=== block 1 ===
File: src/rtl/clkdiv_pkg.sv
// Shared constants and helpers for the programmable clock divider.
//   NCH_DEF     default number of divider channels
//   DIV_W_DEF   default divide-ratio field width
//   DIV_RST_DEF ratio loaded into every channel at reset (40 MHz -> 2 MHz)
//   DIV_MIN     smallest legal ratio; smaller requests are clamped to it
//   ch_idx_w()  width of a channel index, never less than one bit
package clkdiv_pkg;

    localparam int NCH_DEF     = 4;
    localparam int DIV_W_DEF   = 8;
    localparam int DIV_RST_DEF = 20;
    localparam int DIV_MIN     = 2;

    function automatic int ch_idx_w(input int n);
        return (n > 1) ? $clog2(n) : 1;
    endfunction

endpackage

File: src/rtl/clkdiv_channel.sv
// One divider channel: counter over 0..D-1, active and pending ratio, and
// registered clk_out / tick outputs.
// Optional feature macro: CLKDIV_PHASE_SYNC_EN adds sync_i (restart counter).
// Ports:
//   clock      source clock
//   rst        asynchronous active-high reset
//   en_i       run enable
//   sync_i     phase-alignment request (CLKDIV_PHASE_SYNC_EN only)
//   load_i     an accepted ratio for this channel is presented on div_i
//   div_i      already-clamped ratio
//   pending_o  a ratio is waiting for the next period boundary
//   clk_out_o  divided clock (high while cnt < D/2)
//   tick_o     high in the cycle where cnt == 0
module clkdiv_channel
    import clkdiv_pkg::*;
#(
    parameter int DIV_W   = DIV_W_DEF,
    parameter int DIV_RST = DIV_RST_DEF
) (
    input  logic             clock,
    input  logic             rst,
    input  logic             en_i,
`ifdef CLKDIV_PHASE_SYNC_EN
    input  logic             sync_i,
`endif
    input  logic             load_i,
    input  logic [DIV_W-1:0] div_i,
    output logic             pending_o,
    output logic             clk_out_o,
    output logic             tick_o
);

    logic             run_q, run_d;
    logic [DIV_W-1:0] cnt_q, cnt_d;
    logic [DIV_W-1:0] act_q, act_d;
    logic [DIV_W-1:0] pend_q, pend_d;
    logic             pend_v_q, pend_v_d;
    logic             clk_q, clk_d;
    logic             tick_q, tick_d;
    logic             wrap;
    logic             restart;

`ifdef CLKDIV_PHASE_SYNC_EN
    assign restart = sync_i;
`else
    assign restart = 1'b0;
`endif

    assign wrap = (cnt_q == act_q - DIV_W'(1));

    always_comb begin
        run_d    = en_i;
        cnt_d    = cnt_q;
        act_d    = act_q;
        pend_d   = pend_q;
        pend_v_d = pend_v_q;
        if (run_q && en_i) begin
            // Running: a new ratio waits for the period boundary so no runt
            // pulse is produced. A load in the wrap cycle re-arms pending.
            cnt_d = (wrap || restart) ? '0 : cnt_q + DIV_W'(1);
            if (wrap && pend_v_q) begin
                act_d    = pend_q;
                pend_v_d = 1'b0;
            end
            if (load_i) begin
                pend_d   = div_i;
                pend_v_d = 1'b1;
            end
        end else begin
            // Stopped or just starting: nothing to protect, apply at once.
            cnt_d = '0;
            if (pend_v_q) begin
                act_d    = pend_q;
                pend_v_d = 1'b0;
            end
            if (load_i) begin
                act_d = div_i;
            end
        end
        clk_d  = run_d && (cnt_d < (act_d >> 1));
        tick_d = run_d && (cnt_d == '0);
    end

    always_ff @(posedge clock or posedge rst) begin
        if (rst) begin
            run_q    <= 1'b0;
            cnt_q    <= '0;
            act_q    <= DIV_W'(DIV_RST);
            pend_q   <= '0;
            pend_v_q <= 1'b0;
            clk_q    <= 1'b0;
            tick_q   <= 1'b0;
        end else begin
            run_q    <= run_d;
            cnt_q    <= cnt_d;
            act_q    <= act_d;
            pend_q   <= pend_d;
            pend_v_q <= pend_v_d;
            clk_q    <= clk_d;
            tick_q   <= tick_d;
        end
    end

    assign pending_o = pend_v_q;
    assign clk_out_o = clk_q;
    assign tick_o    = tick_q;

endmodule

File: src/rtl/clock_divider_prog.sv
// Multi-channel programmable clock divider with a valid/ready ratio port.
// Optional feature macro: CLKDIV_PHASE_SYNC_EN adds the sync input, which
// restarts every enabled channel at cnt=0 on the next cycle.
// Ports:
//   clock      single source clock
//   rst        asynchronous active-high reset
//   ch_en      per-channel run enable
//   cfg_valid  configuration request
//   cfg_ch     target channel (out-of-range indices are accepted and dropped)
//   cfg_div    requested ratio (values below 2 are clamped to 2)
//   cfg_ready  high when the addressed channel has no pending ratio
//   clk_out    registered divided clocks
//   tick       one-cycle pulse at the start of each output period
//   sync       phase-alignment request (CLKDIV_PHASE_SYNC_EN only)
module clock_divider_prog
    import clkdiv_pkg::*;
#(
    parameter int NCH     = NCH_DEF,
    parameter int DIV_W   = DIV_W_DEF,
    parameter int DIV_RST = DIV_RST_DEF
) (
    input  logic                        clock,
    input  logic                        rst,
    input  logic [NCH-1:0]              ch_en,
    input  logic                        cfg_valid,
    input  logic [ch_idx_w(NCH)-1:0]    cfg_ch,
    input  logic [DIV_W-1:0]            cfg_div,
    output logic                        cfg_ready,
    output logic [NCH-1:0]              clk_out,
`ifdef CLKDIV_PHASE_SYNC_EN
    input  logic                        sync,
`endif
    output logic [NCH-1:0]              tick
);

    localparam int CH_W = ch_idx_w(NCH);

    logic             in_range;
    logic [NCH-1:0]   pending;
    logic [NCH-1:0]   load;
    logic [DIV_W-1:0] div_clamped;

    // When NCH fills the index space every index is valid.
    if ((1 << CH_W) > NCH) begin : g_range_chk
        assign in_range = (cfg_ch < CH_W'(NCH));
    end else begin : g_range_all
        assign in_range = 1'b1;
    end

    assign div_clamped = (cfg_div < DIV_W'(DIV_MIN)) ? DIV_W'(DIV_MIN) : cfg_div;

    always_comb begin
        cfg_ready = 1'b1;
        if (in_range) begin
            cfg_ready = !pending[cfg_ch];
        end
    end

    for (genvar i = 0; i < NCH; i++) begin : g_ch
        assign load[i] = cfg_valid && cfg_ready && in_range && (cfg_ch == CH_W'(i));

        clkdiv_channel #(
            .DIV_W   (DIV_W),
            .DIV_RST (DIV_RST)
        ) u_ch (
            .clock     (clock),
            .rst       (rst),
            .en_i      (ch_en[i]),
`ifdef CLKDIV_PHASE_SYNC_EN
            .sync_i    (sync),
`endif
            .load_i    (load[i]),
            .div_i     (div_clamped),
            .pending_o (pending[i]),
            .clk_out_o (clk_out[i]),
            .tick_o    (tick[i])
        );
    end

endmodule

File: config.mk
export PLATFORM = sky130hd
export DESIGN_NAME = clock_divider_prog
export DESIGN_NICKNAME = d
export VERILOG_FILES = /design/src/rtl/clkdiv_pkg.sv /design/src/rtl/clkdiv_channel.sv /design/src/rtl/clock_divider_prog.sv
export SDC_FILE = /design/constraint.sdc
export NUM_CORES = 1
export LEC_CHECK = 0
export CAP_MARGIN = 10
export CORE_AREA = 2 2 139 141
export DETAILED_ROUTE_END_ITERATION = 10
export DIE_AREA = 0 0 141 143
export PLACE_DENSITY_LB_ADDON = 0.12
export SLEW_MARGIN = 20
export SYNTH_ARGS = -nofsm -noshare
export SYNTH_HDL_FRONTEND = slang
export SYNTH_SLANG_ARGS = --single-unit
File: constraint.sdc
create_clock -name clock -period 3.72 [get_ports clock]
set_input_delay 0.372 -clock clock [delete_from_list [all_inputs] [get_ports clock]]
set_output_delay 0.372 -clock clock [all_outputs]
set_load 0.02 [all_outputs]
### Congestion heat map, block 1

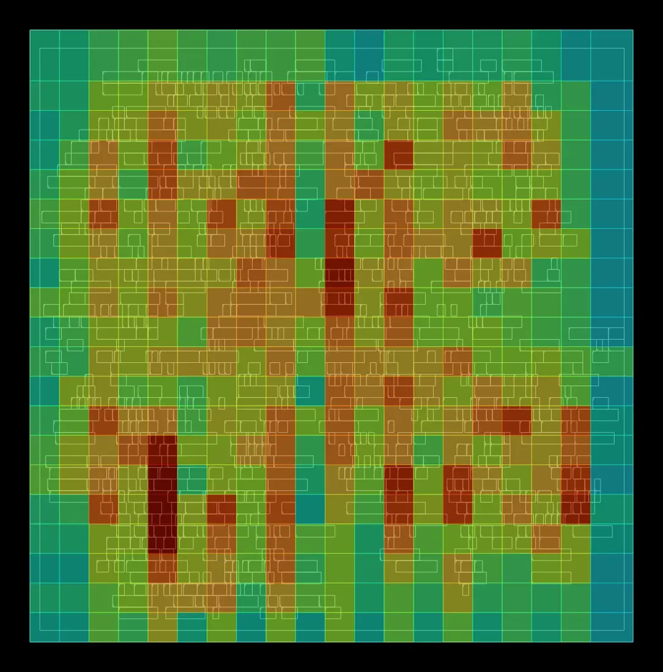
met1 usage: 27.1%
met3 Use GR: 2.75%
M2 GR Usage: 32.8%
WL/cell: 16.9 um
Tot GR Track Use: 19.6%

### Routed metal per tile, block 1

(2 px per um) 28 x 29 tiles, from dark blue (low) to red (high), scaled to the fullest tile. Values are wire area over tile area, all layers added.
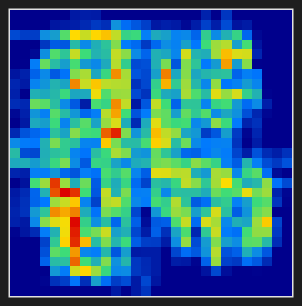
densest ninth of the die = middle
tiles over half the peak = 23%
fullest tile = 0.48
nearly empty tiles = 20%
mean over tiles = 0.14

==> out/metrics.cfg <==
[run_status]
status = complete, no violations

[logic_synthesis]
common_cells = 112 x nand2_1, 104 x dfrtp_1, 98 x nor2_1
synth.cellmix.adderShare_pct = 5.56
mux_share_pct = 7.56
ys_types = 66

[run]
drv_cap = 0

[layout]
final_common_cell = nand2_1
dominant_cells = logic gates
layout.area.comb_sq_um = 4330
seq_share_pct = 33.1
sh_comb_area_pct = 50.9

[cts]
post_cts_resized = 5
post_cts_buffers = 1
cts_buffers = 9

[sta]
fin_hold_ws_ns = 0.474
tightest_slew_ns = 0.685
slew_viol_final = 0
min_period_ns = 3.60

[setup_path]
cpPeakStageDelay_ns = 0.54
worst-endpoint-arrival_ns = 3.89
crit_end = g_ch[2].u_ch.clk_out_o

[route]
antenna_left = 0
wl_met1_mm = 9.23
routed_wl_mm = 18.9

[power]
p_sw_mw = 1.22
seqPwrFrac_pct = 43.6
top_power_group = sequential cells

[global_routing]
antenna_found_initial = 0

[placement]
dp_hpwl_mm = 13.9

[floorplanning]
initCoreUtil_pct = 39.7

### Metal 2, block 1

(3 px per um) Cells faint in the background.
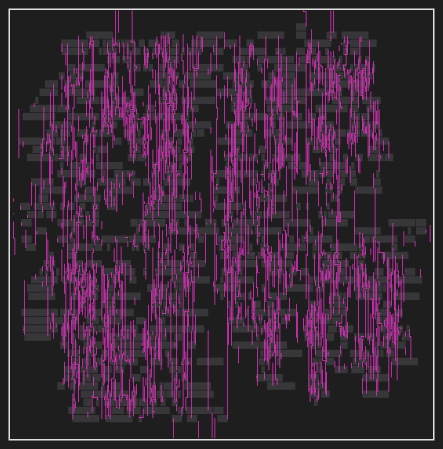
nets with wire on the layer = 756
main direction = vertical
wire length on this layer = 8,950 um
share of all routed wire = 47%

## metrics by stage
| stage | instance area [sq um] | util [%] | TNS [ns] | power [mW] |
|---|---|---|---|---|
| after global routing | 8510 | 45.8 | -0.0343 | 3.91 |
| after global placement | 8050 | 43.3 | 0 | 2.61 |
| after detailed placement | 8050 | 43.3 | -0.0551 | 2.64 |
| after CTS | 8360 | 45.0 | 0 | 3.64 |
| final | 8510 | 45.8 | 0 | 3.66 |
| after floorplan | 7380 | - | 0 | 2.31 |

=== block 2 ===
### Metal 2, block 2

(2 px per um) Cells faint in the background.
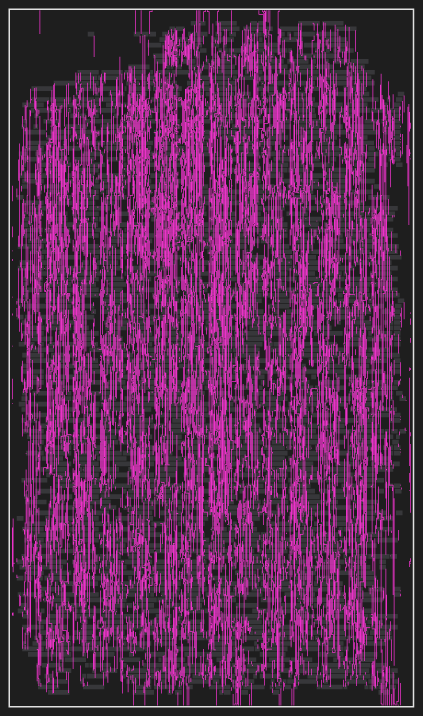
### Routed metal per tile, block 2

(1.5 px per um) 20 x 35 tiles, from dark blue (low) to red (high), scaled to the fullest tile. Values are wire area over tile area, all layers added.
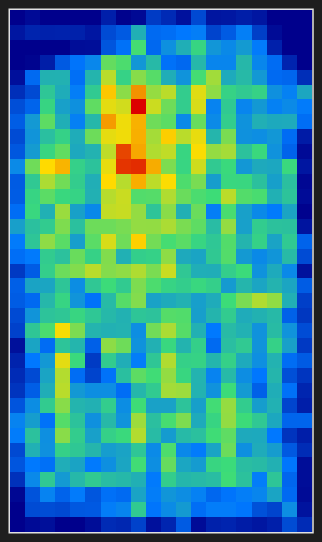
### Signal wires on met3, block 2

(2 px per um) Cells faint in the background.
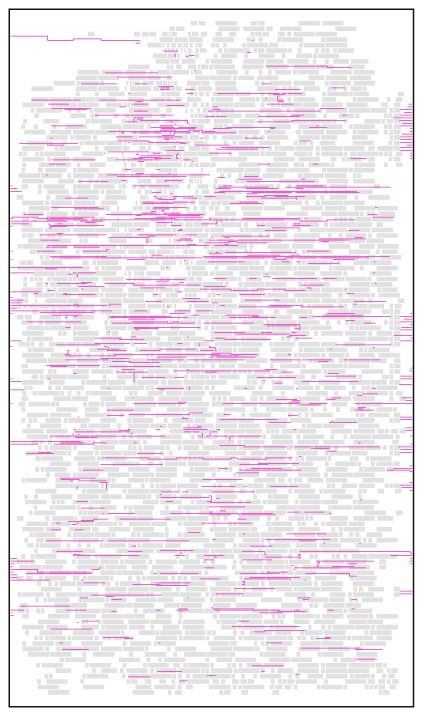
==> config.mk <==
export PLATFORM = sky130hd
export DESIGN_NAME = reorder_buffer
export DESIGN_NICKNAME = d
export VERILOG_FILES = /design/src/rtl/pipeline_types_pkg.sv /design/src/rtl/reorder_buffer.sv
export SDC_FILE = /design/constraint.sdc
export NUM_CORES = 2
export LEC_CHECK = 0
export CORE_ASPECT_RATIO = 1.75
export CORE_MARGIN = 3
export CORE_UTILIZATION = 61
export CTS_CLUSTER_DIAMETER = 40
export CTS_CLUSTER_SIZE = 24
export DETAILED_ROUTE_END_ITERATION = 10
export PLACE_DENSITY_LB_ADDON = 0.2
export SLEW_MARGIN = 40
export SYNTH_ARGS = -nofsm -noshare
export SYNTH_HDL_FRONTEND = slang
export SYNTH_SLANG_ARGS = --single-unit
==> constraint.sdc <==
create_clock -name clk -period 7.05 [get_ports clk]
set_clock_uncertainty 0.2 [all_clocks]
set_input_delay 2.115 -clock clk [delete_from_list [all_inputs] [get_ports clk]]
set_output_delay 2.115 -clock clk [all_outputs]
set_load 0.02 [all_outputs]
==> src/rtl/pipeline_types_pkg.sv <==
// pipeline_types: shared pipeline typedefs and sizing constants.
//   ROB_DEPTH / ROB_TAG_W size the reorder buffer; PREG_W is the physical
//   register tag width. rob_entry_t is one reorder-buffer slot and
//   rs_issue_pkt_t is the reservation-station issue packet, whose rob_tag
//   width follows ROB_TAG_W.
package pipeline_types;

  localparam int ROB_DEPTH = 16;
  localparam int ROB_TAG_W = 4;
  localparam int PREG_W    = 6;

  typedef struct packed {
    logic              valid;
    logic              done;
    logic              mispredicted;
    logic              is_branch;
    logic              reg_write;
    logic [4:0]        rd_log;
    logic [PREG_W-1:0] rd_phys;
    logic [PREG_W-1:0] rd_old_phys;
    logic [31:0]       pc;
  } rob_entry_t;

  typedef struct packed {
    logic                 valid;
    logic [ROB_TAG_W-1:0] rob_tag;
    logic [PREG_W-1:0]    rd_phys;
    logic [31:0]          pc;
  } rs_issue_pkt_t;

endpackage

==> src/rtl/reorder_buffer.sv <==
// reorder_buffer: DEPTH-entry circular reorder buffer.
//   Allocation side : alloc_valid/alloc_ready handshake, alloc_* entry fields,
//                     alloc_tag = tail pointer handed to the RS issue packet.
//   Writeback side  : wb_valid/wb_tag/wb_mispredict mark an entry done.
//   Commit side     : commit_* mirror the head entry while it is done; the
//                     stale physical register is returned via commit_rd_old_phys.
//   Flush side      : flush_valid/flush_pc pulse when a mispredicted branch
//                     commits; all entries are discarded at that edge.
//   clk, reset      : clock and synchronous active-high reset.
// Optional build macro ROB_PERF_CNT_EN adds saturating 32-bit counters
// perf_commit_cnt, perf_flush_cnt and perf_full_cycles.
module reorder_buffer
  import pipeline_types::*;
#(
  parameter int DEPTH  = ROB_DEPTH,
  parameter int TAG_W  = ROB_TAG_W,
  parameter int PREG_W = pipeline_types::PREG_W
) (
  input  logic              clk,
  input  logic              reset,
  input  logic              alloc_valid,
  output logic              alloc_ready,
  input  logic [4:0]        alloc_rd_log,
  input  logic [PREG_W-1:0] alloc_rd_phys,
  input  logic [PREG_W-1:0] alloc_rd_old_phys,
  input  logic              alloc_reg_write,
  input  logic              alloc_is_branch,
  input  logic [31:0]       alloc_pc,
  output logic [TAG_W-1:0]  alloc_tag,
  input  logic              wb_valid,
  input  logic [TAG_W-1:0]  wb_tag,
  input  logic              wb_mispredict,
  output logic              commit_valid,
  output logic [4:0]        commit_rd_log,
  output logic [PREG_W-1:0] commit_rd_phys,
  output logic [PREG_W-1:0] commit_rd_old_phys,
  output logic              commit_reg_write,
  output logic [31:0]       commit_pc,
  output logic              flush_valid,
  output logic [31:0]       flush_pc
`ifdef ROB_PERF_CNT_EN
  ,
  output logic [31:0]       perf_commit_cnt,
  output logic [31:0]       perf_flush_cnt,
  output logic [31:0]       perf_full_cycles
`endif
);

  localparam logic [TAG_W:0] FULL_COUNT = (TAG_W+1)'(DEPTH);

  rob_entry_t       rob_q [DEPTH];
  logic [TAG_W-1:0] head_q;
  logic [TAG_W-1:0] tail_q;
  logic [TAG_W:0]   count_q;

  rob_entry_t head_e;
  logic       head_commit;
  logic       alloc_fire;
  logic       wb_fire;

  // Outputs are forced to their idle values while reset is high so the
  // pipeline sees a clean, empty buffer even before the reset edge lands.
  always_comb begin
    head_e      = rob_q[head_q];
    head_commit = !reset && head_e.valid && head_e.done;

    commit_valid       = head_commit;
    commit_rd_log      = head_commit ? head_e.rd_log      : '0;
    commit_rd_phys     = head_commit ? head_e.rd_phys     : '0;
    commit_rd_old_phys = head_commit ? head_e.rd_old_phys : '0;
    commit_reg_write   = head_commit ? head_e.reg_write   : 1'b0;
    commit_pc          = head_commit ? head_e.pc          : '0;

    flush_valid = head_commit && head_e.mispredicted;
    flush_pc    = flush_valid ? head_e.pc : '0;

    // No commit bypass: a full buffer stalls allocation even if the head
    // retires in the same cycle.
    alloc_ready = reset || (count_q != FULL_COUNT);
    alloc_tag   = reset ? '0 : tail_q;

    alloc_fire = alloc_valid && alloc_ready && !flush_valid;
    wb_fire    = wb_valid && rob_q[wb_tag].valid && !flush_valid;
  end

  // Entry array and pointers. Flush wins over everything else; otherwise
  // alloc, writeback and commit touch disjoint fields or slots (alloc only
  // writes an invalid slot, writeback only a valid one), and the commit
  // clear of valid is ordered last.
  always_ff @(posedge clk) begin
    if (reset) begin
      for (int i = 0; i < DEPTH; i++) begin
        rob_q[i].valid        <= 1'b0;
        rob_q[i].done         <= 1'b0;
        rob_q[i].mispredicted <= 1'b0;
      end
      head_q  <= '0;
      tail_q  <= '0;
      count_q <= '0;
    end else if (flush_valid) begin
      for (int i = 0; i < DEPTH; i++) begin
        rob_q[i].valid        <= 1'b0;
        rob_q[i].done         <= 1'b0;
        rob_q[i].mispredicted <= 1'b0;
      end
      head_q  <= '0;
      tail_q  <= '0;
      count_q <= '0;
    end else begin
      if (alloc_fire) begin
        rob_q[tail_q].valid        <= 1'b1;
        rob_q[tail_q].done         <= 1'b0;
        rob_q[tail_q].mispredicted <= 1'b0;
        rob_q[tail_q].is_branch    <= alloc_is_branch;
        rob_q[tail_q].reg_write    <= alloc_reg_write;
        rob_q[tail_q].rd_log       <= alloc_rd_log;
        rob_q[tail_q].rd_phys      <= alloc_rd_phys;
        rob_q[tail_q].rd_old_phys  <= alloc_rd_old_phys;
        rob_q[tail_q].pc           <= alloc_pc;
        tail_q                     <= tail_q + 1'b1;
      end
      if (wb_fire) begin
        rob_q[wb_tag].done         <= 1'b1;
        rob_q[wb_tag].mispredicted <= rob_q[wb_tag].mispredicted
                                      | (wb_mispredict & rob_q[wb_tag].is_branch);
      end
      if (head_commit) begin
        rob_q[head_q].valid <= 1'b0;
        head_q              <= head_q + 1'b1;
      end
      if (alloc_fire && !head_commit)
        count_q <= count_q + 1'b1;
      else if (!alloc_fire && head_commit)
        count_q <= count_q - 1'b1;
    end
  end

`ifdef ROB_PERF_CNT_EN
  // Saturating event counters; they hold at all-ones rather than wrap.
  always_ff @(posedge clk) begin
    if (reset) begin
      perf_commit_cnt  <= '0;
      perf_flush_cnt   <= '0;
      perf_full_cycles <= '0;
    end else begin
      if (head_commit && perf_commit_cnt != '1)
        perf_commit_cnt <= perf_commit_cnt + 1'b1;
      if (flush_valid && perf_flush_cnt != '1)
        perf_flush_cnt <= perf_flush_cnt + 1'b1;
      if (count_q == FULL_COUNT && perf_full_cycles != '1)
        perf_full_cycles <= perf_full_cycles + 1'b1;
    end
  end
`endif

endmodule

==> out/metrics.cfg <==
[layout]
top_register = rob_q
logic_gate_count = 1430
inverters = 21

[run_status]
status = complete, no violations

[setup_path]
path_common_cell = clkdlybuf4s50_1
r2r_cells = 15
cp-startpoint = reset
crit_path_cell_trace = clkdlybuf4s50_1 > inv_1 > o221ai_1 > nor4_4 > buf_4 > and2_1 > clkdlybuf4s50_1

[power]
pwr-share-comb_pct = 4.7

[floorplanning]
die_w_um = 201

[logic_synthesis]
synth_nets = 2687

[sta]
finalSetupViolCount = 0
slew_headroom_pct = 39.5

[cts]
clock-root-buffer = clkbuf_16
clock.latency.late_pin_ns = 0.64

About 'Metal 2' of block 2:
wire length on this layer = 53.7 mm
nets with wire on the layer = 2,410
main direction = vertical

About 'Routed metal per tile' of block 2:
fullest tile = 0.64
nearly empty tiles = 4.0%
mean over tiles = 0.24
tiles over half the peak = 23%

About 'Signal wires on met3' of block 2:
longest straight run = 92.9 um
main direction = horizontal
share of all routed wire = 8.2%

==> routing by layer <==
| layer | up-vias | global-route usage (%) | wire length, um |
|---|---|---|---|
| met5 | - | 0 | 60 |
| met4 | 8 | 11.7 | 3860 |
| met3 | 241 | 4.77 | 8160 |
| met2 | 1266 | 51.5 | 53700 |
| met1 | 12100 | 35.1 | 34400 |
| li1 | 10100 | - | - |
==> logic make-up after synthesis <==
group | count (synthesis)
AOI/OAI and AO/OA | 100
muxes | 271
adders and majority gates | 13
buffers and inverters | 303
and+or+nand+nor | 1040
DFF | 881
xor gates and xnor gates | 6

=== block 3 ===
===== config.mk =====
export PLATFORM = sky130hd
export DESIGN_NAME = period_down_counter
export DESIGN_NICKNAME = d
export VERILOG_FILES = /design/src/rtl/period_down_counter.sv
export SDC_FILE = /design/constraint.sdc
export NUM_CORES = 1
export LEC_CHECK = 0
export CORE_MARGIN = 10
export CORE_UTILIZATION = 49
export DETAILED_ROUTE_END_ITERATION = 10
export GPL_TIMING_DRIVEN = 0
export PLACE_DENSITY = 0.8
export SETUP_SLACK_MARGIN = 0.15
export SYNTH_ARGS = -nofsm -noshare
export SYNTH_HDL_FRONTEND = slang
export SYNTH_SLANG_ARGS = --single-unit

===== constraint.sdc =====
create_clock -name clk -period 1.88 [get_ports clk]
set_input_delay 0.376 -clock clk [delete_from_list [all_inputs] [get_ports clk]]
set_output_delay 0.376 -clock clk [all_outputs]
set_load 0.02 [all_outputs]

===== src/rtl/period_down_counter.sv =====
// Programmable period down-counter with shadow-register reload, auto-reload/one-shot modes.
// Optional terminal-count event counter (tc_cnt) enabled by defining PDC_TC_COUNT_EN.
module period_down_counter #(
  parameter int unsigned WIDTH = 8
) (
  input  logic             clk,
  input  logic             rst,
  input  logic             en,
  input  logic             start,
  input  logic             stop,
  input  logic             mode,
  input  logic             load_valid,
  input  logic [WIDTH-1:0] load_data,
  output logic             load_ready,
  output logic [WIDTH-1:0] count,
  output logic             zero,
  output logic             tc_pulse,
  output logic             busy
`ifdef PDC_TC_COUNT_EN
  ,
  output logic [15:0]      tc_cnt
`endif
);

  localparam int unsigned TC_CNT_W = 16;

  typedef enum logic [1:0] {
    IDLE = 2'd0,
    RUN  = 2'd1,
    DONE = 2'd2
  } state_t;

  state_t           state;
  logic [WIDTH-1:0] shadow;
  logic             pending;
  logic             load_fire;

  assign load_ready = ~pending;
  assign load_fire  = load_valid & ~pending;
  assign zero       = (count == '0);
  assign busy       = (state == RUN);

  // Control FSM, count register and shadow handshake. The handshake is applied
  // last so a same-edge load lands after any reload has consumed the old shadow.
  always_ff @(posedge clk) begin
    if (rst) begin
      state    <= IDLE;
      count    <= '0;
      shadow   <= '0;
      pending  <= 1'b0;
      tc_pulse <= 1'b0;
    end else begin
      tc_pulse <= 1'b0;
      if (stop) begin
        state <= IDLE;
      end else begin
        case (state)
          IDLE, DONE: begin
            if (start) begin
              count   <= shadow;
              pending <= 1'b0;
              state   <= RUN;
            end
          end
          RUN: begin
            if (en) begin
              if (count != '0) begin
                count <= count - WIDTH'(1);
              end else begin
                tc_pulse <= 1'b1;
                if (!mode) begin
                  count   <= shadow;
                  pending <= 1'b0;
                end else begin
                  state <= DONE;
                end
              end
            end
          end
          default: state <= IDLE;
        endcase
      end
      if (load_fire) begin
        shadow  <= load_data;
        pending <= 1'b1;
      end
    end
  end

`ifdef PDC_TC_COUNT_EN
  // Saturating count of terminal strobes; cleared by a start accepted from IDLE.
  always_ff @(posedge clk) begin
    if (rst) begin
      tc_cnt <= '0;
    end else if (start && !stop && (state == IDLE)) begin
      tc_cnt <= '0;
    end else if (tc_pulse && (tc_cnt != {TC_CNT_W{1'b1}})) begin
      tc_cnt <= tc_cnt + TC_CNT_W'(1);
    end
  end
`endif

endmodule


### Ports around the boundary, block 3

(6 px per um) Pins as bars across the die edge, other pins in gray.
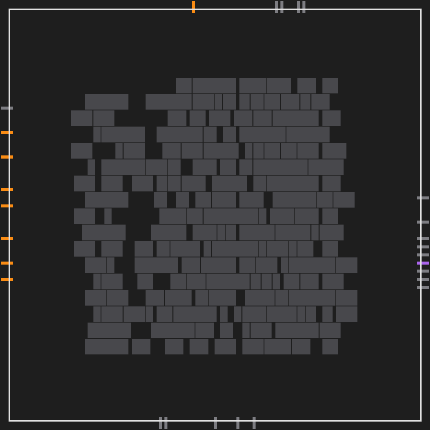
orange -> load_data  # pins 8, direction input, edge 7 left, 1 top
purple -> start  # pins 1, direction input, edge right

==> out/metrics.cfg <==
[sta]
fin_skew_ns = 0.00222
fin_ws_ns = -0.109
finalSetupViolCount = 1

[power]
powerDensity_nw_per_um2 = 625
pwr-share-clk_pct = 23.7
switching_share_pct = 32.4
p_total_mw = 1.09

[setup_path]
worst-endpoint-arrival_ns = 1.61
cp-start-kind = flop
cpPeakStageDelay_ns = 0.49
cp_num_cells = 5

[cts]
htreeDepth = 1

[run_status]
status = complete, but fails checks
failed_checks = setup timing

[placement]
post-place-cells = 175

[layout]
fin_cells = 194
clkbuf_count = 4

[logic_synthesis]
logic_family = AND-OR/OR-AND gates
synth.cellmix.adderShare_pct = 2.18

[route]
wl_met3_um = 361
via_count = 1219

[global_routing]
met1_usage_pct = 17.4

### Signal wires on met3, block 3

(6 px per um) Cells faint in the background.
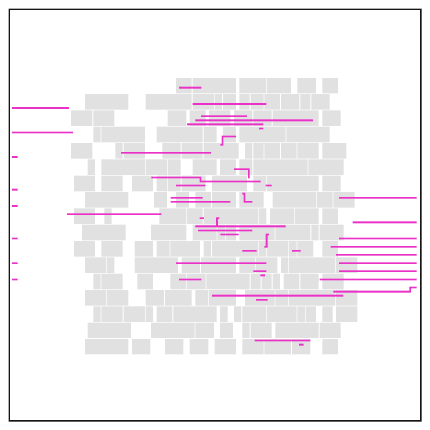
longest straight run = 21.6 um
main direction = horizontal
nets with wire on the layer = 37
share of all routed wire = 9.2%
wire length on this layer = 361 um

## layout by cell type, fill, tap and decap left out, types with 2 or more instances in the layout
cell / n
dfxtp_1: 15
a211oi_2: 2
nand4_1: 3
a21oi_2: 2
mux2i_1: 12
buf_6: 6
ha_4: 2
inv_2: 3
a21oi_1: 2
buf_4: 12
nand2b_1: 4
a211oi_1: 2
clkbuf_1: 2
and4_1: 2
dlygate4sd2_1: 8
nor2_1: 14
o32ai_1: 3
a21oi_4: 2
nor2b_1: 3
a31oi_1: 2
nor3_2: 2
clkdlybuf4s50_1: 15
inv_1: 2
o21ai_0: 4
dfxtp_2: 5
clkbuf_4: 3

=== block 4 ===
### Metal 2, block 4

(10 px per um) Cells faint in the background.
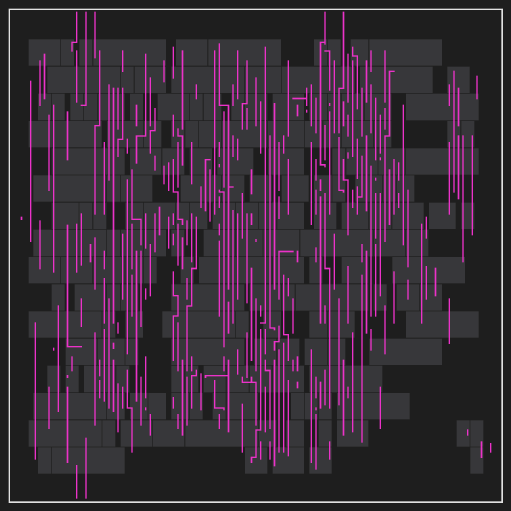
### Congestion heat map, block 4

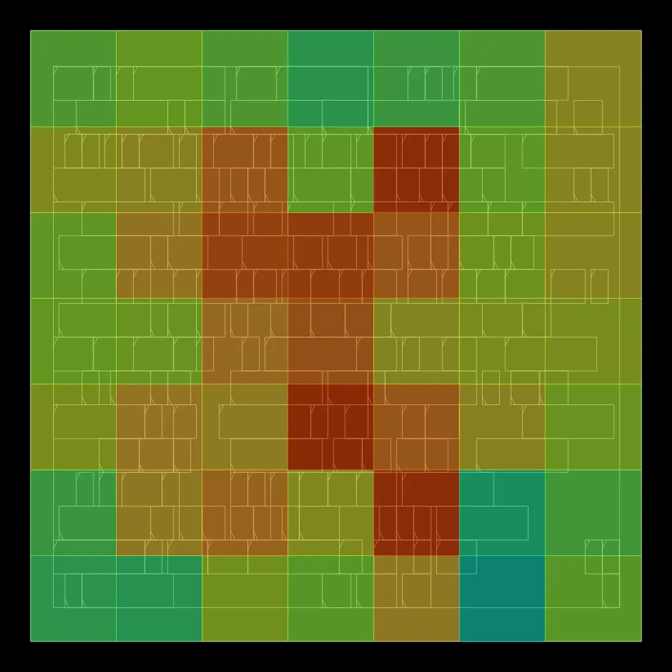
<file path="src/rtl/pll_lock_supervisor.sv">
// PLL lock supervisor: synchronizes PLL LOCK, debounces it into sys_resetn and re-arms the PLL on timeout.
// Optional macro LOSS_COUNT_EN: when defined, loss_count counts loss-of-lock events (saturating); otherwise tied to 0.
`timescale 1ns/1ps
module pll_lock_supervisor #(
  parameter int STABLE_CYCLES = 1024,
  parameter int LOCK_TIMEOUT  = 2500000,
  parameter int RST_PULSE     = 16,
  parameter int CNT_W         = 8
) (
  input  logic             clk_25MHz,
  input  logic             resetn,
  input  logic             locked_async,
  output logic             pll_rst,
  output logic             sys_resetn,
  output logic             lock_lost,
  output logic [CNT_W-1:0] loss_count,
  output logic [1:0]       state_o
);

  localparam int T_MAX_A = (STABLE_CYCLES > LOCK_TIMEOUT) ? STABLE_CYCLES : LOCK_TIMEOUT;
  localparam int T_MAX   = (T_MAX_A > RST_PULSE) ? T_MAX_A : RST_PULSE;
  localparam int TIMER_W = (T_MAX > 1) ? $clog2(T_MAX) : 1;

  localparam logic [TIMER_W-1:0] TIMEOUT_LAST = TIMER_W'(LOCK_TIMEOUT - 1);
  localparam logic [TIMER_W-1:0] STABLE_LAST  = TIMER_W'(STABLE_CYCLES - 1);
  localparam logic [TIMER_W-1:0] PULSE_LAST   = TIMER_W'(RST_PULSE - 1);

  typedef enum logic [1:0] {
    WAIT_LOCK = 2'd0,
    STABILIZE = 2'd1,
    RUN       = 2'd2,
    PLL_RESET = 2'd3
  } state_t;

  state_t             state;
  logic               sync1;
  logic               locked_s;
  logic [TIMER_W-1:0] timer;

`ifdef LOSS_COUNT_EN
  logic [CNT_W-1:0] loss_cnt;

  function automatic logic [CNT_W-1:0] sat_inc(input logic [CNT_W-1:0] v);
    return (&v) ? v : v + 1'b1;
  endfunction

  assign loss_count = loss_cnt;
`else
  assign loss_count = '0;
`endif

  assign state_o = state;

  always_ff @(posedge clk_25MHz) begin
    if (!resetn) begin
      state      <= WAIT_LOCK;
      sync1      <= 1'b0;
      locked_s   <= 1'b0;
      timer      <= '0;
      pll_rst    <= 1'b0;
      sys_resetn <= 1'b0;
      lock_lost  <= 1'b0;
`ifdef LOSS_COUNT_EN
      loss_cnt   <= '0;
`endif
    end else begin
      // Two-flop synchronizer; the FSM below only ever looks at locked_s.
      sync1     <= locked_async;
      locked_s  <= sync1;
      lock_lost <= 1'b0;
      case (state)
        WAIT_LOCK: begin
          if (locked_s) begin
            state <= STABILIZE;
            timer <= '0;
          end else if (timer == TIMEOUT_LAST) begin
            state   <= PLL_RESET;
            pll_rst <= 1'b1;
            timer   <= '0;
          end else begin
            timer <= timer + 1'b1;
          end
        end
        STABILIZE: begin
          if (!locked_s) begin
            state <= WAIT_LOCK;
            timer <= '0;
          end else if (timer == STABLE_LAST) begin
            state      <= RUN;
            sys_resetn <= 1'b1;
            timer      <= '0;
          end else begin
            timer <= timer + 1'b1;
          end
        end
        RUN: begin
          if (!locked_s) begin
            state      <= WAIT_LOCK;
            sys_resetn <= 1'b0;
            lock_lost  <= 1'b1;
            timer      <= '0;
`ifdef LOSS_COUNT_EN
            loss_cnt   <= sat_inc(loss_cnt);
`endif
          end
        end
        PLL_RESET: begin
          // Lock is deliberately ignored while the PLL is held in reset.
          if (timer == PULSE_LAST) begin
            state   <= WAIT_LOCK;
            pll_rst <= 1'b0;
            timer   <= '0;
          end else begin
            timer <= timer + 1'b1;
          end
        end
        default: begin
          state <= WAIT_LOCK;
          timer <= '0;
        end
      endcase
    end
  end

endmodule

</file>
<file path="config.mk">
export PLATFORM = sky130hd
export DESIGN_NAME = pll_lock_supervisor
export DESIGN_NICKNAME = d
export VERILOG_FILES = /design/src/rtl/pll_lock_supervisor.sv
export SDC_FILE = /design/constraint.sdc
export NUM_CORES = 1
export LEC_CHECK = 0
export ABC_CLOCK_PERIOD_IN_PS = 3600
export CORE_MARGIN = 1.5
export CORE_UTILIZATION = 70
export CTS_BUF_LIST = sky130_fd_sc_hd__clkbuf_4 sky130_fd_sc_hd__clkbuf_8
export CTS_CLUSTER_SIZE = 20
export DETAILED_ROUTE_END_ITERATION = 16
export DONT_BUFFER_PORTS = 1
export HOLD_SLACK_MARGIN = 0.02
export PLACE_DENSITY = 0.92
export SYNTH_ARGS = -nofsm -noshare
export SYNTH_HDL_FRONTEND = slang
export SYNTH_SLANG_ARGS = --single-unit
export TNS_END_PERCENT = 20
</file>
<file path="constraint.sdc">
create_clock -name clk_25MHz -period 3.6 [get_ports clk_25MHz]
set_input_delay 0.72 -clock clk_25MHz [delete_from_list [all_inputs] [get_ports clk_25MHz]]
set_output_delay 0.72 -clock clk_25MHz [all_outputs]
set_load 0.005 [all_outputs]
</file>
==> out/metrics.cfg <==
[layout]
bufAreaShareNonClock_pct = 0.498
syn_to_final_growth_pct = 1.18
sh_comb_area_pct = 54.1
dominant_cells = logic gates
largest_register_ffs = 22
inverters = 4
top_register = timer
flop_area_sq_um = 581
layout.area.comb_sq_um = 816

[global_routing]
antenna_found_initial = 0
grt_pass1_wl_mm = 4.95
grt_max_degree = 22
grt_usage_pct = 26.7
met2_usage_pct = 43.9

[setup_path]
cp.buffers_inverters = 0
crit_end = timer[21]

[logic_synthesis]
async_reset_ff_share_pct = 0
ff_type = dfxtp_1
aoi_share_pct = 7.81
syn_area_sq_um = 1490

[power]
seq_power_mw = 0.355
powerComb_mw = 0.0672
pwr-share-comb_pct = 11.1

[sta]
fin_skew_ns = 0.00721
finalClockPeriodUsage_pct = 60.3
slew_viol_final = 0

[floorplanning]
placementRows = 16
die_y_um = 49.1
die_w_um = 49.1

[route]
antenna_left = 0
via_count = 1230
wl_met1_mm = 1.28
wl_per_cell_um = 13.9

[cts]
clock_sinks = 29

[placement]
pre_cts_slack_ns = 1.49
dp_hpwl_mm = 2.03

[hold_path]
hold_start = sync1

[run_status]
status = complete, no violations

Notes on 'Metal 2' of block 4 above:
wire length on this layer = 1,410 um
longest straight run = 27.5 um
main direction = vertical
nets with wire on the layer = 156
share of all routed wire = 49%

Notes on 'Congestion heat map' of block 4 above:
met3 Use GR: 7.98%
met1 usage: 34.0%
Finished Core Util: 76.1%

through the flow:
| step | area, sq um | total power, mW | std cells | hold WS (ns) |
|---|---|---|---|---|
| 6_report | 1510 | 0.607 | 206 | 0.447 |
| 2_1_floorplan | 1520 | 0.427 | 186 | 0.412 |
| 4_1_cts | 1510 | 0.609 | 206 | 0.451 |
| 3_5_place_dp | 1450 | 0.428 | 198 | 0.429 |
| 5_1_grt | 1510 | 0.635 | 206 | 0.479 |
| 3_3_place_gp | 1450 | 0.423 | 198 | 0.424 |

=== block 5 ===
$ cat src/rtl/adder32_rr_scheduler_if.sv
// Bundle for the shared-adder scheduler: requester operands/grants, adder operands/result,
// tagged result stream and the issue counter.
interface adder32_rr_scheduler_if #(
  parameter int NUM_REQ = 4,
  parameter int ID_W    = $clog2(NUM_REQ)
);
  logic [NUM_REQ-1:0]    req_valid;
  logic [NUM_REQ*32-1:0] req_a;
  logic [NUM_REQ*32-1:0] req_b;
  logic [NUM_REQ-1:0]    req_ready;
  logic [31:0]           add_a;
  logic [31:0]           add_b;
  logic [31:0]           add_o;
  logic                  res_valid;
  logic [31:0]           res_data;
  logic [ID_W-1:0]       res_id;
  logic                  res_ready;
  logic [31:0]           issue_cnt;

  modport master (
    output req_valid, req_a, req_b, add_o, res_ready,
    input  req_ready, add_a, add_b, res_valid, res_data, res_id, issue_cnt
  );

  modport slave (
    input  req_valid, req_a, req_b, add_o, res_ready,
    output req_ready, add_a, add_b, res_valid, res_data, res_id, issue_cnt
  );
endinterface

$ cat src/rtl/adder32_rr_scheduler.sv
// Round-robin sharing of one registered 32-bit adder among NUM_REQ requesters; results come
// back in issue order, tagged with the requester ID, through a credit-protected result FIFO.
module adder32_rr_scheduler #(
  parameter int NUM_REQ   = 4,
  parameter int ID_W      = $clog2(NUM_REQ),
  parameter int RES_DEPTH = 2
) (
  input logic clk,
  input logic rst,
  adder32_rr_scheduler_if.slave bus
);
  localparam int PW = (RES_DEPTH > 1) ? $clog2(RES_DEPTH) : 1;
  localparam int OW = $clog2(RES_DEPTH + 1);
  localparam int CW = $clog2(RES_DEPTH + 3) + 1;

  logic [ID_W-1:0]    ptr;
  logic [ID_W-1:0]    gnt_id;
  logic [ID_W-1:0]    idx;
  logic [NUM_REQ-1:0] grant;
  logic               fire;
  logic               issue_ok;
  logic               head_valid;
  logic               pop;
  logic               push;
  logic [CW-1:0]      credit_use;

  logic [31:0]        add_a_q;
  logic [31:0]        add_b_q;
  logic [31:0]        cnt_q;
  logic               s1_valid;
  logic               s2_valid;
  logic [ID_W-1:0]    s1_tag;
  logic [ID_W-1:0]    s2_tag;

  logic [31:0]        mem_data [RES_DEPTH];
  logic [ID_W-1:0]    mem_id   [RES_DEPTH];
  logic [PW-1:0]      rd_ptr;
  logic [PW-1:0]      wr_ptr;
  logic [OW-1:0]      occ;

  function automatic logic [PW-1:0] ptr_next(input logic [PW-1:0] p);
    return (32'(p) == 32'(RES_DEPTH - 1)) ? '0 : p + PW'(1);
  endfunction

  assign head_valid = (occ != '0);
  assign pop        = head_valid & bus.res_ready;
  assign push       = s2_valid;

  // Both in-flight stages reserve a slot, so a landing result always finds room.
  assign credit_use = CW'(occ) + CW'(s1_valid) + CW'(s2_valid) - CW'(pop);
  assign issue_ok   = (credit_use < CW'(RES_DEPTH));

  always_comb begin
    grant  = '0;
    gnt_id = '0;
    fire   = 1'b0;
    idx    = '0;
    for (int unsigned k = 0; k < NUM_REQ; k++) begin
      idx = ID_W'((32'(ptr) + k) % NUM_REQ);
      if (!fire && bus.req_valid[idx]) begin
        fire        = 1'b1;
        grant[idx]  = 1'b1;
        gnt_id      = idx;
      end
    end
    if (!issue_ok || rst) begin
      grant = '0;
      fire  = 1'b0;
    end
  end

  always_ff @(posedge clk or posedge rst) begin
    if (rst) begin
      add_a_q  <= '0;
      add_b_q  <= '0;
      cnt_q    <= '0;
      ptr      <= '0;
      s1_valid <= 1'b0;
      s2_valid <= 1'b0;
      s1_tag   <= '0;
      s2_tag   <= '0;
    end else begin
      if (fire) begin
        add_a_q <= bus.req_a[32*gnt_id +: 32];
        add_b_q <= bus.req_b[32*gnt_id +: 32];
        ptr     <= ID_W'((32'(gnt_id) + 32'd1) % NUM_REQ);
        cnt_q   <= cnt_q + 32'd1;
      end
      s1_valid <= fire;
      s1_tag   <= gnt_id;
      s2_valid <= s1_valid;
      s2_tag   <= s1_tag;
    end
  end

  always_ff @(posedge clk or posedge rst) begin
    if (rst) begin
      rd_ptr <= '0;
      wr_ptr <= '0;
      occ    <= '0;
      for (int unsigned i = 0; i < RES_DEPTH; i++) begin
        mem_data[i] <= '0;
        mem_id[i]   <= '0;
      end
    end else begin
      if (push) begin
        mem_data[wr_ptr] <= bus.add_o;
        mem_id[wr_ptr]   <= s2_tag;
        wr_ptr           <= ptr_next(wr_ptr);
      end
      if (pop) begin
        rd_ptr <= ptr_next(rd_ptr);
      end
      occ <= occ + OW'(push) - OW'(pop);
    end
  end

  assign bus.req_ready = grant;
  assign bus.add_a     = add_a_q;
  assign bus.add_b     = add_b_q;
  assign bus.res_valid = head_valid;
  assign bus.res_data  = mem_data[rd_ptr];
  assign bus.res_id    = mem_id[rd_ptr];
  assign bus.issue_cnt = cnt_q;
endmodule

$ cat src/flat_wrapper.sv
// flat-port wrapper written by rule: the top's interface ports become plain ports
module adder32_rr_scheduler_flat 
#(
  parameter int NUM_REQ   = 4,
  parameter int ID_W      = $clog2(NUM_REQ),
  parameter int RES_DEPTH = 2
)
  (clk, rst, bus_req_valid, bus_req_a, bus_req_b, bus_add_o, bus_res_ready, bus_req_ready, bus_add_a, bus_add_b, bus_res_valid, bus_res_data, bus_res_id, bus_issue_cnt);
  adder32_rr_scheduler_if #(.NUM_REQ(NUM_REQ), .ID_W(ID_W)) bus_i ();
  input logic clk;
  input logic rst;
  input wire logic [$bits(bus_i.req_valid)-1:0] bus_req_valid;
  input wire logic [$bits(bus_i.req_a)-1:0] bus_req_a;
  input wire logic [$bits(bus_i.req_b)-1:0] bus_req_b;
  input wire logic [$bits(bus_i.add_o)-1:0] bus_add_o;
  input wire logic [$bits(bus_i.res_ready)-1:0] bus_res_ready;
  output wire logic [$bits(bus_i.req_ready)-1:0] bus_req_ready;
  output wire logic [$bits(bus_i.add_a)-1:0] bus_add_a;
  output wire logic [$bits(bus_i.add_b)-1:0] bus_add_b;
  output wire logic [$bits(bus_i.res_valid)-1:0] bus_res_valid;
  output wire logic [$bits(bus_i.res_data)-1:0] bus_res_data;
  output wire logic [$bits(bus_i.res_id)-1:0] bus_res_id;
  output wire logic [$bits(bus_i.issue_cnt)-1:0] bus_issue_cnt;
  assign bus_i.req_valid = bus_req_valid;
  assign bus_i.req_a = bus_req_a;
  assign bus_i.req_b = bus_req_b;
  assign bus_i.add_o = bus_add_o;
  assign bus_i.res_ready = bus_res_ready;
  assign bus_req_ready = bus_i.req_ready;
  assign bus_add_a = bus_i.add_a;
  assign bus_add_b = bus_i.add_b;
  assign bus_res_valid = bus_i.res_valid;
  assign bus_res_data = bus_i.res_data;
  assign bus_res_id = bus_i.res_id;
  assign bus_issue_cnt = bus_i.issue_cnt;
  adder32_rr_scheduler #(.NUM_REQ(NUM_REQ), .ID_W(ID_W), .RES_DEPTH(RES_DEPTH)) u_core (.clk(clk), .rst(rst), .bus(bus_i));
endmodule
$ cat config.mk
export PLATFORM = sky130hd
export DESIGN_NAME = adder32_rr_scheduler_flat
export DESIGN_NICKNAME = d
export VERILOG_FILES = /design/src/rtl/adder32_rr_scheduler_if.sv /design/src/rtl/adder32_rr_scheduler.sv /design/src/flat_wrapper.sv
export SDC_FILE = /design/constraint.sdc
export NUM_CORES = 1
export LEC_CHECK = 0
export ABC_AREA = 1
export CORE_ASPECT_RATIO = 1.1
export CORE_MARGIN = 2
export CORE_UTILIZATION = 40
export CTS_CLUSTER_SIZE = 8
export DETAILED_ROUTE_END_ITERATION = 7
export PLACE_DENSITY_LB_ADDON = 0.12
export SLEW_MARGIN = 10
export SYNTH_ARGS = -nofsm -noshare
export SYNTH_HDL_FRONTEND = slang
export SYNTH_SLANG_ARGS = --single-unit
$ cat constraint.sdc
create_clock -name clk -period 6.2 [get_ports clk]
set_input_delay 0.93 -clock clk [delete_from_list [all_inputs] [get_ports clk]]
set_output_delay 0.93 -clock clk [all_outputs]
set_load 0.05 [all_outputs]
### Metal 2, block 5

(2 px per um) Cells faint in the background.
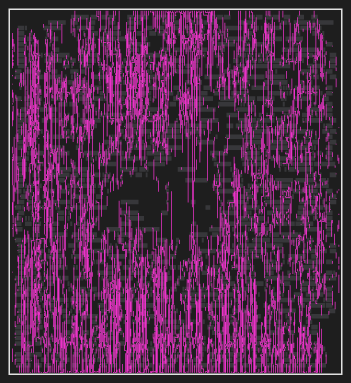
wire length on this layer = 19,600 um
main direction = vertical
share of all routed wire = 49%
longest straight run = 71.7 um
nets with wire on the layer = 1,873

==> out/metrics.cfg <==
[floorplanning]
io-pin-count = 430

[power]
powerComb_mw = 6.72
top_power_group = combinational logic
worst_ir_drop_vdd_mv = 0.430

[placement]
place.gp.congestion = 0.915

[route]
first_iter_violations = 807
routed_wl_mm = 40.2

[run_status]
status = complete, no violations

[layout]
final_nets = 2445
mostFrequentLayoutCells = 657 x nand2_1, 429 x clkdlybuf4s50_1, 329 x inv_1
clkCellAreaFrac_pct = 3.81
dominant_cells = logic gates

[sta]
tightest_slew_ns = 1.17

[hold_path]
min_to = u_core.s2_tag[1]

[setup_path]
r2r-end = u_core.bus.add_b[27]

[logic_synthesis]
synth.cellmix.adderShare_pct = 1.70
yosysWarningCount = 0

### Routed metal per tile, block 5

(2 px per um) 33 x 36 tiles, from dark blue (low) to red (high), scaled to the fullest tile. Values are wire area over tile area, all layers added.
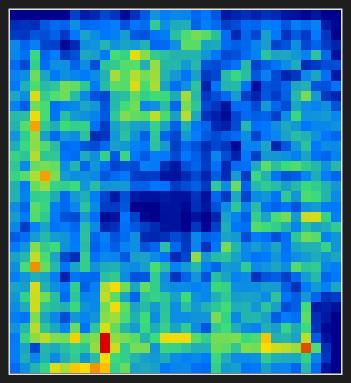
nearly empty tiles = 2.4%
emptiest ninth of the die = middle
tiles over half the peak = 13%

layer usage:
layer  GRT usage (%)  part of all wire (%)  vias up
met1            32.6                    41     5627
met3            6.51                   7.2       69
met5               0                     0        -
met4            11.0                   3.4        0
met2            45.0                    49      426
li1                -                     -     6091
stage by stage:
step	setup WS, ns	cell area [sq um]	hold slack, ns
2_1_floorplan	0.496	11500	0.331
3_3_place_gp	1.22	15900	0.332
3_5_place_dp	1.15	15900	0.337
4_1_cts	1.14	16500	0.354
6_report	1.12	16500	0.352
5_1_grt	0.973	16500	0.371

=== block 6 ===
### Congestion heat map, block 6

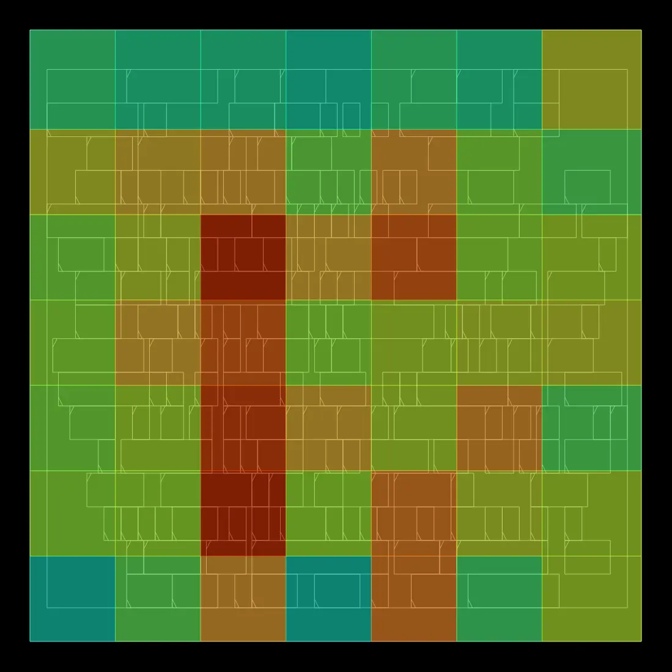
==> config.mk <==
export PLATFORM = sky130hd
export DESIGN_NAME = decoder_scan_n
export DESIGN_NICKNAME = d
export VERILOG_FILES = /design/src/rtl/decoder_scan_n.sv
export SDC_FILE = /design/constraint.sdc
export NUM_CORES = 1
export LEC_CHECK = 0
export ABC_AREA = 1
export CORE_UTILIZATION = 49
export DETAILED_ROUTE_END_ITERATION = 10
export PLACE_DENSITY = 0.78
export SLEW_MARGIN = 10
export SYNTH_ARGS = -nofsm -noshare
export SYNTH_HDL_FRONTEND = slang
export SYNTH_SLANG_ARGS = --single-unit
==> constraint.sdc <==
create_clock -name clk -period 2.8 [get_ports clk]
set_input_delay 0.7 -clock clk [delete_from_list [all_inputs] [get_ports clk]]
set_output_delay 0.7 -clock clk [all_outputs]
set_load 0.01 [all_outputs]
==> src/rtl/decoder_scan_n.sv <==
// decoder_scan_n: registered N-to-2**N one-hot decoder with dwell-timed up/down scan; optional DECODER_SCAN_MASK_EN adds a position mask
module decoder_scan_n #(
  parameter int N = 3,
  parameter int DWELL_W = 8
) (
  input  logic               clk,
  input  logic               rst_n,
  input  logic               en,
  input  logic               mode,
  input  logic               load,
  input  logic [N-1:0]       sel,
  input  logic               dir,
  input  logic [DWELL_W-1:0] dwell,
`ifdef DECODER_SCAN_MASK_EN
  input  logic [2**N-1:0]    mask,
`endif
  output logic [2**N-1:0]    f,
  output logic [N-1:0]       idx,
  output logic               wrap
);
  localparam int M = 2**N;
  logic [N-1:0] step, idx_d;
  logic [DWELL_W-1:0] cnt, cnt_d;
  logic step_wrap, adv, blank, wrap_d;
`ifdef DECODER_SCAN_MASK_EN
  logic [N-1:0] p;
  // nearest enabled position in the scan direction; the smallest distance is assigned last and wins
  always_comb begin
    step = idx;
    p = '0;
    for (int i = M - 1; i > 0; i--) begin
      p = dir ? idx - N'(i) : idx + N'(i);
      if (mask[p]) step = p;
    end
    step_wrap = dir ? step > idx : step < idx;
    blank = mode && mask == '0;
  end
`else
  // plain neighbour step with boundary detection
  always_comb begin
    step = dir ? idx - N'(1) : idx + N'(1);
    step_wrap = dir ? idx == '0 : &idx;
    blank = 1'b0;
  end
`endif
  // next index, dwell count and wrap pulse for an enabled cycle
  always_comb begin
    adv = mode && !load && cnt >= dwell;
    idx_d = (!mode || load) ? sel : adv ? step : idx;
    cnt_d = (!mode || load || adv) ? '0 : cnt + DWELL_W'(1);
    wrap_d = adv && step_wrap;
  end
  // state and registered decode; disable freezes idx/cnt and blanks the output
  always_ff @(posedge clk) begin
    if (!rst_n) begin
      idx <= '0;
      cnt <= '0;
      wrap <= 1'b0;
      f <= '0;
    end else if (!en) begin
      wrap <= 1'b0;
      f <= '0;
    end else begin
      idx <= idx_d;
      cnt <= cnt_d;
      wrap <= wrap_d;
      f <= blank ? '0 : M'(1) << idx_d;
    end
  end
endmodule

==> out/metrics.cfg <==
[run_status]
status = complete, no violations

[global_routing]
busiest_layer = met2
grtUsageMet3_pct = 3.12

[power]
internal-power_mw = 0.484
switching_share_pct = 23.4

[sta]
clock.fmax_mhz = 441
slew_headroom_pct = 79.7

[logic_synthesis]
async_reset_ff_share_pct = 0
synth-edff-count = 0
logic_family = simple AND/OR/NAND/NOR gates
ys_cells = 149

[placement]
place.gp.congestion = 0.810

[cts]
post_cts_buffers = 0

[hold_path]
hp-class = flop to flop

[route]
via_per_inst = 4.95

About 'Congestion heat map' of block 6:
WL/cell: 11.1 um
Finished Core Util: 71.9%

cell type report:
class	instances	area [sq um]
Multi-Input combinational cell	104	608
Fill cell	184	573
Sequential cell	20	400
Timing Repair Buffer	28	280
Inverter	25	93.8
Tap cell	27	33.8
Clock inverter	1	30.0
Clock buffer	3	22.5
final timing paths:
kind,from,to
max,dwell[7],f[1]
min reg2reg,cnt[1],cnt[1]
min,cnt[1],cnt[1]
max reg2reg,cnt[3],f[1]
sequential cells by signal, summed over array words and instances (netlist names):
name	cells
f	8
wrap	1
cnt	8
idx	3

=== block 7 ===
[src/rtl/rr_arbiter_timeslice.sv]
// N-way round-robin arbiter; each grant is held for a programmable time slice.
// Optional: define RR_ARB_EARLY_RELEASE_EN to end a slice when the holder drops its request.
module rr_arbiter_timeslice #(
  parameter int N       = 4,
  parameter int SLICE_W = 4,
  parameter int IDW     = $clog2(N)
) (
  input  logic               clk,
  input  logic               rst_n,
  input  logic [N-1:0]       req,
  input  logic [SLICE_W-1:0] slice_len,
  output logic [N-1:0]       gnt,
  output logic [IDW-1:0]     gnt_id,
  output logic               gnt_valid,
  output logic               slice_last
);

  typedef enum logic {IDLE, GRANT} state_t;

  state_t             state;
  logic [IDW-1:0]     last;
  logic [SLICE_W-1:0] cnt;
  logic [IDW-1:0]     pick;
  logic               found;
  logic [IDW:0]       sum;
  logic [IDW-1:0]     idx;
  logic [SLICE_W-1:0] eff_len;

  // Search upward from last+1 with wrap; the first hit wins, so the previous holder
  // is checked last and only wins when it is the sole requester.
  always_comb begin
    pick  = '0;
    found = 1'b0;
    sum   = '0;
    idx   = '0;
    for (int unsigned i = 1; i <= N; i++) begin
      sum = {1'b0, last} + (IDW+1)'(i);
      if (sum >= (IDW+1)'(N))
        sum = sum - (IDW+1)'(N);
      idx = sum[IDW-1:0];
      if (!found && req[idx]) begin
        found = 1'b1;
        pick  = idx;
      end
    end
  end

  assign eff_len = (slice_len == '0) ? SLICE_W'(1) : slice_len;

  always_comb begin
    slice_last = 1'b0;
    if (state == GRANT) begin
`ifdef RR_ARB_EARLY_RELEASE_EN
      slice_last = (cnt == SLICE_W'(1)) || !req[gnt_id];
`else
      slice_last = (cnt == SLICE_W'(1));
`endif
    end
  end

  always_ff @(posedge clk or negedge rst_n) begin
    if (!rst_n) begin
      state     <= IDLE;
      gnt       <= '0;
      gnt_id    <= '0;
      gnt_valid <= 1'b0;
      last      <= IDW'(N-1);
      cnt       <= '0;
    end else begin
      case (state)
        IDLE: begin
          if (found) begin
            state     <= GRANT;
            gnt       <= N'(1) << pick;
            gnt_id    <= pick;
            gnt_valid <= 1'b1;
            last      <= pick;
            cnt       <= eff_len;
          end
        end
        GRANT: begin
          if (slice_last) begin
            if (found) begin
              gnt       <= N'(1) << pick;
              gnt_id    <= pick;
              gnt_valid <= 1'b1;
              last      <= pick;
              cnt       <= eff_len;
            end else begin
              state     <= IDLE;
              gnt       <= '0;
              gnt_valid <= 1'b0;
              cnt       <= '0;
            end
          end else begin
            cnt <= cnt - SLICE_W'(1);
          end
        end
        default: state <= IDLE;
      endcase
    end
  end

endmodule

[config.mk]
export PLATFORM = sky130hd
export DESIGN_NAME = rr_arbiter_timeslice
export DESIGN_NICKNAME = d
export VERILOG_FILES = /design/src/rtl/rr_arbiter_timeslice.sv
export SDC_FILE = /design/constraint.sdc
export NUM_CORES = 1
export LEC_CHECK = 0
export ABC_CLOCK_PERIOD_IN_PS = 2000
export CAP_MARGIN = 20
export CORE_ASPECT_RATIO = 1.25
export CORE_MARGIN = 2
export CORE_UTILIZATION = 48
export CTS_CLUSTER_DIAMETER = 50
export DETAILED_ROUTE_END_ITERATION = 8
export PLACE_DENSITY = 0.85
export REMOVE_ABC_BUFFERS = 1
export SYNTH_ARGS = -nofsm -noshare
export SYNTH_HDL_FRONTEND = slang
export SYNTH_SLANG_ARGS = --single-unit
[constraint.sdc]
create_clock -name clk -period 2 [get_ports clk]
set_input_delay 0.4 -clock clk [delete_from_list [all_inputs] [get_ports clk]]
set_output_delay 0.4 -clock clk [all_outputs]
set_load 0.1 [all_outputs]
### Congestion heat map, block 7

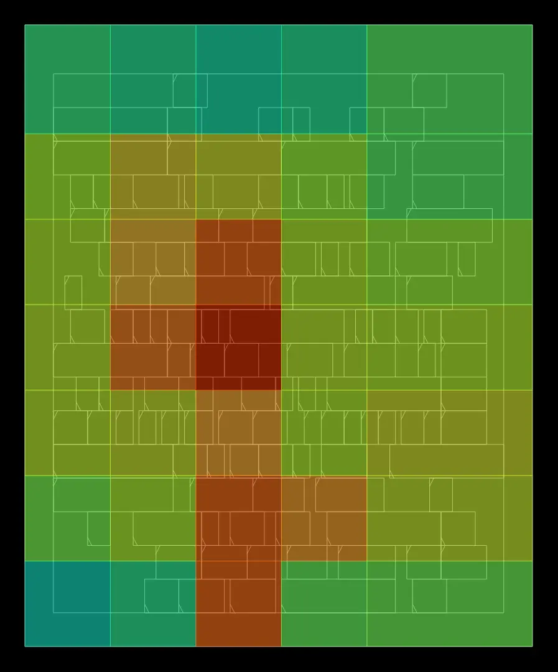
busiest layer in global routing: met2
Tot GR Track Use: 24.4%
met1 usage: 25.5%

==> out/metrics.cfg <==
[logic_synthesis]
yosysMostFrequentCell = dfrtp_1
ys_seq_share_pct = 43.1
yosys_area_sq_um = 820
aoi_share_pct = 21.2
synth-edff-count = 0
async_reset_ff_share_pct = 100
simple_gate_share_pct = 20.2
yosysWarningCount = 0
synth_xor_xnor_area_share_pct = 0
common_cells = 12 x dfrtp_1, 10 x nand2_1, 8 x nor2_1

[cts]
clock-root-buffer = clkbuf_4
cts_tree = built
post_cts_buffers = 0

[sta]
finalSetupTns_ns = 0
fin_skew_ns = 0.00161
finalSetupViolCount = 0
fin_hold_ws_ns = 0.497
hold_violations = 0
tightest_slew_ns = 0.636

[power]
powerComb_mw = 1.21
clk-power_mw = 0.210
worst_ir_drop_vdd_mv = 1.07
seq_power_mw = 0.542
seqPwrFrac_pct = 27.7

[global_routing]
antenna_found_initial = 0
grt_max_degree = 15
grt_pass1_vias = 796

[placement]
place.gp.congestion = 0.796
dp_hpwl_mm = 1.44
io_buffers = 17
post-place-cells = 130

[setup_path]
worst-endpoint-arrival_ns = 1.48
crit_end = slice_last
cp-startpoint = cnt[1]
criticalPathCategory = flop to primary output
r2r_cells = 7

[layout]
layout-drive-gt1-share_pct = 36.4
fin_cells = 136
reg_top3 = cnt (4), gnt (4)
n_antenna_cell = 0

[floorplanning]
io-pin-count = 18

[route]
antenna_left = 0

[hold_path]
hp-class = input port to async pin

[run_status]
status = complete, no violations

worst max-delay path, cell delays in order (launching register included):
cell and delay (ns):
dfrtp_1 0.41, inv_2 0.10, ha_4 0.16, nor3b_4 0.19, and2_4 0.17, buf_12 0.17
layout make-up:
cell class	instances	area, sq um
inverter	7	26.3
timing repair buffer	32	275
tap	18	22.5
fill	126	420
clock buffer	4	36.3
sequential	14	353
multi-input combinational	61	448
routing by layer:
metal	vias up	part of all wire (%)
met5	-	0
met1	365	40
met3	3	2.9
li1	370	-
met4	0	1.8
met2	17	55

=== block 8 ===
===== config.mk =====
export PLATFORM = sky130hd
export DESIGN_NAME = uart_responder
export DESIGN_NICKNAME = d
export VERILOG_FILES = /design/src/rtl/uart_responder.sv
export SDC_FILE = /design/constraint.sdc
export NUM_CORES = 1
export LEC_CHECK = 0
export CAP_MARGIN = 20
export CORE_UTILIZATION = 30
export CTS_BUF_LIST = sky130_fd_sc_hd__clkbuf_16
export DETAILED_ROUTE_END_ITERATION = 12
export PLACE_DENSITY_LB_ADDON = 0.08
export SLEW_MARGIN = 20
export SYNTH_ARGS = -nofsm -noshare
export SYNTH_HDL_FRONTEND = slang
export SYNTH_SLANG_ARGS = --single-unit

===== constraint.sdc =====
create_clock -name clk -period 4.28 [get_ports clk]
set_clock_uncertainty 0.05 [all_clocks]
set_input_delay 0.856 -clock clk [delete_from_list [all_inputs] [get_ports clk]]
set_output_delay 0.856 -clock clk [all_outputs]
set_load 0.01 [all_outputs]

===== src/rtl/uart_responder.sv =====
// uart_responder: CPU-bus UART peripheral (rdn/wrn handshake, 8N1 serial TX and RX).
// Define UART_RX_FIFO_EN to replace the single receive buffer with an RX_FIFO_DEPTH-entry FIFO.

module uart_responder #(
  parameter int unsigned CLKS_PER_BIT  = 16,
  parameter int unsigned RX_FIFO_DEPTH = 4
) (
  input  logic       clk,
  input  logic       rst,
  input  logic       wrn,
  input  logic       rdn,
  input  logic [7:0] data_i,
  output logic [7:0] data_o,
  output logic       data_oe,
  output logic       data_ready,
  output logic       tbre,
  output logic       tsre,
  output logic       txd,
  input  logic       rxd,
  output logic       overrun
);

  localparam int unsigned        CNT_W     = $clog2(CLKS_PER_BIT);
  localparam logic [CNT_W-1:0]   BIT_LAST  = CNT_W'(CLKS_PER_BIT - 1);
  localparam logic [CNT_W-1:0]   HALF_LAST = CNT_W'(CLKS_PER_BIT / 2 - 1);

  if (CLKS_PER_BIT < 4 || (CLKS_PER_BIT % 2) != 0) begin : g_bad_clks_per_bit
    $error("CLKS_PER_BIT must be >= 4 and even");
  end
  if (RX_FIFO_DEPTH < 2 || (RX_FIFO_DEPTH & (RX_FIFO_DEPTH - 1)) != 0) begin : g_bad_depth
    $error("RX_FIFO_DEPTH must be a power of two >= 2");
  end

  typedef enum logic [1:0] {TxIdle, TxStart, TxData, TxStop} tx_state_e;
  typedef enum logic [2:0] {RxIdle, RxStart, RxData, RxStop, RxBreak} rx_state_e;

  // Bus strobes
  logic wrn_q, rdn_q;
  logic wr_evt, rd_end;

  assign wr_evt  = wrn_q & ~wrn;
  assign rd_end  = ~rdn_q & rdn;
  assign data_oe = ~rdn;

  // Transmitter
  tx_state_e        tx_state_q, tx_state_d;
  logic [CNT_W-1:0] tx_cnt_q, tx_cnt_d;
  logic [2:0]       tx_idx_q, tx_idx_d;
  logic [7:0]       tsr_q, tsr_d, thr_q, thr_d;
  logic             tbre_q, tbre_d, tsre_q, tsre_d, txd_q, txd_d;
  logic             tx_bit_end, tx_load;

  assign tx_bit_end = (tx_cnt_q == BIT_LAST);

  always_comb begin
    tx_state_d = tx_state_q;
    tx_cnt_d   = tx_cnt_q;
    tx_idx_d   = tx_idx_q;
    tsr_d      = tsr_q;
    thr_d      = thr_q;
    tbre_d     = tbre_q;
    tsre_d     = tsre_q;
    txd_d      = txd_q;
    tx_load    = 1'b0;

    if (wr_evt && tbre_q) begin
      thr_d  = data_i;
      tbre_d = 1'b0;
    end

    unique case (tx_state_q)
      TxIdle: tx_load = ~tbre_q;
      TxStart: begin
        tx_cnt_d = tx_bit_end ? '0 : tx_cnt_q + 1'b1;
        if (tx_bit_end) begin
          txd_d      = tsr_q[0];
          tsr_d      = {1'b0, tsr_q[7:1]};
          tx_idx_d   = '0;
          tx_state_d = TxData;
        end
      end
      TxData: begin
        tx_cnt_d = tx_bit_end ? '0 : tx_cnt_q + 1'b1;
        if (tx_bit_end) begin
          if (tx_idx_q == 3'd7) begin
            txd_d      = 1'b1;
            tx_state_d = TxStop;
          end else begin
            txd_d    = tsr_q[0];
            tsr_d    = {1'b0, tsr_q[7:1]};
            tx_idx_d = tx_idx_q + 1'b1;
          end
        end
      end
      TxStop: begin
        tx_cnt_d = tx_bit_end ? '0 : tx_cnt_q + 1'b1;
        if (tx_bit_end) begin
          if (!tbre_q) begin
            tx_load = 1'b1;
          end else begin
            tsre_d     = 1'b1;
            tx_state_d = TxIdle;
          end
        end
      end
      default: tx_state_d = TxIdle;
    endcase

    // A pending holding-register byte starts its start bit on the next cycle.
    if (tx_load) begin
      tsr_d      = thr_q;
      tbre_d     = 1'b1;
      tsre_d     = 1'b0;
      txd_d      = 1'b0;
      tx_cnt_d   = '0;
      tx_state_d = TxStart;
    end
  end

  // Receiver
  rx_state_e        rx_state_q, rx_state_d;
  logic [CNT_W-1:0] rx_cnt_q, rx_cnt_d;
  logic [2:0]       rx_idx_q, rx_idx_d;
  logic [7:0]       rx_shift_q, rx_shift_d;
  logic             rx_meta_q, rxs_q;
  logic             rx_bit_end, deliver;

  assign rx_bit_end = (rx_cnt_q == BIT_LAST);

  always_comb begin
    rx_state_d = rx_state_q;
    rx_cnt_d   = rx_cnt_q;
    rx_idx_d   = rx_idx_q;
    rx_shift_d = rx_shift_q;
    deliver    = 1'b0;

    unique case (rx_state_q)
      RxIdle: begin
        if (!rxs_q) begin
          rx_cnt_d   = '0;
          rx_state_d = RxStart;
        end
      end
      RxStart: begin
        if (rx_cnt_q == HALF_LAST) begin
          rx_cnt_d   = '0;
          rx_idx_d   = '0;
          rx_state_d = rxs_q ? RxIdle : RxData;
        end else begin
          rx_cnt_d = rx_cnt_q + 1'b1;
        end
      end
      RxData: begin
        rx_cnt_d = rx_bit_end ? '0 : rx_cnt_q + 1'b1;
        if (rx_bit_end) begin
          rx_shift_d = {rxs_q, rx_shift_q[7:1]};
          rx_idx_d   = rx_idx_q + 1'b1;
          if (rx_idx_q == 3'd7) rx_state_d = RxStop;
        end
      end
      RxStop: begin
        rx_cnt_d = rx_bit_end ? '0 : rx_cnt_q + 1'b1;
        if (rx_bit_end) begin
          deliver    = rxs_q;
          rx_state_d = rxs_q ? RxIdle : RxBreak;
        end
      end
      RxBreak: if (rxs_q) rx_state_d = RxIdle;
      default: rx_state_d = RxIdle;
    endcase
  end

  always_ff @(posedge clk or negedge rst) begin
    if (!rst) begin
      wrn_q      <= 1'b1;
      rdn_q      <= 1'b1;
      tx_state_q <= TxIdle;
      tx_cnt_q   <= '0;
      tx_idx_q   <= '0;
      tsr_q      <= '0;
      thr_q      <= '0;
      tbre_q     <= 1'b1;
      tsre_q     <= 1'b1;
      txd_q      <= 1'b1;
      rx_meta_q  <= 1'b1;
      rxs_q      <= 1'b1;
      rx_state_q <= RxIdle;
      rx_cnt_q   <= '0;
      rx_idx_q   <= '0;
      rx_shift_q <= '0;
    end else begin
      wrn_q      <= wrn;
      rdn_q      <= rdn;
      tx_state_q <= tx_state_d;
      tx_cnt_q   <= tx_cnt_d;
      tx_idx_q   <= tx_idx_d;
      tsr_q      <= tsr_d;
      thr_q      <= thr_d;
      tbre_q     <= tbre_d;
      tsre_q     <= tsre_d;
      txd_q      <= txd_d;
      rx_meta_q  <= rxd;
      rxs_q      <= rx_meta_q;
      rx_state_q <= rx_state_d;
      rx_cnt_q   <= rx_cnt_d;
      rx_idx_q   <= rx_idx_d;
      rx_shift_q <= rx_shift_d;
    end
  end

  assign tbre = tbre_q;
  assign tsre = tsre_q;
  assign txd  = txd_q;

`ifdef UART_RX_FIFO_EN
  localparam int unsigned AW        = $clog2(RX_FIFO_DEPTH);
  localparam logic [AW:0] FIFO_FULL = (AW + 1)'(RX_FIFO_DEPTH);

  logic [7:0]    mem_q [RX_FIFO_DEPTH];
  logic [AW-1:0] wr_ptr_q, rd_ptr_q;
  logic [AW:0]   count_q, count_d;
  logic          fifo_full, fifo_empty, push, pop, overrun_q;

  assign fifo_full  = (count_q == FIFO_FULL);
  assign fifo_empty = (count_q == '0);
  assign pop        = rd_end & ~fifo_empty;
  // A pop in the same cycle frees the slot, so a full FIFO still accepts the byte.
  assign push       = deliver & (~fifo_full | pop);

  always_comb begin
    count_d = count_q;
    if (push && !pop) begin
      count_d = count_q + 1'b1;
    end else if (pop && !push) begin
      count_d = count_q - 1'b1;
    end
  end

  always_ff @(posedge clk or negedge rst) begin
    if (!rst) begin
      mem_q     <= '{default: '0};
      wr_ptr_q  <= '0;
      rd_ptr_q  <= '0;
      count_q   <= '0;
      overrun_q <= 1'b0;
    end else begin
      if (push) begin
        mem_q[wr_ptr_q] <= rx_shift_q;
        wr_ptr_q        <= wr_ptr_q + 1'b1;
      end
      if (pop) rd_ptr_q <= rd_ptr_q + 1'b1;
      count_q <= count_d;
      if (deliver && fifo_full && !pop) overrun_q <= 1'b1;
    end
  end

  assign data_o     = mem_q[rd_ptr_q];
  assign data_ready = ~fifo_empty;
  assign overrun    = overrun_q;
`else
  logic [7:0] rbr_q;
  logic       ready_q, overrun_q;

  always_ff @(posedge clk or negedge rst) begin
    if (!rst) begin
      rbr_q     <= '0;
      ready_q   <= 1'b0;
      overrun_q <= 1'b0;
    end else if (deliver) begin
      // The new byte wins over a simultaneous read; an unread old byte is lost.
      rbr_q   <= rx_shift_q;
      ready_q <= 1'b1;
      if (ready_q && !rd_end) overrun_q <= 1'b1;
    end else if (rd_end) begin
      ready_q <= 1'b0;
    end
  end

  assign data_o     = rbr_q;
  assign data_ready = ready_q;
  assign overrun    = overrun_q;
`endif

endmodule

### Metal 2, block 8

(4 px per um) Cells faint in the background.
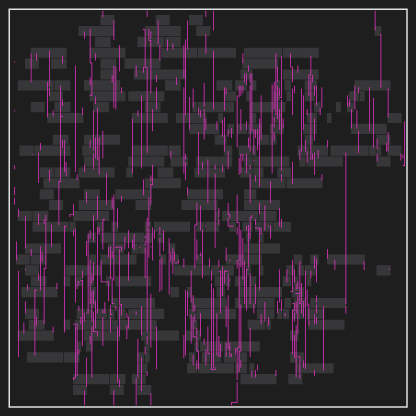
longest straight run = 37.7 um
wire length on this layer = 2,440 um
share of all routed wire = 42%

==> out/metrics.cfg <==
[route]
routed_wl_mm = 5.74
via_count = 1957

[power]
seqPwrFrac_pct = 40.4
switching_share_pct = 31.1
pwr-share-comb_pct = 24.2
seq_power_mw = 0.877
clk-power_mw = 0.770

[placement]
place.gp.congestion = 0.728
pre_cts_slack_ns = 1.49

[sta]
finalSetupTns_ns = 0
finalClockPeriodUsage_pct = 65.2
fin_ws_ns = 1.49
slew_viol_final = 0

[run]
warnings = 29

[layout]
flop_area_sq_um = 1510
logic_gate_count = 157
fillers = 917
flop-count = 60
inverters = 12
post-route-util_pct = 38.0
fin_cells = 383

[logic_synthesis]
postSynthAreaPerCell_sq_um = 11.7
synth_nets = 264
topCellsByArea = dfrtp_1 47%, mux2_2 10%, dfstp_2 6.5%
synthCells = 241
ys_cells = 241
synth.cellmix.adderShare_pct = 4.42
async_reset_ff_share_pct = 100

[setup_path]
cp.buffers_inverters = 3

[global_routing]
antenna_found_initial = 0
overflow = 0

[hold_path]
hp-class = flop to flop

[floorplanning]
chipArea_sq_um = 9820
die_y_um = 99.1

[run_status]
status = complete, no violations

==> layout by cell type, fill, tap and decap left out, drive strengths merged, types with 2 or more instances in the layout <==
cell	count
dfrtp	53
mux2	26
clkdlybuf4s50	25
o21ai	17
inv	13
nand3	11
nor3	10
ha	10
nand2	10
clkbuf	9
a31oi	8
dfstp	7
nor2	6
nand2b	4
a22o	4
a21oi	4
nor2b	4
o31ai	3
clkinv	3
or2	2
o2111ai	2
o22ai	2
and3	2
a2111oi	2
nor4	2
nor3b	2
a22oi	2
mux2i	2
a211o	2
o41ai	2
o221ai	2
bufinv	2
and3b	2
buf	2

=== block 9 ===
### src/rtl/dff_demux_pkg.sv
// dff_demux_pkg: shared constants, select type and decode helper for the 1:4 registered demux
package dff_demux_pkg;

    localparam int NUM_OUT = 4;
    localparam int SEL_W   = 2;

    typedef logic [SEL_W-1:0] sel_t;

    function automatic logic [NUM_OUT-1:0] sel_onehot(input sel_t s);
        return NUM_OUT'(1) << s;
    endfunction

endpackage

### src/rtl/dff_demux_if.sv
// dff_demux_if: input valid/ready handshake plus four per-channel output handshakes
interface dff_demux_if
    import dff_demux_pkg::*;
#(
    parameter int WIDTH = 1
);
    logic                     in_valid;
    logic                     in_ready;
    logic [WIDTH-1:0]         in_data;
    sel_t                     in_sel;
    logic [NUM_OUT-1:0]       out_valid;
    logic [NUM_OUT-1:0]       out_ready;
    logic [NUM_OUT*WIDTH-1:0] out_data;

    modport master (
        output in_valid, in_data, in_sel, out_ready,
        input  in_ready, out_valid, out_data
    );

    modport slave (
        input  in_valid, in_data, in_sel, out_ready,
        output in_ready, out_valid, out_data
    );
endinterface

### src/rtl/dff_demux_slot.sv
// dff_demux_slot: one-entry output holding register; a load wins over a drain so
// back-to-back words pass without a bubble
module dff_demux_slot #(
    parameter int WIDTH = 1
) (
    input  logic             clk,
    input  logic             rst_n,
    input  logic             load,
    input  logic [WIDTH-1:0] load_data,
    input  logic             ready,
    output logic             valid,
    output logic [WIDTH-1:0] data
);

    always_ff @(posedge clk or negedge rst_n) begin
        if (!rst_n) begin
            valid <= 1'b0;
            data  <= '0;
        end else if (load) begin
            valid <= 1'b1;
            data  <= load_data;
        end else if (valid && ready) begin
            valid <= 1'b0;
        end
    end

endmodule

### src/rtl/dff_demux_1x4.sv
// dff_demux_1x4: registered 1:4 demux; a route register feeds four independent
// holding slots, and a blocked route word stalls the input for every channel
module dff_demux_1x4
    import dff_demux_pkg::*;
#(
    parameter int WIDTH = 1
) (
    input logic         clk,
    input logic         rst_n,
    dff_demux_if.slave  bus
);

    logic               s1_valid;
    logic [WIDTH-1:0]   s1_data;
    sel_t               s1_sel;
    logic               s1_adv;
    logic               accept;
    logic [NUM_OUT-1:0] slot_valid;
    logic [NUM_OUT-1:0] load;

    // in_ready depends only on stage state and out_ready, never on in_valid
    assign s1_adv       = s1_valid && (!slot_valid[s1_sel] || bus.out_ready[s1_sel]);
    assign bus.in_ready = !s1_valid || s1_adv;
    assign accept       = bus.in_valid && bus.in_ready;
    assign load         = s1_adv ? sel_onehot(s1_sel) : '0;
    assign bus.out_valid = slot_valid;

    always_ff @(posedge clk or negedge rst_n) begin
        if (!rst_n) begin
            s1_valid <= 1'b0;
            s1_data  <= '0;
            s1_sel   <= '0;
        end else if (accept) begin
            s1_valid <= 1'b1;
            s1_data  <= bus.in_data;
            s1_sel   <= bus.in_sel;
        end else if (s1_adv) begin
            s1_valid <= 1'b0;
        end
    end

    for (genvar k = 0; k < NUM_OUT; k++) begin : g_slot
        dff_demux_slot #(.WIDTH(WIDTH)) u_slot (
            .clk       (clk),
            .rst_n     (rst_n),
            .load      (load[k]),
            .load_data (s1_data),
            .ready     (bus.out_ready[k]),
            .valid     (slot_valid[k]),
            .data      (bus.out_data[k*WIDTH +: WIDTH])
        );
    end

endmodule
### src/flat_wrapper.sv
// flat-port wrapper written by rule: the top's interface ports become plain ports
module dff_demux_1x4_flat import dff_demux_pkg::*;
#(
    parameter int WIDTH = 1
)
  (clk, rst_n, bus_in_valid, bus_in_data, bus_in_sel, bus_out_ready, bus_in_ready, bus_out_valid, bus_out_data);
  dff_demux_if #(.WIDTH(WIDTH)) bus_i ();
  input logic clk;
  input logic rst_n;
  input wire logic [$bits(bus_i.in_valid)-1:0] bus_in_valid;
  input wire logic [$bits(bus_i.in_data)-1:0] bus_in_data;
  input wire logic [$bits(bus_i.in_sel)-1:0] bus_in_sel;
  input wire logic [$bits(bus_i.out_ready)-1:0] bus_out_ready;
  output wire logic [$bits(bus_i.in_ready)-1:0] bus_in_ready;
  output wire logic [$bits(bus_i.out_valid)-1:0] bus_out_valid;
  output wire logic [$bits(bus_i.out_data)-1:0] bus_out_data;
  assign bus_i.in_valid = bus_in_valid;
  assign bus_i.in_data = bus_in_data;
  assign bus_i.in_sel = bus_in_sel;
  assign bus_i.out_ready = bus_out_ready;
  assign bus_in_ready = bus_i.in_ready;
  assign bus_out_valid = bus_i.out_valid;
  assign bus_out_data = bus_i.out_data;
  dff_demux_1x4 #(.WIDTH(WIDTH)) u_core (.clk(clk), .rst_n(rst_n), .bus(bus_i));
endmodule
### config.mk
export PLATFORM = sky130hd
export DESIGN_NAME = dff_demux_1x4_flat
export DESIGN_NICKNAME = d
export VERILOG_FILES = /design/src/rtl/dff_demux_pkg.sv /design/src/rtl/dff_demux_if.sv /design/src/rtl/dff_demux_slot.sv /design/src/rtl/dff_demux_1x4.sv /design/src/flat_wrapper.sv
export SDC_FILE = /design/constraint.sdc
export NUM_CORES = 1
export LEC_CHECK = 0
export CAP_MARGIN = 5
export CORE_MARGIN = 10
export CORE_UTILIZATION = 48
export DETAILED_ROUTE_END_ITERATION = 12
export HOLD_SLACK_MARGIN = 0.05
export PLACE_DENSITY = 0.84
export SLEW_MARGIN = 10
export SYNTH_ARGS = -nofsm -noshare
export SYNTH_HDL_FRONTEND = slang
export SYNTH_SLANG_ARGS = --single-unit
### constraint.sdc
create_clock -name clk -period 3.2 [get_ports clk]
set_clock_uncertainty 0.1 [all_clocks]
set_input_delay 0.64 -clock clk [delete_from_list [all_inputs] [get_ports clk]]
set_output_delay 0.64 -clock clk [all_outputs]
set_load 0.01 [all_outputs]
### Routed metal per tile, block 9

(6 px per um) 11 x 11 tiles, from dark blue (low) to red (high), scaled to the fullest tile. Values are wire area over tile area, all layers added.
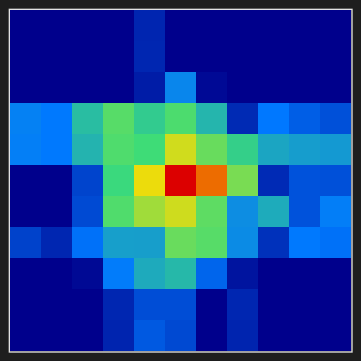
mean over tiles = 0.062
nearly empty tiles = 44%
emptiest ninth of the die = top right

==> out/metrics.cfg <==
[layout]
layout-drive-gt1-share_pct = 9.46
syn_to_final_growth_pct = 23.0
fillers = 111

[global_routing]
grt_usage_pct = 7.94
grt_pass1_wl_mm = 2.13
met2_usage_pct = 11.0
grtUsageMet3_pct = 3.82

[logic_synthesis]
yosysWarningCount = 0
syn_area_sq_um = 653
ff_type = dfrtp_1
synth-edff-count = 0
mux_share_pct = 11.7
aoi_share_pct = 12.3
simple_gate_share_pct = 17.4
postSynthAreaPerCell_sq_um = 10.5

[floorplanning]
die_y_um = 56.9
initCoreUtil_pct = 50.8
io-pin-count = 19

[run]
drv_cap = 0

[setup_path]
r2r_cells = 4
regToRegSetupSlack_ns = 1.63
cp-startpoint = bus_out_ready[2]
crit_path_cell_trace = clkdlybuf4s50_1 > nand2b_1 > o21ai_1 > a22oi_1 > clkdlybuf4s50_1
r2r-end = u_core.s1_data

[power]
powerDensity_nw_per_um2 = 609
switching_share_pct = 29.7
top_power_group = sequential cells
seqPwrFrac_pct = 45.9

[route]
wl_met1_um = 537
top_layer_used = met4
route.met2.wl_um = 560
antenna_left = 0

[placement]
dpl_cell_area_sq_um = 781
pre_cts_slack_ns = 0.187
dp_hpwl_um = 987

[hold_path]
hold_start = u_core.g_slot[1].u_slot.data
min_to = u_core.g_slot[1].u_slot.data

[run_status]
status = complete, no violations

[sta]
fin_ws_ns = 0.157
slew_viol_final = 0
rsz0062_at_grt = false

[cts]
cts_tree = built
hold_buffers = 0

### Metal 2, block 9

(8 px per um) Cells faint in the background.
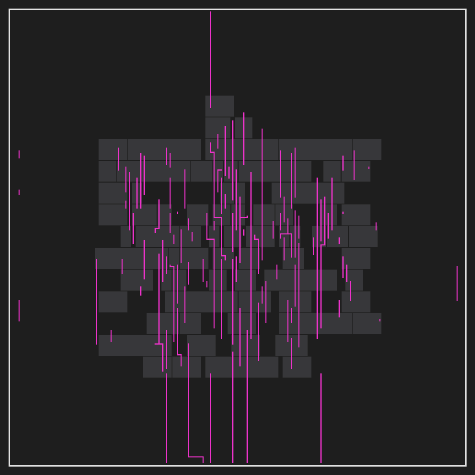
main direction = vertical
share of all routed wire = 46%
wire length on this layer = 560 um
longest straight run = 20.7 um
nets with wire on the layer = 79

==> state kept, by name, summed over array words and instances (netlist names) <==
name and flops:
u_core.s1_valid 1, u_core.s1_data 1, u_core.s1_sel 2, u_core.g_slot.u_slot.valid 4, u_core.g_slot.u_slot.data 4
==> cell type report <==
class                           count  area, sq um  share of cell area [%]
Sequential cell                    12          300                    37.4
Clock buffer                        3         22.5                    2.80
Tap cell                           15         18.8                    2.34
Inverter                            3         11.3                    1.40
Timing Repair Buffer               18          180                    22.4
Multi-Input combinational cell     38          270                    33.6

=== block 10 ===
**src/rtl/common_pkg.sv**
```systemverilog
// Shared types and bus widths for the slot-arbitrated Wishbone fabric.
package common_pkg;

    localparam int WB_ADDR_WIDTH = 16;
    localparam int DATA_WIDTH    = 8;

    // Slot owner of the time-division frame (slot indices 0 and 1 both map to the CPU)
    typedef enum logic [1:0] {
        SLOT_CPU   = 2'd0,
        SLOT_VIDEO = 2'd2,
        SLOT_SPI   = 2'd3
    } slot_e;

    // Which controller currently owns an accepted bus cycle
    typedef enum logic [1:0] {
        OWN_IDLE       = 2'd0,
        OWN_SPI_BUSY   = 2'd1,
        OWN_VIDEO_BUSY = 2'd2
    } owner_e;

    // Map the two slot-index bits of the frame counter onto the slot owner
    function automatic slot_e slot_decode(input logic [1:0] slot_idx);
        slot_e slot_v;
        case (slot_idx)
            2'd0:    slot_v = SLOT_CPU;
            2'd1:    slot_v = SLOT_CPU;
            2'd2:    slot_v = SLOT_VIDEO;
            2'd3:    slot_v = SLOT_SPI;
            default: slot_v = SLOT_CPU;
        endcase
        return slot_v;
    endfunction

endpackage

```
**src/rtl/slot_timer.sv**
```systemverilog
// Free-running frame counter: four slots of SLOT_CYCLES cycles each.
// Reports the current slot, a strobe on the first cycle of every slot and
// a flag on the last cycle of every slot.
module slot_timer
    import common_pkg::*;
#(
    parameter int SLOT_CYCLES = 16
) (
    input  logic  clk_i,
    input  logic  rst_i,
    output slot_e slot_o,
    output logic  strobe_o,
    output logic  last_o
);

    localparam int CW = $clog2(4 * SLOT_CYCLES);
    localparam int LW = $clog2(SLOT_CYCLES);

    logic [CW-1:0] cnt_q;
    logic [CW-1:0] cnt_d;

    // Counter wraps naturally because the frame length is a power of two
    always_comb begin
        cnt_d = cnt_q + CW'(1);
    end

    // Counter register with synchronous reset to the start of a CPU slot
    always_ff @(posedge clk_i) begin
        if (rst_i) begin
            cnt_q <= '0;
        end else begin
            cnt_q <= cnt_d;
        end
    end

    // Slot decode from the top two bits, boundary flags from the low bits
    always_comb begin
        slot_o   = slot_decode(cnt_q[CW-1:LW]);
        strobe_o = (cnt_q[LW-1:0] == '0);
        last_o   = (&cnt_q[LW-1:0]);
    end

endmodule

```
**src/rtl/wb_slot_arbiter.sv**
```systemverilog
// Time-slot arbiter sharing one Wishbone bus between a video and an SPI
// controller, with two CPU slots per frame that never drive the bus.
// A controller may start one cycle at the first cycle of its slot; the
// cycle ends on ack, on the controller dropping cycle_i, or is aborted
// with err/timeout on the last cycle of the slot.
module wb_slot_arbiter
    import common_pkg::*;
#(
    parameter int SLOT_CYCLES = 16
) (
    input  logic                     wb_clock_i,
    input  logic                     wb_reset_i,
    input  logic [WB_ADDR_WIDTH-1:0] spi_addr_i,
    input  logic [DATA_WIDTH-1:0]    spi_data_i,
    input  logic                     spi_we_i,
    input  logic                     spi_cycle_i,
    input  logic                     spi_strobe_i,
    output logic [DATA_WIDTH-1:0]    spi_data_o,
    output logic                     spi_stall_o,
    output logic                     spi_ack_o,
    output logic                     spi_err_o,
    input  logic [WB_ADDR_WIDTH-1:0] video_addr_i,
    input  logic [DATA_WIDTH-1:0]    video_data_i,
    input  logic                     video_we_i,
    input  logic                     video_cycle_i,
    input  logic                     video_strobe_i,
    output logic [DATA_WIDTH-1:0]    video_data_o,
    output logic                     video_stall_o,
    output logic                     video_ack_o,
    output logic                     video_err_o,
    output logic [WB_ADDR_WIDTH-1:0] wb_addr_o,
    output logic [DATA_WIDTH-1:0]    wb_data_o,
    output logic                     wb_we_o,
    output logic                     wb_cycle_o,
    output logic                     wb_strobe_o,
    input  logic [DATA_WIDTH-1:0]    wb_data_i,
    input  logic                     wb_stall_i,
    input  logic                     wb_ack_i,
    output logic                     cpu_grant_o,
    output logic                     grant_strobe_o,
    output logic                     timeout_o
);

    slot_e  slot_s;
    logic   slot_strobe_s;
    logic   slot_last_s;
    owner_e owner_q;
    owner_e owner_d;
    logic   accept_video_s;
    logic   accept_spi_s;

    slot_timer #(
        .SLOT_CYCLES(SLOT_CYCLES)
    ) u_slot_timer (
        .clk_i   (wb_clock_i),
        .rst_i   (wb_reset_i),
        .slot_o  (slot_s),
        .strobe_o(slot_strobe_s),
        .last_o  (slot_last_s)
    );

    // Read data goes straight back to both controllers; only ack qualifies it
    assign spi_data_o   = wb_data_i;
    assign video_data_o = wb_data_i;

    // Slot status, silenced while reset is held
    always_comb begin
        cpu_grant_o    = (!wb_reset_i) && (slot_s == SLOT_CPU);
        grant_strobe_o = (!wb_reset_i) && slot_strobe_s;
    end

    // A request is taken only at the opening cycle of its own slot with the bus free
    always_comb begin
        accept_video_s = 1'b0;
        accept_spi_s   = 1'b0;
        if ((!wb_reset_i) && (owner_q == OWN_IDLE) && slot_strobe_s && (!wb_stall_i)) begin
            accept_video_s = (slot_s == SLOT_VIDEO) && video_cycle_i && video_strobe_i;
            accept_spi_s   = (slot_s == SLOT_SPI) && spi_cycle_i && spi_strobe_i;
        end else begin
            accept_video_s = 1'b0;
            accept_spi_s   = 1'b0;
        end
    end

    // Owner FSM next state and per-controller handshake responses
    always_comb begin
        owner_d       = owner_q;
        wb_strobe_o   = accept_video_s || accept_spi_s;
        video_stall_o = !accept_video_s;
        spi_stall_o   = !accept_spi_s;
        video_ack_o   = 1'b0;
        video_err_o   = 1'b0;
        spi_ack_o     = 1'b0;
        spi_err_o     = 1'b0;
        timeout_o     = 1'b0;
        if (wb_reset_i) begin
            owner_d = OWN_IDLE;
        end else begin
            case (owner_q)
                OWN_IDLE: begin
                    if (accept_video_s) begin
                        owner_d = OWN_VIDEO_BUSY;
                    end else if (accept_spi_s) begin
                        owner_d = OWN_SPI_BUSY;
                    end else begin
                        owner_d = OWN_IDLE;
                    end
                end
                OWN_VIDEO_BUSY: begin
                    if (!video_cycle_i) begin
                        owner_d = OWN_IDLE;
                    end else if (wb_ack_i) begin
                        video_ack_o = 1'b1;
                        owner_d     = OWN_IDLE;
                    end else if (slot_last_s) begin
                        video_err_o = 1'b1;
                        timeout_o   = 1'b1;
                        owner_d     = OWN_IDLE;
                    end else begin
                        owner_d = OWN_VIDEO_BUSY;
                    end
                end
                OWN_SPI_BUSY: begin
                    if (!spi_cycle_i) begin
                        owner_d = OWN_IDLE;
                    end else if (wb_ack_i) begin
                        spi_ack_o = 1'b1;
                        owner_d   = OWN_IDLE;
                    end else if (slot_last_s) begin
                        spi_err_o = 1'b1;
                        timeout_o = 1'b1;
                        owner_d   = OWN_IDLE;
                    end else begin
                        owner_d = OWN_SPI_BUSY;
                    end
                end
                default: begin
                    owner_d = OWN_IDLE;
                end
            endcase
        end
    end

    // Owner register; reset drops any cycle in flight without a response
    always_ff @(posedge wb_clock_i) begin
        if (wb_reset_i) begin
            owner_q <= OWN_IDLE;
        end else begin
            owner_q <= owner_d;
        end
    end

    // Bus request mux: the owner while busy, otherwise the current slot's controller
    always_comb begin
        wb_addr_o  = '0;
        wb_data_o  = '0;
        wb_we_o    = 1'b0;
        wb_cycle_o = 1'b0;
        if (wb_reset_i) begin
            wb_we_o    = 1'b0;
            wb_cycle_o = 1'b0;
        end else if ((owner_q == OWN_VIDEO_BUSY) ||
                     ((owner_q == OWN_IDLE) && (slot_s == SLOT_VIDEO))) begin
            wb_addr_o  = video_addr_i;
            wb_data_o  = video_data_i;
            wb_we_o    = video_we_i;
            wb_cycle_o = video_cycle_i;
        end else if ((owner_q == OWN_SPI_BUSY) ||
                     ((owner_q == OWN_IDLE) && (slot_s == SLOT_SPI))) begin
            wb_addr_o  = spi_addr_i;
            wb_data_o  = spi_data_i;
            wb_we_o    = spi_we_i;
            wb_cycle_o = spi_cycle_i;
        end else begin
            wb_we_o    = 1'b0;
            wb_cycle_o = 1'b0;
        end
    end

endmodule

```
**config.mk**
```make
export PLATFORM = sky130hd
export DESIGN_NAME = wb_slot_arbiter
export DESIGN_NICKNAME = d
export VERILOG_FILES = /design/src/rtl/common_pkg.sv /design/src/rtl/slot_timer.sv /design/src/rtl/wb_slot_arbiter.sv
export SDC_FILE = /design/constraint.sdc
export NUM_CORES = 1
export LEC_CHECK = 0
export CORE_ASPECT_RATIO = 0.8
export CORE_MARGIN = 2
export CORE_UTILIZATION = 26
export CTS_CLUSTER_SIZE = 8
export DETAILED_ROUTE_END_ITERATION = 6
export GPL_ROUTABILITY_DRIVEN = 0
export PLACE_DENSITY = 0.83
export REMOVE_ABC_BUFFERS = 1
export SKIP_LAST_GASP = 1
export SLEW_MARGIN = 30
export SYNTH_ARGS = -nofsm -noshare
export SYNTH_HDL_FRONTEND = slang
export SYNTH_SLANG_ARGS = --single-unit
```
**constraint.sdc**
```tcl
create_clock -name wb_clock_i -period 3 [get_ports wb_clock_i]
set_input_delay 0.9 -clock wb_clock_i [delete_from_list [all_inputs] [get_ports wb_clock_i]]
set_output_delay 0.9 -clock wb_clock_i [all_outputs]
set_load 0.005 [all_outputs]
```
### Ports around the boundary, block 10

(6 px per um) Pins as bars across the die edge, other pins in gray.
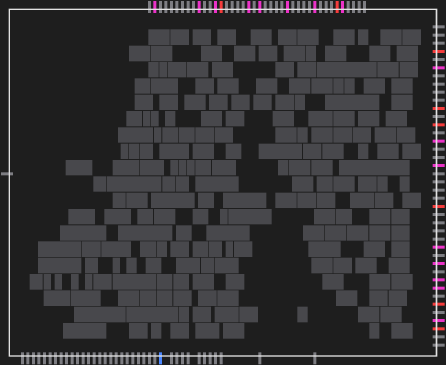
blue -> wb_reset_i  # pins 1, direction input, edge bottom
red -> spi_data_i  # pins 8, direction input, edge 6 right, 2 top
magenta -> video_addr_i  # pins 16, direction input, edge 8 right, 8 top

==> out/metrics.cfg <==
[run_status]
status = complete, no violations

[setup_path]
cp.buffers_inverters = 6
worst-endpoint-arrival_ns = 2.09
cp_num_cells = 8
regToRegSetupSlack_ns = 1.31

[logic_synthesis]
simple_gate_share_pct = 18.4
yosysWarningCount = 0
async_reset_ff_share_pct = 0
postSynthAreaPerCell_sq_um = 8.63
common_cells = 20 x a22o_1, 16 x buf_4, 9 x nor2_1
mux_share_pct = 1.21
ys_cells = 108

[route]
dr.pass1.iters = 4
wl_per_cell_um = 17.7
top_layer_used = met4
remaining_drc_errors = 0
wl_met1_mm = 1.63

[run]
drv_cap = 0

[global_routing]
grt_pass1_vias = 1261
antenna_found_initial = 0
grtUsageMet3_pct = 7.42

[floorplanning]
io-pin-count = 118

[layout]
layout-drive-gt1-share_pct = 33.0
n_antenna_cell = 0
largest_register_ffs = 6
top_register = u_slot_timer.cnt_q
mostFrequentLayoutCells = 54 x clkdlybuf4s50_1, 20 x a22o_1, 19 x dlygate4sd2_1

[sta]
finalSetupViolCount = 0
clock.fmax_mhz = 334
hold_violations = 0
rsz0062_at_grt = true

[placement]
pre_cts_slack_ns = -0.547
dpl_cell_area_sq_um = 1890

[power]
pwr-share-clk_pct = 37.0
p_total_mw = 0.356
p_sw_mw = 0.0762

[hold_path]
hold_start = u_slot_timer.cnt_q[0]

[cts]
clock.latency.late_pin_ns = 0.23

### Routed metal per tile, block 10

(6 px per um) 14 x 12 tiles, from dark blue (low) to red (high), scaled to the fullest tile. Values are wire area over tile area, all layers added.
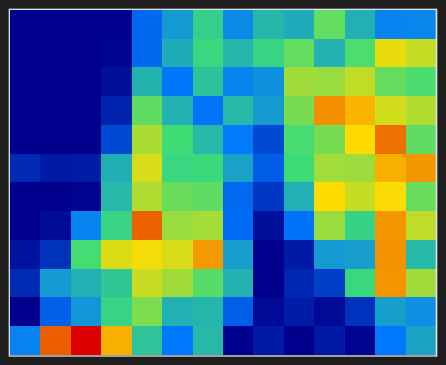
mean over tiles = 0.18
densest ninth of the die = right middle
nearly empty tiles = 16%

power groups by stage:
| stage | Clock [mW] | Sequential (mW) | Combinational [mW] |
|---|---|---|---|
| 2_1_floorplan | 0 | 0.115 | 0.0133 |
| 3_3_place_gp | 0 | 0.115 | 0.106 |
| 3_5_place_dp | 0 | 0.116 | 0.108 |
| 4_1_cts | 0.135 | 0.114 | 0.111 |
| 5_1_grt | 0.140 | 0.114 | 0.117 |
| 6_report | 0.132 | 0.113 | 0.111 |
what timing repair did:
item,in CTS,in global routing
gates cloned,2,2
pin swaps,8,6
setup endpoints to repair,36,32
gates resized,80,31
setup buffers,8,1

=== block 11 ===
$ cat config.mk
export PLATFORM = sky130hd
export DESIGN_NAME = cache_burst_axi
export DESIGN_NICKNAME = d
export VERILOG_FILES = /design/src/rtl/cache_burst_axi.sv
export SDC_FILE = /design/constraint.sdc
export NUM_CORES = 1
export LEC_CHECK = 0
export CORE_AREA = 2 2 213 215
export DETAILED_ROUTE_END_ITERATION = 10
export DIE_AREA = 0 0 215 217
export GPL_TIMING_DRIVEN = 0
export RECOVER_POWER = 25
export SYNTH_ARGS = -nofsm -noshare
export SYNTH_HDL_FRONTEND = slang
export SYNTH_SLANG_ARGS = --single-unit
$ cat constraint.sdc
create_clock -name clk -period 1.65 [get_ports clk]
set_input_delay 0.33 -clock clk [delete_from_list [all_inputs] [get_ports clk]]
set_output_delay 0.33 -clock clk [all_outputs]
set_load 0.05 [all_outputs]
$ cat src/rtl/cache_burst_axi.sv
`default_nettype none
// ============================================================================
// Module   : cache_burst_axi
// Brief    : Cache-line fill and writeback engine over AXI4 bursts, with an
//            early-restart word stream and optional critical-word-first reads.
// Revision : 1.0  initial release
// ============================================================================
module cache_burst_axi #(
  parameter int         LINE_WORDS = 4,
  parameter logic [3:0] AXI_ID     = 4'h1,
  parameter bit         WRAP_EN    = 1'b0
) (
  input  logic                          clk,
  input  logic                          resetn,
  // line read request / return
  input  logic                          rd_req,
  input  logic [31:0]                   rd_addr,
  output logic                          rd_rdy,
  output logic                          rd_word_valid,
  output logic [$clog2(LINE_WORDS)-1:0] rd_word_idx,
  output logic [31:0]                   rd_word,
  output logic                          ret_valid,
  output logic [32*LINE_WORDS-1:0]      ret_data,
  output logic                          ret_err,
  // line writeback request / completion
  input  logic                          wr_req,
  input  logic [31:0]                   wr_addr,
  input  logic [32*LINE_WORDS-1:0]      wr_data,
  output logic                          wr_rdy,
  output logic                          wr_bvalid,
  output logic                          wr_err,
  // AXI AR
  output logic [3:0]                    arid,
  output logic [31:0]                   araddr,
  output logic [7:0]                    arlen,
  output logic [2:0]                    arsize,
  output logic [1:0]                    arburst,
  output logic                          arvalid,
  input  logic                          arready,
  // AXI R
  input  logic [3:0]                    rid,
  input  logic [31:0]                   rdata,
  input  logic [1:0]                    rresp,
  input  logic                          rlast,
  input  logic                          rvalid,
  output logic                          rready,
  // AXI AW
  output logic [3:0]                    awid,
  output logic [31:0]                   awaddr,
  output logic [7:0]                    awlen,
  output logic [2:0]                    awsize,
  output logic [1:0]                    awburst,
  output logic                          awvalid,
  input  logic                          awready,
  // AXI W
  output logic [31:0]                   wdata,
  output logic [3:0]                    wstrb,
  output logic                          wlast,
  output logic                          wvalid,
  input  logic                          wready,
  // AXI B
  input  logic [3:0]                    bid,
  input  logic [1:0]                    bresp,
  input  logic                          bvalid,
  output logic                          bready
);

  localparam int                   c_IDX_W = $clog2(LINE_WORDS);
  localparam int                   c_OFF_W = c_IDX_W + 2;
  localparam logic [c_IDX_W-1:0]   c_LAST  = c_IDX_W'(LINE_WORDS - 1);
  localparam logic [7:0]           c_LEN   = 8'(LINE_WORDS - 1);

  localparam logic [1:0] R_IDLE = 2'd0;
  localparam logic [1:0] R_DATA = 2'd1;
  localparam logic [1:0] R_DONE = 2'd2;

  localparam logic [1:0] W_IDLE = 2'd0;
  localparam logic [1:0] W_DATA = 2'd1;
  localparam logic [1:0] W_RESP = 2'd2;

  logic [1:0]              r_rd_state;
  logic [1:0]              w_rd_next;
  logic [1:0]              r_wr_state;
  logic [1:0]              w_wr_next;

  logic [c_IDX_W-1:0]      r_rd_beat;
  logic [c_IDX_W-1:0]      r_start_word;
  logic [c_IDX_W-1:0]      w_start_word;
  logic [c_IDX_W-1:0]      w_slot;
  logic [32*LINE_WORDS-1:0] r_ret_data;
  logic                    r_ret_err;
  logic                    w_beat_err;

  logic [c_IDX_W-1:0]      r_wr_beat;
  logic [32*LINE_WORDS-1:0] r_wr_data;
  logic [31:c_OFF_W]       r_wr_line;
  logic                    r_wr_err;
  logic                    w_hazard;
  logic                    w_unused;

  // ------------------------------------------------------------------------
  // Address channels
  // ------------------------------------------------------------------------
  generate
    if (WRAP_EN) begin : g_wrap
      assign araddr       = {rd_addr[31:2], 2'b00};
      assign arburst      = 2'b10;
      assign w_start_word = rd_addr[c_OFF_W-1:2];
    end else begin : g_incr
      assign araddr       = {rd_addr[31:c_OFF_W], {c_OFF_W{1'b0}}};
      assign arburst      = 2'b01;
      assign w_start_word = '0;
    end
  endgenerate

  assign arid    = AXI_ID;
  assign arlen   = c_LEN;
  assign arsize  = 3'b010;
  assign awid    = AXI_ID;
  assign awaddr  = {wr_addr[31:c_OFF_W], {c_OFF_W{1'b0}}};
  assign awlen   = c_LEN;
  assign awsize  = 3'b010;
  assign awburst = 2'b01;
  assign wstrb   = 4'hF;

  // A read may not overtake a writeback of the same line, including one being
  // requested in this very cycle.
  always_comb begin
    w_hazard = 1'b0;
    if (r_wr_state != W_IDLE)
      w_hazard = (rd_addr[31:c_OFF_W] == r_wr_line);
    else if (wr_req)
      w_hazard = (rd_addr[31:c_OFF_W] == wr_addr[31:c_OFF_W]);
  end

  // ------------------------------------------------------------------------
  // Read FSM
  // ------------------------------------------------------------------------
  always_ff @(posedge clk or negedge resetn) begin
    if (!resetn) r_rd_state <= R_IDLE;
    else         r_rd_state <= w_rd_next;
  end

  always_comb begin
    w_rd_next = r_rd_state;
    case (r_rd_state)
      R_IDLE:  if (rd_rdy) w_rd_next = R_DATA;
      R_DATA:  if (rd_word_valid && (r_rd_beat == c_LAST)) w_rd_next = R_DONE;
      R_DONE:  w_rd_next = R_IDLE;
      default: w_rd_next = R_IDLE;
    endcase
  end

  always_comb begin
    arvalid   = 1'b0;
    rready    = 1'b0;
    ret_valid = 1'b0;
    if (resetn) begin
      arvalid   = (r_rd_state == R_IDLE) && rd_req && !w_hazard;
      rready    = (r_rd_state == R_DATA);
      ret_valid = (r_rd_state == R_DONE);
    end
    rd_rdy        = arvalid && arready;
    rd_word_valid = rready && rvalid;
  end

  assign w_slot      = r_start_word + r_rd_beat;
  assign rd_word_idx = w_slot;
  assign rd_word     = rdata;
  assign ret_data    = r_ret_data;
  assign ret_err     = r_ret_err;
  assign w_beat_err  = rresp[1] || (rlast != (r_rd_beat == c_LAST));

  always_ff @(posedge clk or negedge resetn) begin
    if (!resetn) begin
      r_rd_beat    <= '0;
      r_start_word <= '0;
      r_ret_data   <= '0;
      r_ret_err    <= 1'b0;
    end else if (rd_rdy) begin
      r_start_word <= w_start_word;
      r_rd_beat    <= '0;
      r_ret_err    <= 1'b0;
    end else if (rd_word_valid) begin
      r_ret_data[w_slot*32 +: 32] <= rdata;
      r_rd_beat                   <= r_rd_beat + 1'b1;
      if (w_beat_err) r_ret_err <= 1'b1;
    end else if (r_rd_state != R_DATA) begin
      r_rd_beat <= '0;
    end
  end

  // ------------------------------------------------------------------------
  // Write FSM
  // ------------------------------------------------------------------------
  always_ff @(posedge clk or negedge resetn) begin
    if (!resetn) r_wr_state <= W_IDLE;
    else         r_wr_state <= w_wr_next;
  end

  always_comb begin
    w_wr_next = r_wr_state;
    case (r_wr_state)
      W_IDLE:  if (wr_rdy) w_wr_next = W_DATA;
      W_DATA:  if (wvalid && wready && (r_wr_beat == c_LAST)) w_wr_next = W_RESP;
      W_RESP:  if (wr_bvalid) w_wr_next = W_IDLE;
      default: w_wr_next = W_IDLE;
    endcase
  end

  always_comb begin
    awvalid = 1'b0;
    wvalid  = 1'b0;
    bready  = 1'b0;
    if (resetn) begin
      awvalid = (r_wr_state == W_IDLE) && wr_req;
      wvalid  = (r_wr_state == W_DATA);
      bready  = (r_wr_state == W_RESP);
    end
    wr_rdy    = awvalid && awready;
    wlast     = wvalid && (r_wr_beat == c_LAST);
    wr_bvalid = bready && bvalid;
    wdata     = r_wr_data[r_wr_beat*32 +: 32];
    wr_err    = wr_bvalid ? bresp[1] : r_wr_err;
  end

  always_ff @(posedge clk or negedge resetn) begin
    if (!resetn) begin
      r_wr_beat <= '0;
      r_wr_data <= '0;
      r_wr_line <= '0;
      r_wr_err  <= 1'b0;
    end else begin
      if (wr_rdy) begin
        r_wr_data <= wr_data;
        r_wr_line <= wr_addr[31:c_OFF_W];
        r_wr_beat <= '0;
      end else if (wvalid && wready) begin
        r_wr_beat <= r_wr_beat + 1'b1;
      end else if (r_wr_state != W_DATA) begin
        r_wr_beat <= '0;
      end
      if (wr_bvalid) r_wr_err <= bresp[1];
    end
  end

  // IDs are never checked; sub-line address bits are intentionally dropped.
  assign w_unused = ^{rid, bid, rresp[0], bresp[0],
                      rd_addr[c_OFF_W-1:0], wr_addr[c_OFF_W-1:0]};

endmodule
`default_nettype wire
### Routed metal per tile, block 11

(1.5 px per um) 22 x 22 tiles, from dark blue (low) to red (high), scaled to the fullest tile. Values are wire area over tile area, all layers added.
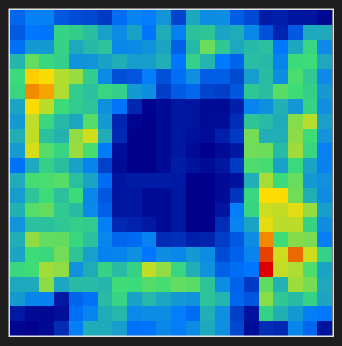
mean over tiles = 0.21
tiles over half the peak = 17%
nearly empty tiles = 4.8%
emptiest ninth of the die = middle
fullest tile = 0.64

### Congestion heat map, block 11

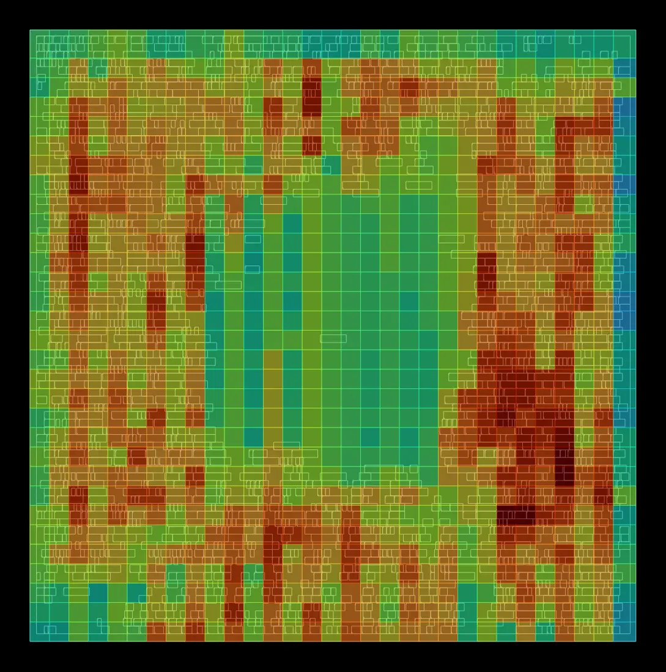
busiest layer in global routing: met2
WL/cell: 20.2 um
met1 usage: 25.8%
Tot GR Track Use: 21.6%
met3 Use GR: 6.76%

==> out/metrics.cfg <==
[logic_synthesis]
yosysMostFrequentCell = nand2_1
ys_types = 37
logic_family = simple AND/OR/NAND/NOR gates
ff_type = dfrtp_1

[power]
powerDensity_nw_per_um2 = 1640
seq_power_mw = 11.5

[sta]
fin_hold_ws_ns = -0.0467
finalSetupViolCount = 364
tightest_slew_ns = 1.54
hold_violations = 14
fin_ws_ns = -0.891
clock.fmax_mhz = 394
slew_viol_final = 59

[route]
wl_met3_mm = 4.78
antenna_left = 0
remaining_drc_errors = 0
via_per_inst = 4.66

[run_status]
status = complete, but fails checks
failed_checks = hold timing, capacitance limit, slew limit, setup timing

[layout]
logic_gate_count = 1070

[cts]
cts_buffers = 35
cts_tree = built
path_clk_slew_ns = 0.05

[global_routing]
grt_max_degree = 108

[setup_path]
worstPathRequired_ns = 1.32
rr_startpoint = r_wr_state[1]

[run]
drv_cap = 1

[floorplanning]
die_y_um = 217

### Metal 2, block 11

(2 px per um) Cells faint in the background.
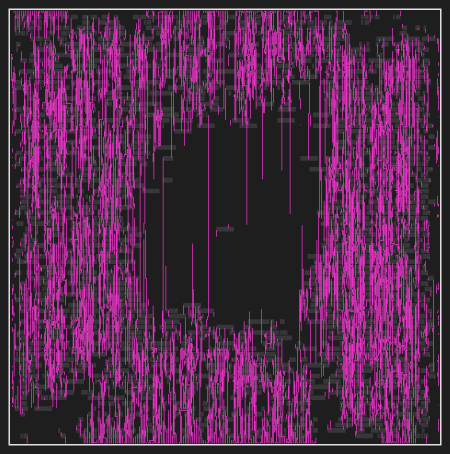
longest straight run = 119 um
wire length on this layer = 29.6 mm
share of all routed wire = 51%
main direction = vertical
nets with wire on the layer = 2,075

-- repair_timing --
item	CTS	global route
buffers inserted	44	51
cloned	3	47
resized	1361	540
endpoints found under the hold margin	129	221
pin swaps	12	138
endpoints found under the setup margin	550	352
-- worst register-to-register path: stages, from the launching register on --
cell and delay (ns):
dfrtp_2 0.43, nor3b_4 0.26, nand2_1 0.09, or4_4 0.46
o21ai_4 0.19, buf_4 0.13, buf_4 0.10, buf_6 0.09
buf_6 0.09, buf_6 0.08, o21ai_0 0.07

=== block 12 ===
--- src/rtl/cache_controller.sv ---
// Cache controller: sequences a 2-way, 64-set data cache (two 32-bit words per line)
// between the MEM stage and the SRAM controller.
//   - Read hits are served combinationally from the cache in the same cycle.
//   - Read misses fetch a 64-bit line from SRAM, fill the cache and forward the word.
//   - Writes are write-through, no-write-allocate: invalidate the line, then write SRAM.
// Ports:
//   clk, rst                     clock, synchronous active-high reset
//   address, wdata               processor byte address / store data
//   MEM_R_EN, MEM_W_EN           load / store request, held until ready
//   rdata, ready                 load data and access-complete handshake
//   cache_*                      address, strobes and fill data to/from the cache
//   sram_*                       line-read / word-write requests to the SRAM controller
//   hit_count, miss_count        saturating read hit / miss counters
module cache_controller #(
  parameter int unsigned ADDR_OFFSET = 1024,
  parameter int unsigned CNT_W       = 16
) (
  input  logic             clk,
  input  logic             rst,
  input  logic [31:0]      address,
  input  logic [31:0]      wdata,
  input  logic             MEM_R_EN,
  input  logic             MEM_W_EN,
  output logic [31:0]      rdata,
  output logic             ready,
  output logic [18:0]      cache_addr,
  output logic             cache_R_EN,
  output logic             cache_W_EN,
  output logic             cache_invalidate,
  output logic [63:0]      cache_wdata,
  input  logic             cache_hit,
  input  logic [31:0]      cache_rdata,
  output logic             sram_rd_en,
  output logic             sram_wr_en,
  output logic [18:0]      sram_addr,
  output logic [31:0]      sram_wdata,
  input  logic [63:0]      sram_rdata,
  input  logic             sram_ready,
  output logic [CNT_W-1:0] hit_count,
  output logic [CNT_W-1:0] miss_count
);

  typedef enum logic [1:0] {
    StIdle,
    StReadMiss,
    StWrite
  } state_e;

  state_e           state_q, state_d;
  logic [CNT_W-1:0] hit_count_q, hit_count_d;
  logic [CNT_W-1:0] miss_count_q, miss_count_d;

  logic [31:0] eff;
  logic [18:0] line_addr;
  logic        unused_eff_hi;

  assign eff           = address - 32'(ADDR_OFFSET);
  assign line_addr     = {eff[18:3], 3'b000};
  assign unused_eff_hi = ^eff[31:19];

  assign hit_count  = hit_count_q;
  assign miss_count = miss_count_q;

  always_comb begin
    state_d          = state_q;
    hit_count_d      = hit_count_q;
    miss_count_d     = miss_count_q;
    rdata            = '0;
    ready            = 1'b0;
    cache_addr       = eff[18:0];
    cache_R_EN       = 1'b0;
    cache_W_EN       = 1'b0;
    cache_invalidate = 1'b0;
    cache_wdata      = sram_rdata;
    sram_rd_en       = 1'b0;
    sram_wr_en       = 1'b0;
    sram_addr        = eff[18:0];
    sram_wdata       = wdata;

    // Reset forces every handshake low so nothing leaks out during the reset cycle.
    if (rst) begin
      state_d      = StIdle;
      hit_count_d  = '0;
      miss_count_d = '0;
    end else begin
      unique case (state_q)
        StIdle: begin
          if (MEM_W_EN) begin
            // Store wins over a simultaneous load.
            cache_invalidate = 1'b1;
            sram_wr_en       = 1'b1;
            state_d          = StWrite;
          end else if (MEM_R_EN) begin
            if (cache_hit) begin
              ready      = 1'b1;
              rdata      = cache_rdata;
              cache_R_EN = 1'b1;
              if (hit_count_q != '1) hit_count_d = hit_count_q + CNT_W'(1);
            end else begin
              sram_rd_en = 1'b1;
              sram_addr  = line_addr;
              if (miss_count_q != '1) miss_count_d = miss_count_q + CNT_W'(1);
              state_d    = StReadMiss;
            end
          end else begin
            ready = 1'b1;
          end
        end
        StReadMiss: begin
          sram_rd_en = 1'b1;
          sram_addr  = line_addr;
          if (sram_ready) begin
            cache_W_EN = 1'b1;
            rdata      = eff[2] ? sram_rdata[63:32] : sram_rdata[31:0];
            ready      = 1'b1;
            state_d    = StIdle;
          end
        end
        StWrite: begin
          sram_wr_en = 1'b1;
          if (sram_ready) begin
            ready   = 1'b1;
            state_d = StIdle;
          end
        end
        default: state_d = StIdle;
      endcase
    end
  end

  always_ff @(posedge clk) begin
    if (rst) begin
      state_q      <= StIdle;
      hit_count_q  <= '0;
      miss_count_q <= '0;
    end else begin
      state_q      <= state_d;
      hit_count_q  <= hit_count_d;
      miss_count_q <= miss_count_d;
    end
  end

endmodule

--- config.mk ---
export PLATFORM = sky130hd
export DESIGN_NAME = cache_controller
export DESIGN_NICKNAME = d
export VERILOG_FILES = /design/src/rtl/cache_controller.sv
export SDC_FILE = /design/constraint.sdc
export NUM_CORES = 1
export LEC_CHECK = 0
export CORE_AREA = 2 2 145 147
export CTS_CLUSTER_DIAMETER = 50
export DETAILED_ROUTE_END_ITERATION = 6
export DIE_AREA = 0 0 147 149
export DONT_BUFFER_PORTS = 1
export MAX_ROUTING_LAYER = met4
export PLACE_DENSITY = 0.36
export SLEW_MARGIN = 20
export SYNTH_ARGS = -nofsm -noshare
export SYNTH_HDL_FRONTEND = slang
export SYNTH_SLANG_ARGS = --single-unit
--- constraint.sdc ---
create_clock -name clk -period 2.75 [get_ports clk]
set_clock_uncertainty 0.15 [all_clocks]
set_input_delay 0.4125 -clock clk [delete_from_list [all_inputs] [get_ports clk]]
set_output_delay 0.4125 -clock clk [all_outputs]
set_load 0.02 [all_outputs]
==> out/metrics.cfg <==
[run_status]
status = complete, no violations

[logic_synthesis]
ys_seq_share_pct = 18.2
synth.cellmix.adderShare_pct = 2.35
simple_gate_share_pct = 25.0
top_cell_area_share_pct = 24.5
aoi_share_pct = 14.1

[layout]
mostFrequentLayoutCells = 81 x nor2_1, 59 x a21oi_1, 48 x buf_4
final_nets = 597
clkCellAreaFrac_pct = 4.11

[sta]
finalClockPeriodUsage_pct = 96.2
fin_ws_ns = 0.105
slew_headroom_pct = 66.5

[route]
top_layer_used = met4
via_per_inst = 4.55
route.met2.wl_mm = 6.68
antenna_left = 0
wl_met3_mm = 1.38

[cts]
cts_tree = built
clock_sinks = 34
clock.latency.late_pin_ns = 0.27
post_cts_buffers = 0

[setup_path]
worstPathRequired_ns = 2.19
worst-path-max-fanout = 32
regToRegSetupSlack_ns = 0.38
r2r-end = miss_count[15]
cp-startpoint = state_q[0]

[power]
seqPwrFrac_pct = 38.4
p_sw_mw = 0.365

[floorplanning]
placeableCoreArea_sq_um = 20600

[global_routing]
met1_usage_pct = 11.5

cells in the mapped netlist, types with 3 or more instances:
master    count
nor4_1        6
o31ai_1      15
nand3_1      12
buf_2         4
inv_1        11
dfxtp_1      34
o21ai_0      11
mux2_2        4
clkbuf_1     13
or4_1        12
xor2_1        4
nor3_1        5
nand4_1      11
ha_1          7
buf_4       122
buf_1         3
a211oi_1      3
or3_1         9
nand2_1      13
a21oi_1      59
mux2i_1      34
nor2_1       81
nor2b_1       9
nand2b_1      5
### Congestion heat map, block 12

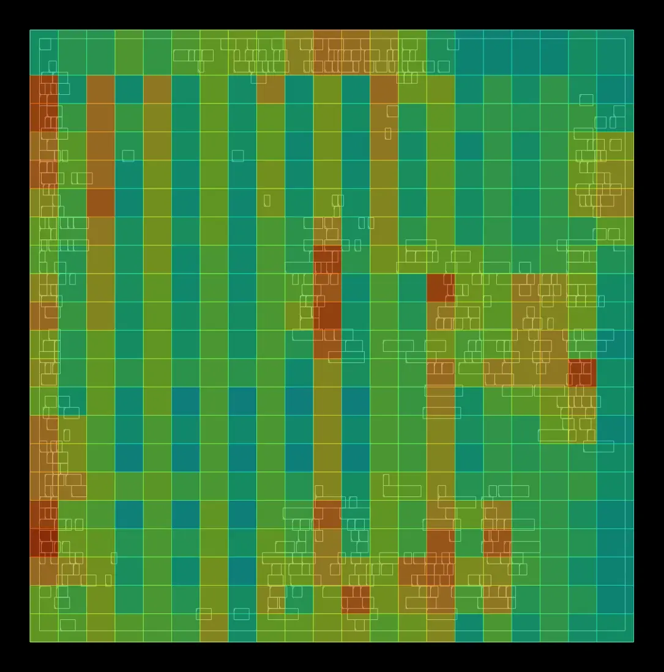
Finished Core Util: 17.5%
busiest layer in global routing: met2
M2 GR Usage: 19.8%
Tot GR Track Use: 11.1%


=== block 13 ===
$ cat config.mk
export PLATFORM = sky130hd
export DESIGN_NAME = seq_subtractor
export DESIGN_NICKNAME = d
export VERILOG_FILES = /design/src/rtl/seq_subtractor.sv
export SDC_FILE = /design/constraint.sdc
export NUM_CORES = 1
export LEC_CHECK = 0
export CELL_PAD_IN_SITES_DETAIL_PLACEMENT = 0
export CELL_PAD_IN_SITES_GLOBAL_PLACEMENT = 1
export CORE_AREA = 2 2 113 126
export CTS_CLUSTER_DIAMETER = 60
export DETAILED_ROUTE_END_ITERATION = 8
export DIE_AREA = 0 0 115 128
export MAX_ROUTING_LAYER = met4
export PLACE_DENSITY_LB_ADDON = 0.1
export SLEW_MARGIN = 20
export SYNTH_ARGS = -nofsm -noshare
export SYNTH_HDL_FRONTEND = slang
export SYNTH_SLANG_ARGS = --single-unit
$ cat constraint.sdc
create_clock -name clk -period 4.3 [get_ports clk]
set_input_delay 0.86 -clock clk [delete_from_list [all_inputs] [get_ports clk]]
set_output_delay 0.86 -clock clk [all_outputs]
set_load 0.02 [all_outputs]
$ cat src/rtl/seq_subtractor.sv
// seq_subtractor: nibble-serial WIDTH-bit subtractor, D = A - B, one DIGIT-bit digit per clock.
// Subtraction is done as A + ~B with carry-in 1, rippling the carry LSB-first across STEPS edges.
//
// Ports:
//   clk        rising-edge clock
//   rst_n      synchronous active-low reset
//   in_valid   operands A/B present        in_ready   block can accept operands (IDLE)
//   A, B       minuend, subtrahend
//   out_valid  result valid and held       out_ready  consumer accepts result
//   D          A - B modulo 2^WIDTH
//   borrow     A < B unsigned (inverted final carry)
//   overflow   signed overflow of A - B
//   zero       D == 0
module seq_subtractor #(
    parameter int unsigned WIDTH = 32,
    parameter int unsigned DIGIT = 4
) (
    input  logic             clk,
    input  logic             rst_n,
    input  logic             in_valid,
    output logic             in_ready,
    input  logic [WIDTH-1:0] A,
    input  logic [WIDTH-1:0] B,
    output logic             out_valid,
    input  logic             out_ready,
    output logic [WIDTH-1:0] D,
    output logic             borrow,
    output logic             overflow,
    output logic             zero
);

    localparam int unsigned Steps   = WIDTH / DIGIT;
    localparam int unsigned IdxW    = (Steps > 1) ? $clog2(Steps) : 1;
    localparam logic [IdxW-1:0] LastIdx = IdxW'(Steps - 1);

    typedef enum logic [1:0] {StIdle, StRun, StDone} state_e;

    state_e            state_q, state_d;
    logic [WIDTH-1:0]  a_q, b_q, d_q;
    logic              carry_q;
    logic [IdxW-1:0]   idx_q;
    logic              borrow_q, overflow_q, zero_q;

    logic [DIGIT-1:0]  a_dig, b_dig;
    logic [DIGIT:0]    sum;
    logic [WIDTH-1:0]  d_next;
    int unsigned       digit_lsb;

    // Current digit sum and the D value with that digit written in.
    always_comb begin
        digit_lsb = 32'(idx_q) * DIGIT;
        a_dig     = a_q[digit_lsb +: DIGIT];
        b_dig     = b_q[digit_lsb +: DIGIT];
        sum       = {1'b0, a_dig} + {1'b0, ~b_dig} + {{DIGIT{1'b0}}, carry_q};
        d_next    = d_q;
        d_next[digit_lsb +: DIGIT] = sum[DIGIT-1:0];
    end

    // State register.
    always_ff @(posedge clk) begin
        if (!rst_n) begin
            state_q <= StIdle;
        end else begin
            state_q <= state_d;
        end
    end

    // Next-state logic.
    always_comb begin
        state_d = state_q;
        case (state_q)
            StIdle:  if (in_valid) state_d = StRun;
            StRun:   if (idx_q == LastIdx) state_d = StDone;
            StDone:  if (out_ready) state_d = StIdle;
            default: state_d = StIdle;
        endcase
    end

    // Handshake outputs.
    always_comb begin
        in_ready  = 1'b0;
        out_valid = 1'b0;
        case (state_q)
            StIdle:  in_ready  = 1'b1;
            StDone:  out_valid = 1'b1;
            default: ;
        endcase
    end

    // Datapath: operand capture, digit-serial result build, flags on the last digit.
    always_ff @(posedge clk) begin
        if (!rst_n) begin
            a_q        <= '0;
            b_q        <= '0;
            d_q        <= '0;
            carry_q    <= 1'b1;
            idx_q      <= '0;
            borrow_q   <= 1'b0;
            overflow_q <= 1'b0;
            zero_q     <= 1'b0;
        end else begin
            case (state_q)
                StIdle: begin
                    if (in_valid) begin
                        a_q     <= A;
                        b_q     <= B;
                        carry_q <= 1'b1;
                        idx_q   <= '0;
                    end
                end
                StRun: begin
                    d_q     <= d_next;
                    carry_q <= sum[DIGIT];
                    if (idx_q == LastIdx) begin
                        borrow_q   <= ~sum[DIGIT];
                        overflow_q <= (a_q[WIDTH-1] != b_q[WIDTH-1]) &&
                                      (d_next[WIDTH-1] != a_q[WIDTH-1]);
                        zero_q     <= (d_next == '0);
                    end else begin
                        idx_q <= idx_q + IdxW'(1);
                    end
                end
                default: ;
            endcase
        end
    end

    assign D        = d_q;
    assign borrow   = borrow_q;
    assign overflow = overflow_q;
    assign zero     = zero_q;

endmodule

### Ports around the boundary, block 13

(4 px per um) Pins as bars across the die edge, other pins in gray.
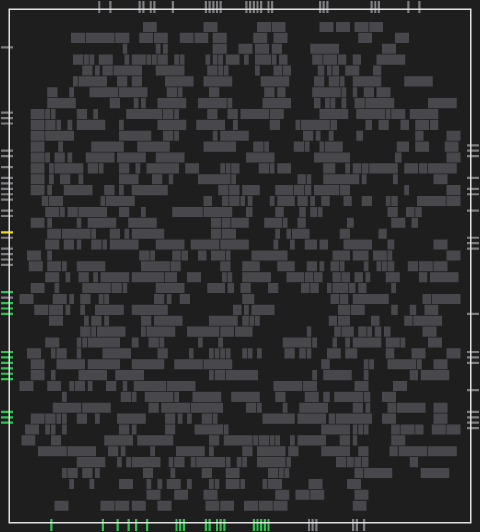
green -> A  # pins 32, direction input, edge 19 bottom, 13 left
yellow -> overflow  # pins 1, direction output, edge left

==> out/metrics.cfg <==
[global_routing]
grtUsageMet3_pct = 2.74
grt_usage_pct = 19.8
antenna_found_initial = 0

[power]
pwr-share-clk_pct = 35.4
powerDensity_nw_per_um2 = 333
switching_share_pct = 27.2

[placement]
post-place-cells = 832
pre_cts_slack_ns = 0.744
io_buffers = 104

[run_status]
status = complete, no violations

[logic_synthesis]
ys_types = 51
yosysWarningCount = 0
logic_family = simple AND/OR/NAND/NOR gates
yosys.area.top_type = dfxtp_1
synth-seq-cells = 105
yosys_area_sq_um = 5170
topCellsByArea = dfxtp_1 41%, nand2_1 12%, a21boi_0 11%
synth_xor_xnor_area_share_pct = 0.484
syn_area_sq_um = 5170
aoi_share_pct = 17.2

[cts]
post_cts_resized = 0
cts_tree = built
post_cts_buffers = 0
clockBufferDepth = 2

[setup_path]
cp.buffers_inverters = 1
cp_num_cells = 12
regToRegSetupSlack_ns = 0.71
worstSetupEndpointType = flop

[layout]
syn_to_final_growth_pct = 27.4
final_cell_area_sq_um = 6590
final_nets = 759

[route]
dr.pass1.iters = 5
routed_wl_mm = 13.6

[floorplanning]
placementRows = 45

### Signal wires on met3, block 13

(4 px per um) Cells faint in the background.
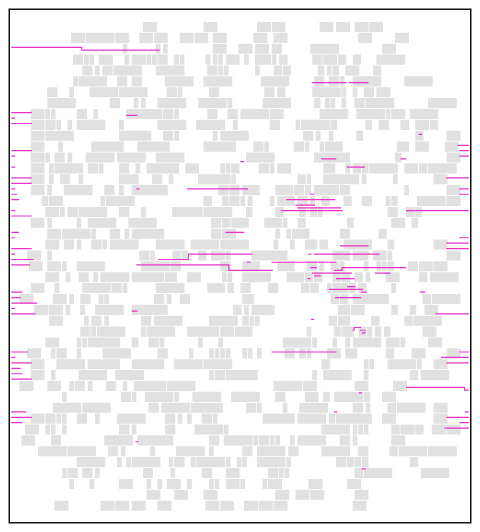
longest straight run = 23.0 um
wire length on this layer = 501 um
main direction = horizontal
share of all routed wire = 3.7%
nets with wire on the layer = 77

-- area by class of cell --
cell class	instances	area, sq um	area share, %
Clock buffer	10	239	3.63
Clock inverter	5	32.5	0.494
Inverter	11	41.3	0.626
Multi-Input combinational cell	440	2870	43.6
Sequential cell	105	2100	31.9
Tap cell	164	205	3.11
Timing Repair Buffer	112	1100	16.6
-- sequential cells by signal, summed over array words and instances (netlist names) --
name	cells
b_q	32
overflow	1
borrow	1
D	32
zero	1
carry_q	1
idx_q	3
state_q	2
a_q	32


==> gallery <==
Signal wires on met3.
(a)
(4 px per um) Cells faint in the background.
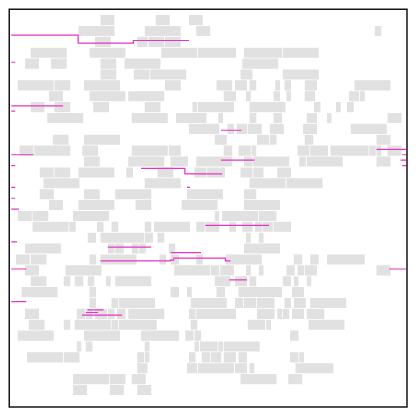
(b)
(6 px per um) Cells faint in the background.
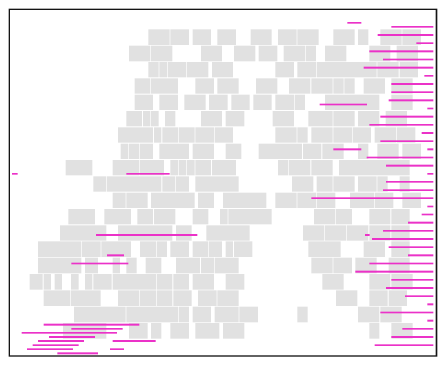
(c)
(3 px per um) Cells faint in the background.
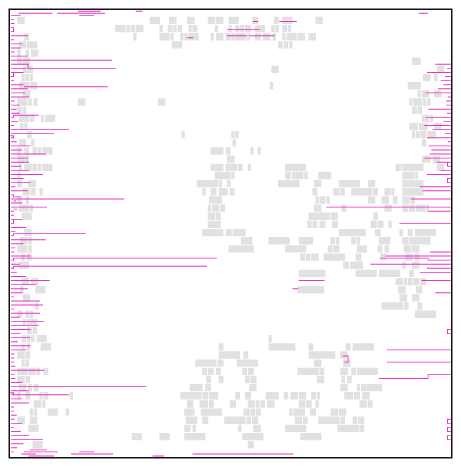
(d)
(2 px per um) Cells faint in the background.
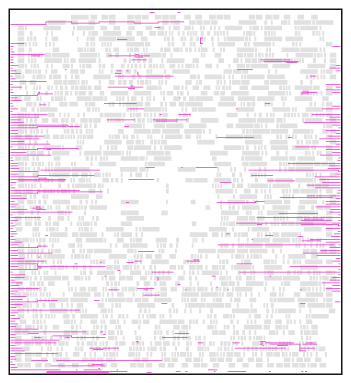
(e)
(10 px per um) Cells faint in the background.
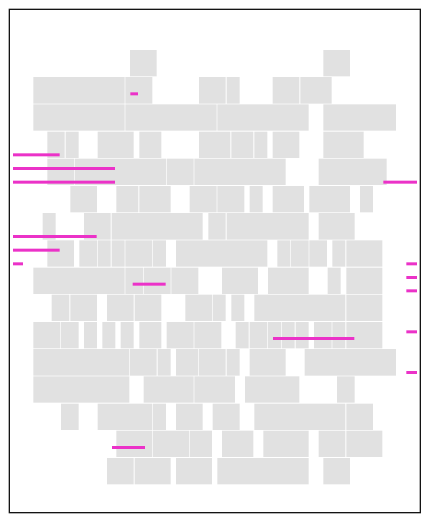
(f)
(10 px per um) Cells faint in the background.
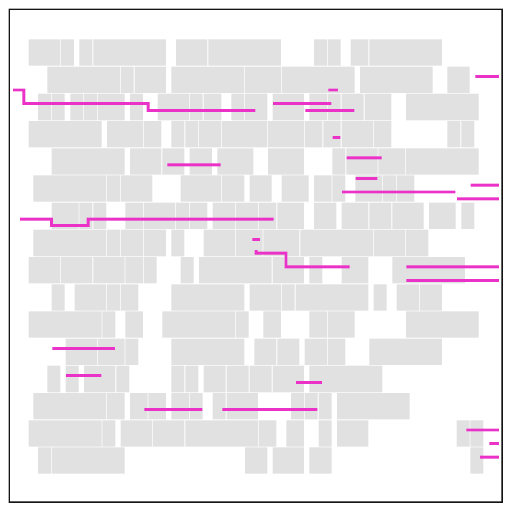
The one with the smallest die is (e).
The one with the largest die is (d).
| picture | from |
|---|---|
| (c) | block 12 |
| (f) | block 4 |
| (e) | block 7 |
| (b) | block 10 |
| (d) | block 5 |
| (a) | block 8 |

Key to (b):
share of all routed wire = 8.9%
wire length on this layer = 397 um
longest straight run = 20.0 um
main direction = horizontal
nets with wire on the layer = 54


==> gallery <==
Metal 2.
picture 1
(6 px per um) Cells faint in the background.
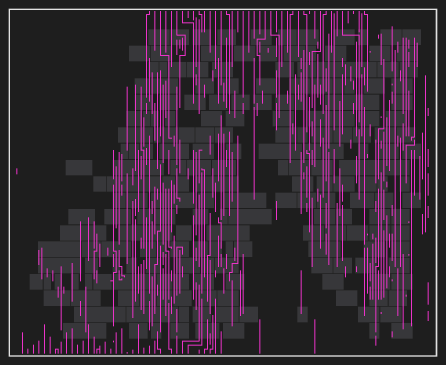
picture 2
(3 px per um) Cells faint in the background.
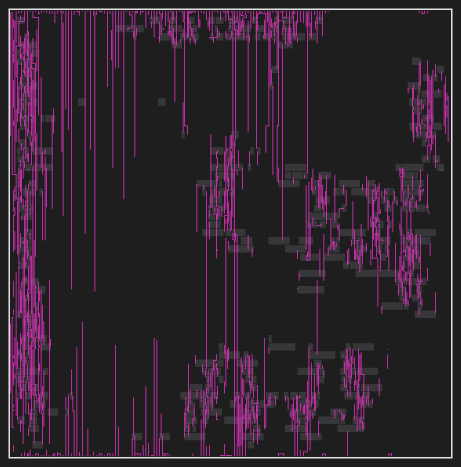
picture 3
(10 px per um) Cells faint in the background.
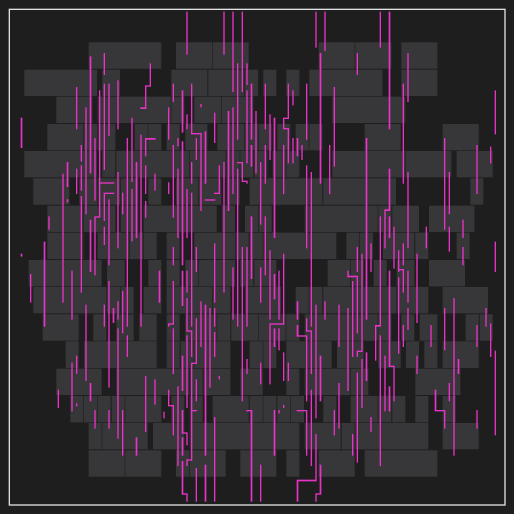
picture 4
(4 px per um) Cells faint in the background.
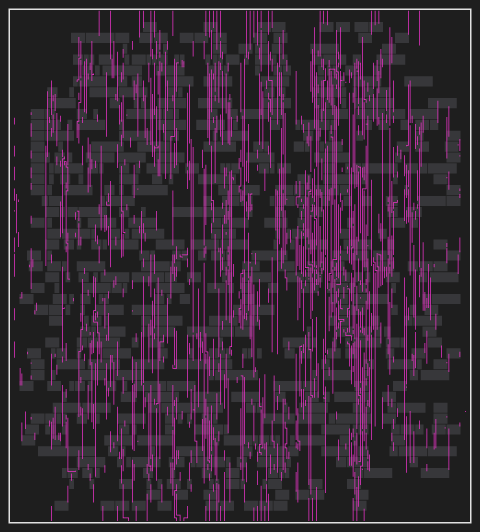
picture 5
(10 px per um) Cells faint in the background.
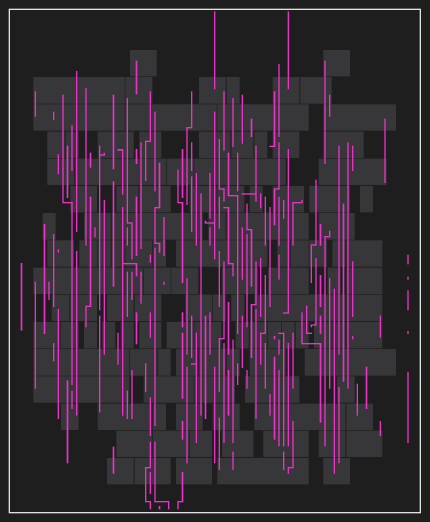
picture 6
(6 px per um) Cells faint in the background.
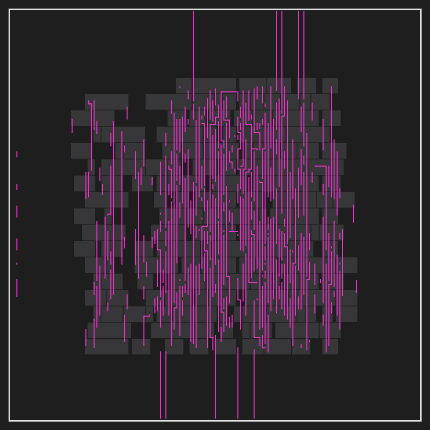
Picture 3 is block 6.
Picture 6 is block 3.
Picture 4 is block 13.
Picture 1 is block 10.
Picture 5 is block 7.
Picture 2 is block 12.
The one with the smallest die is picture 5.
The one with the largest die is picture 2.

Key to picture 1:
wire length on this layer = 2,360 um
nets with wire on the layer = 253

No activity file was given, so power comes from the tool's default toggle rates.
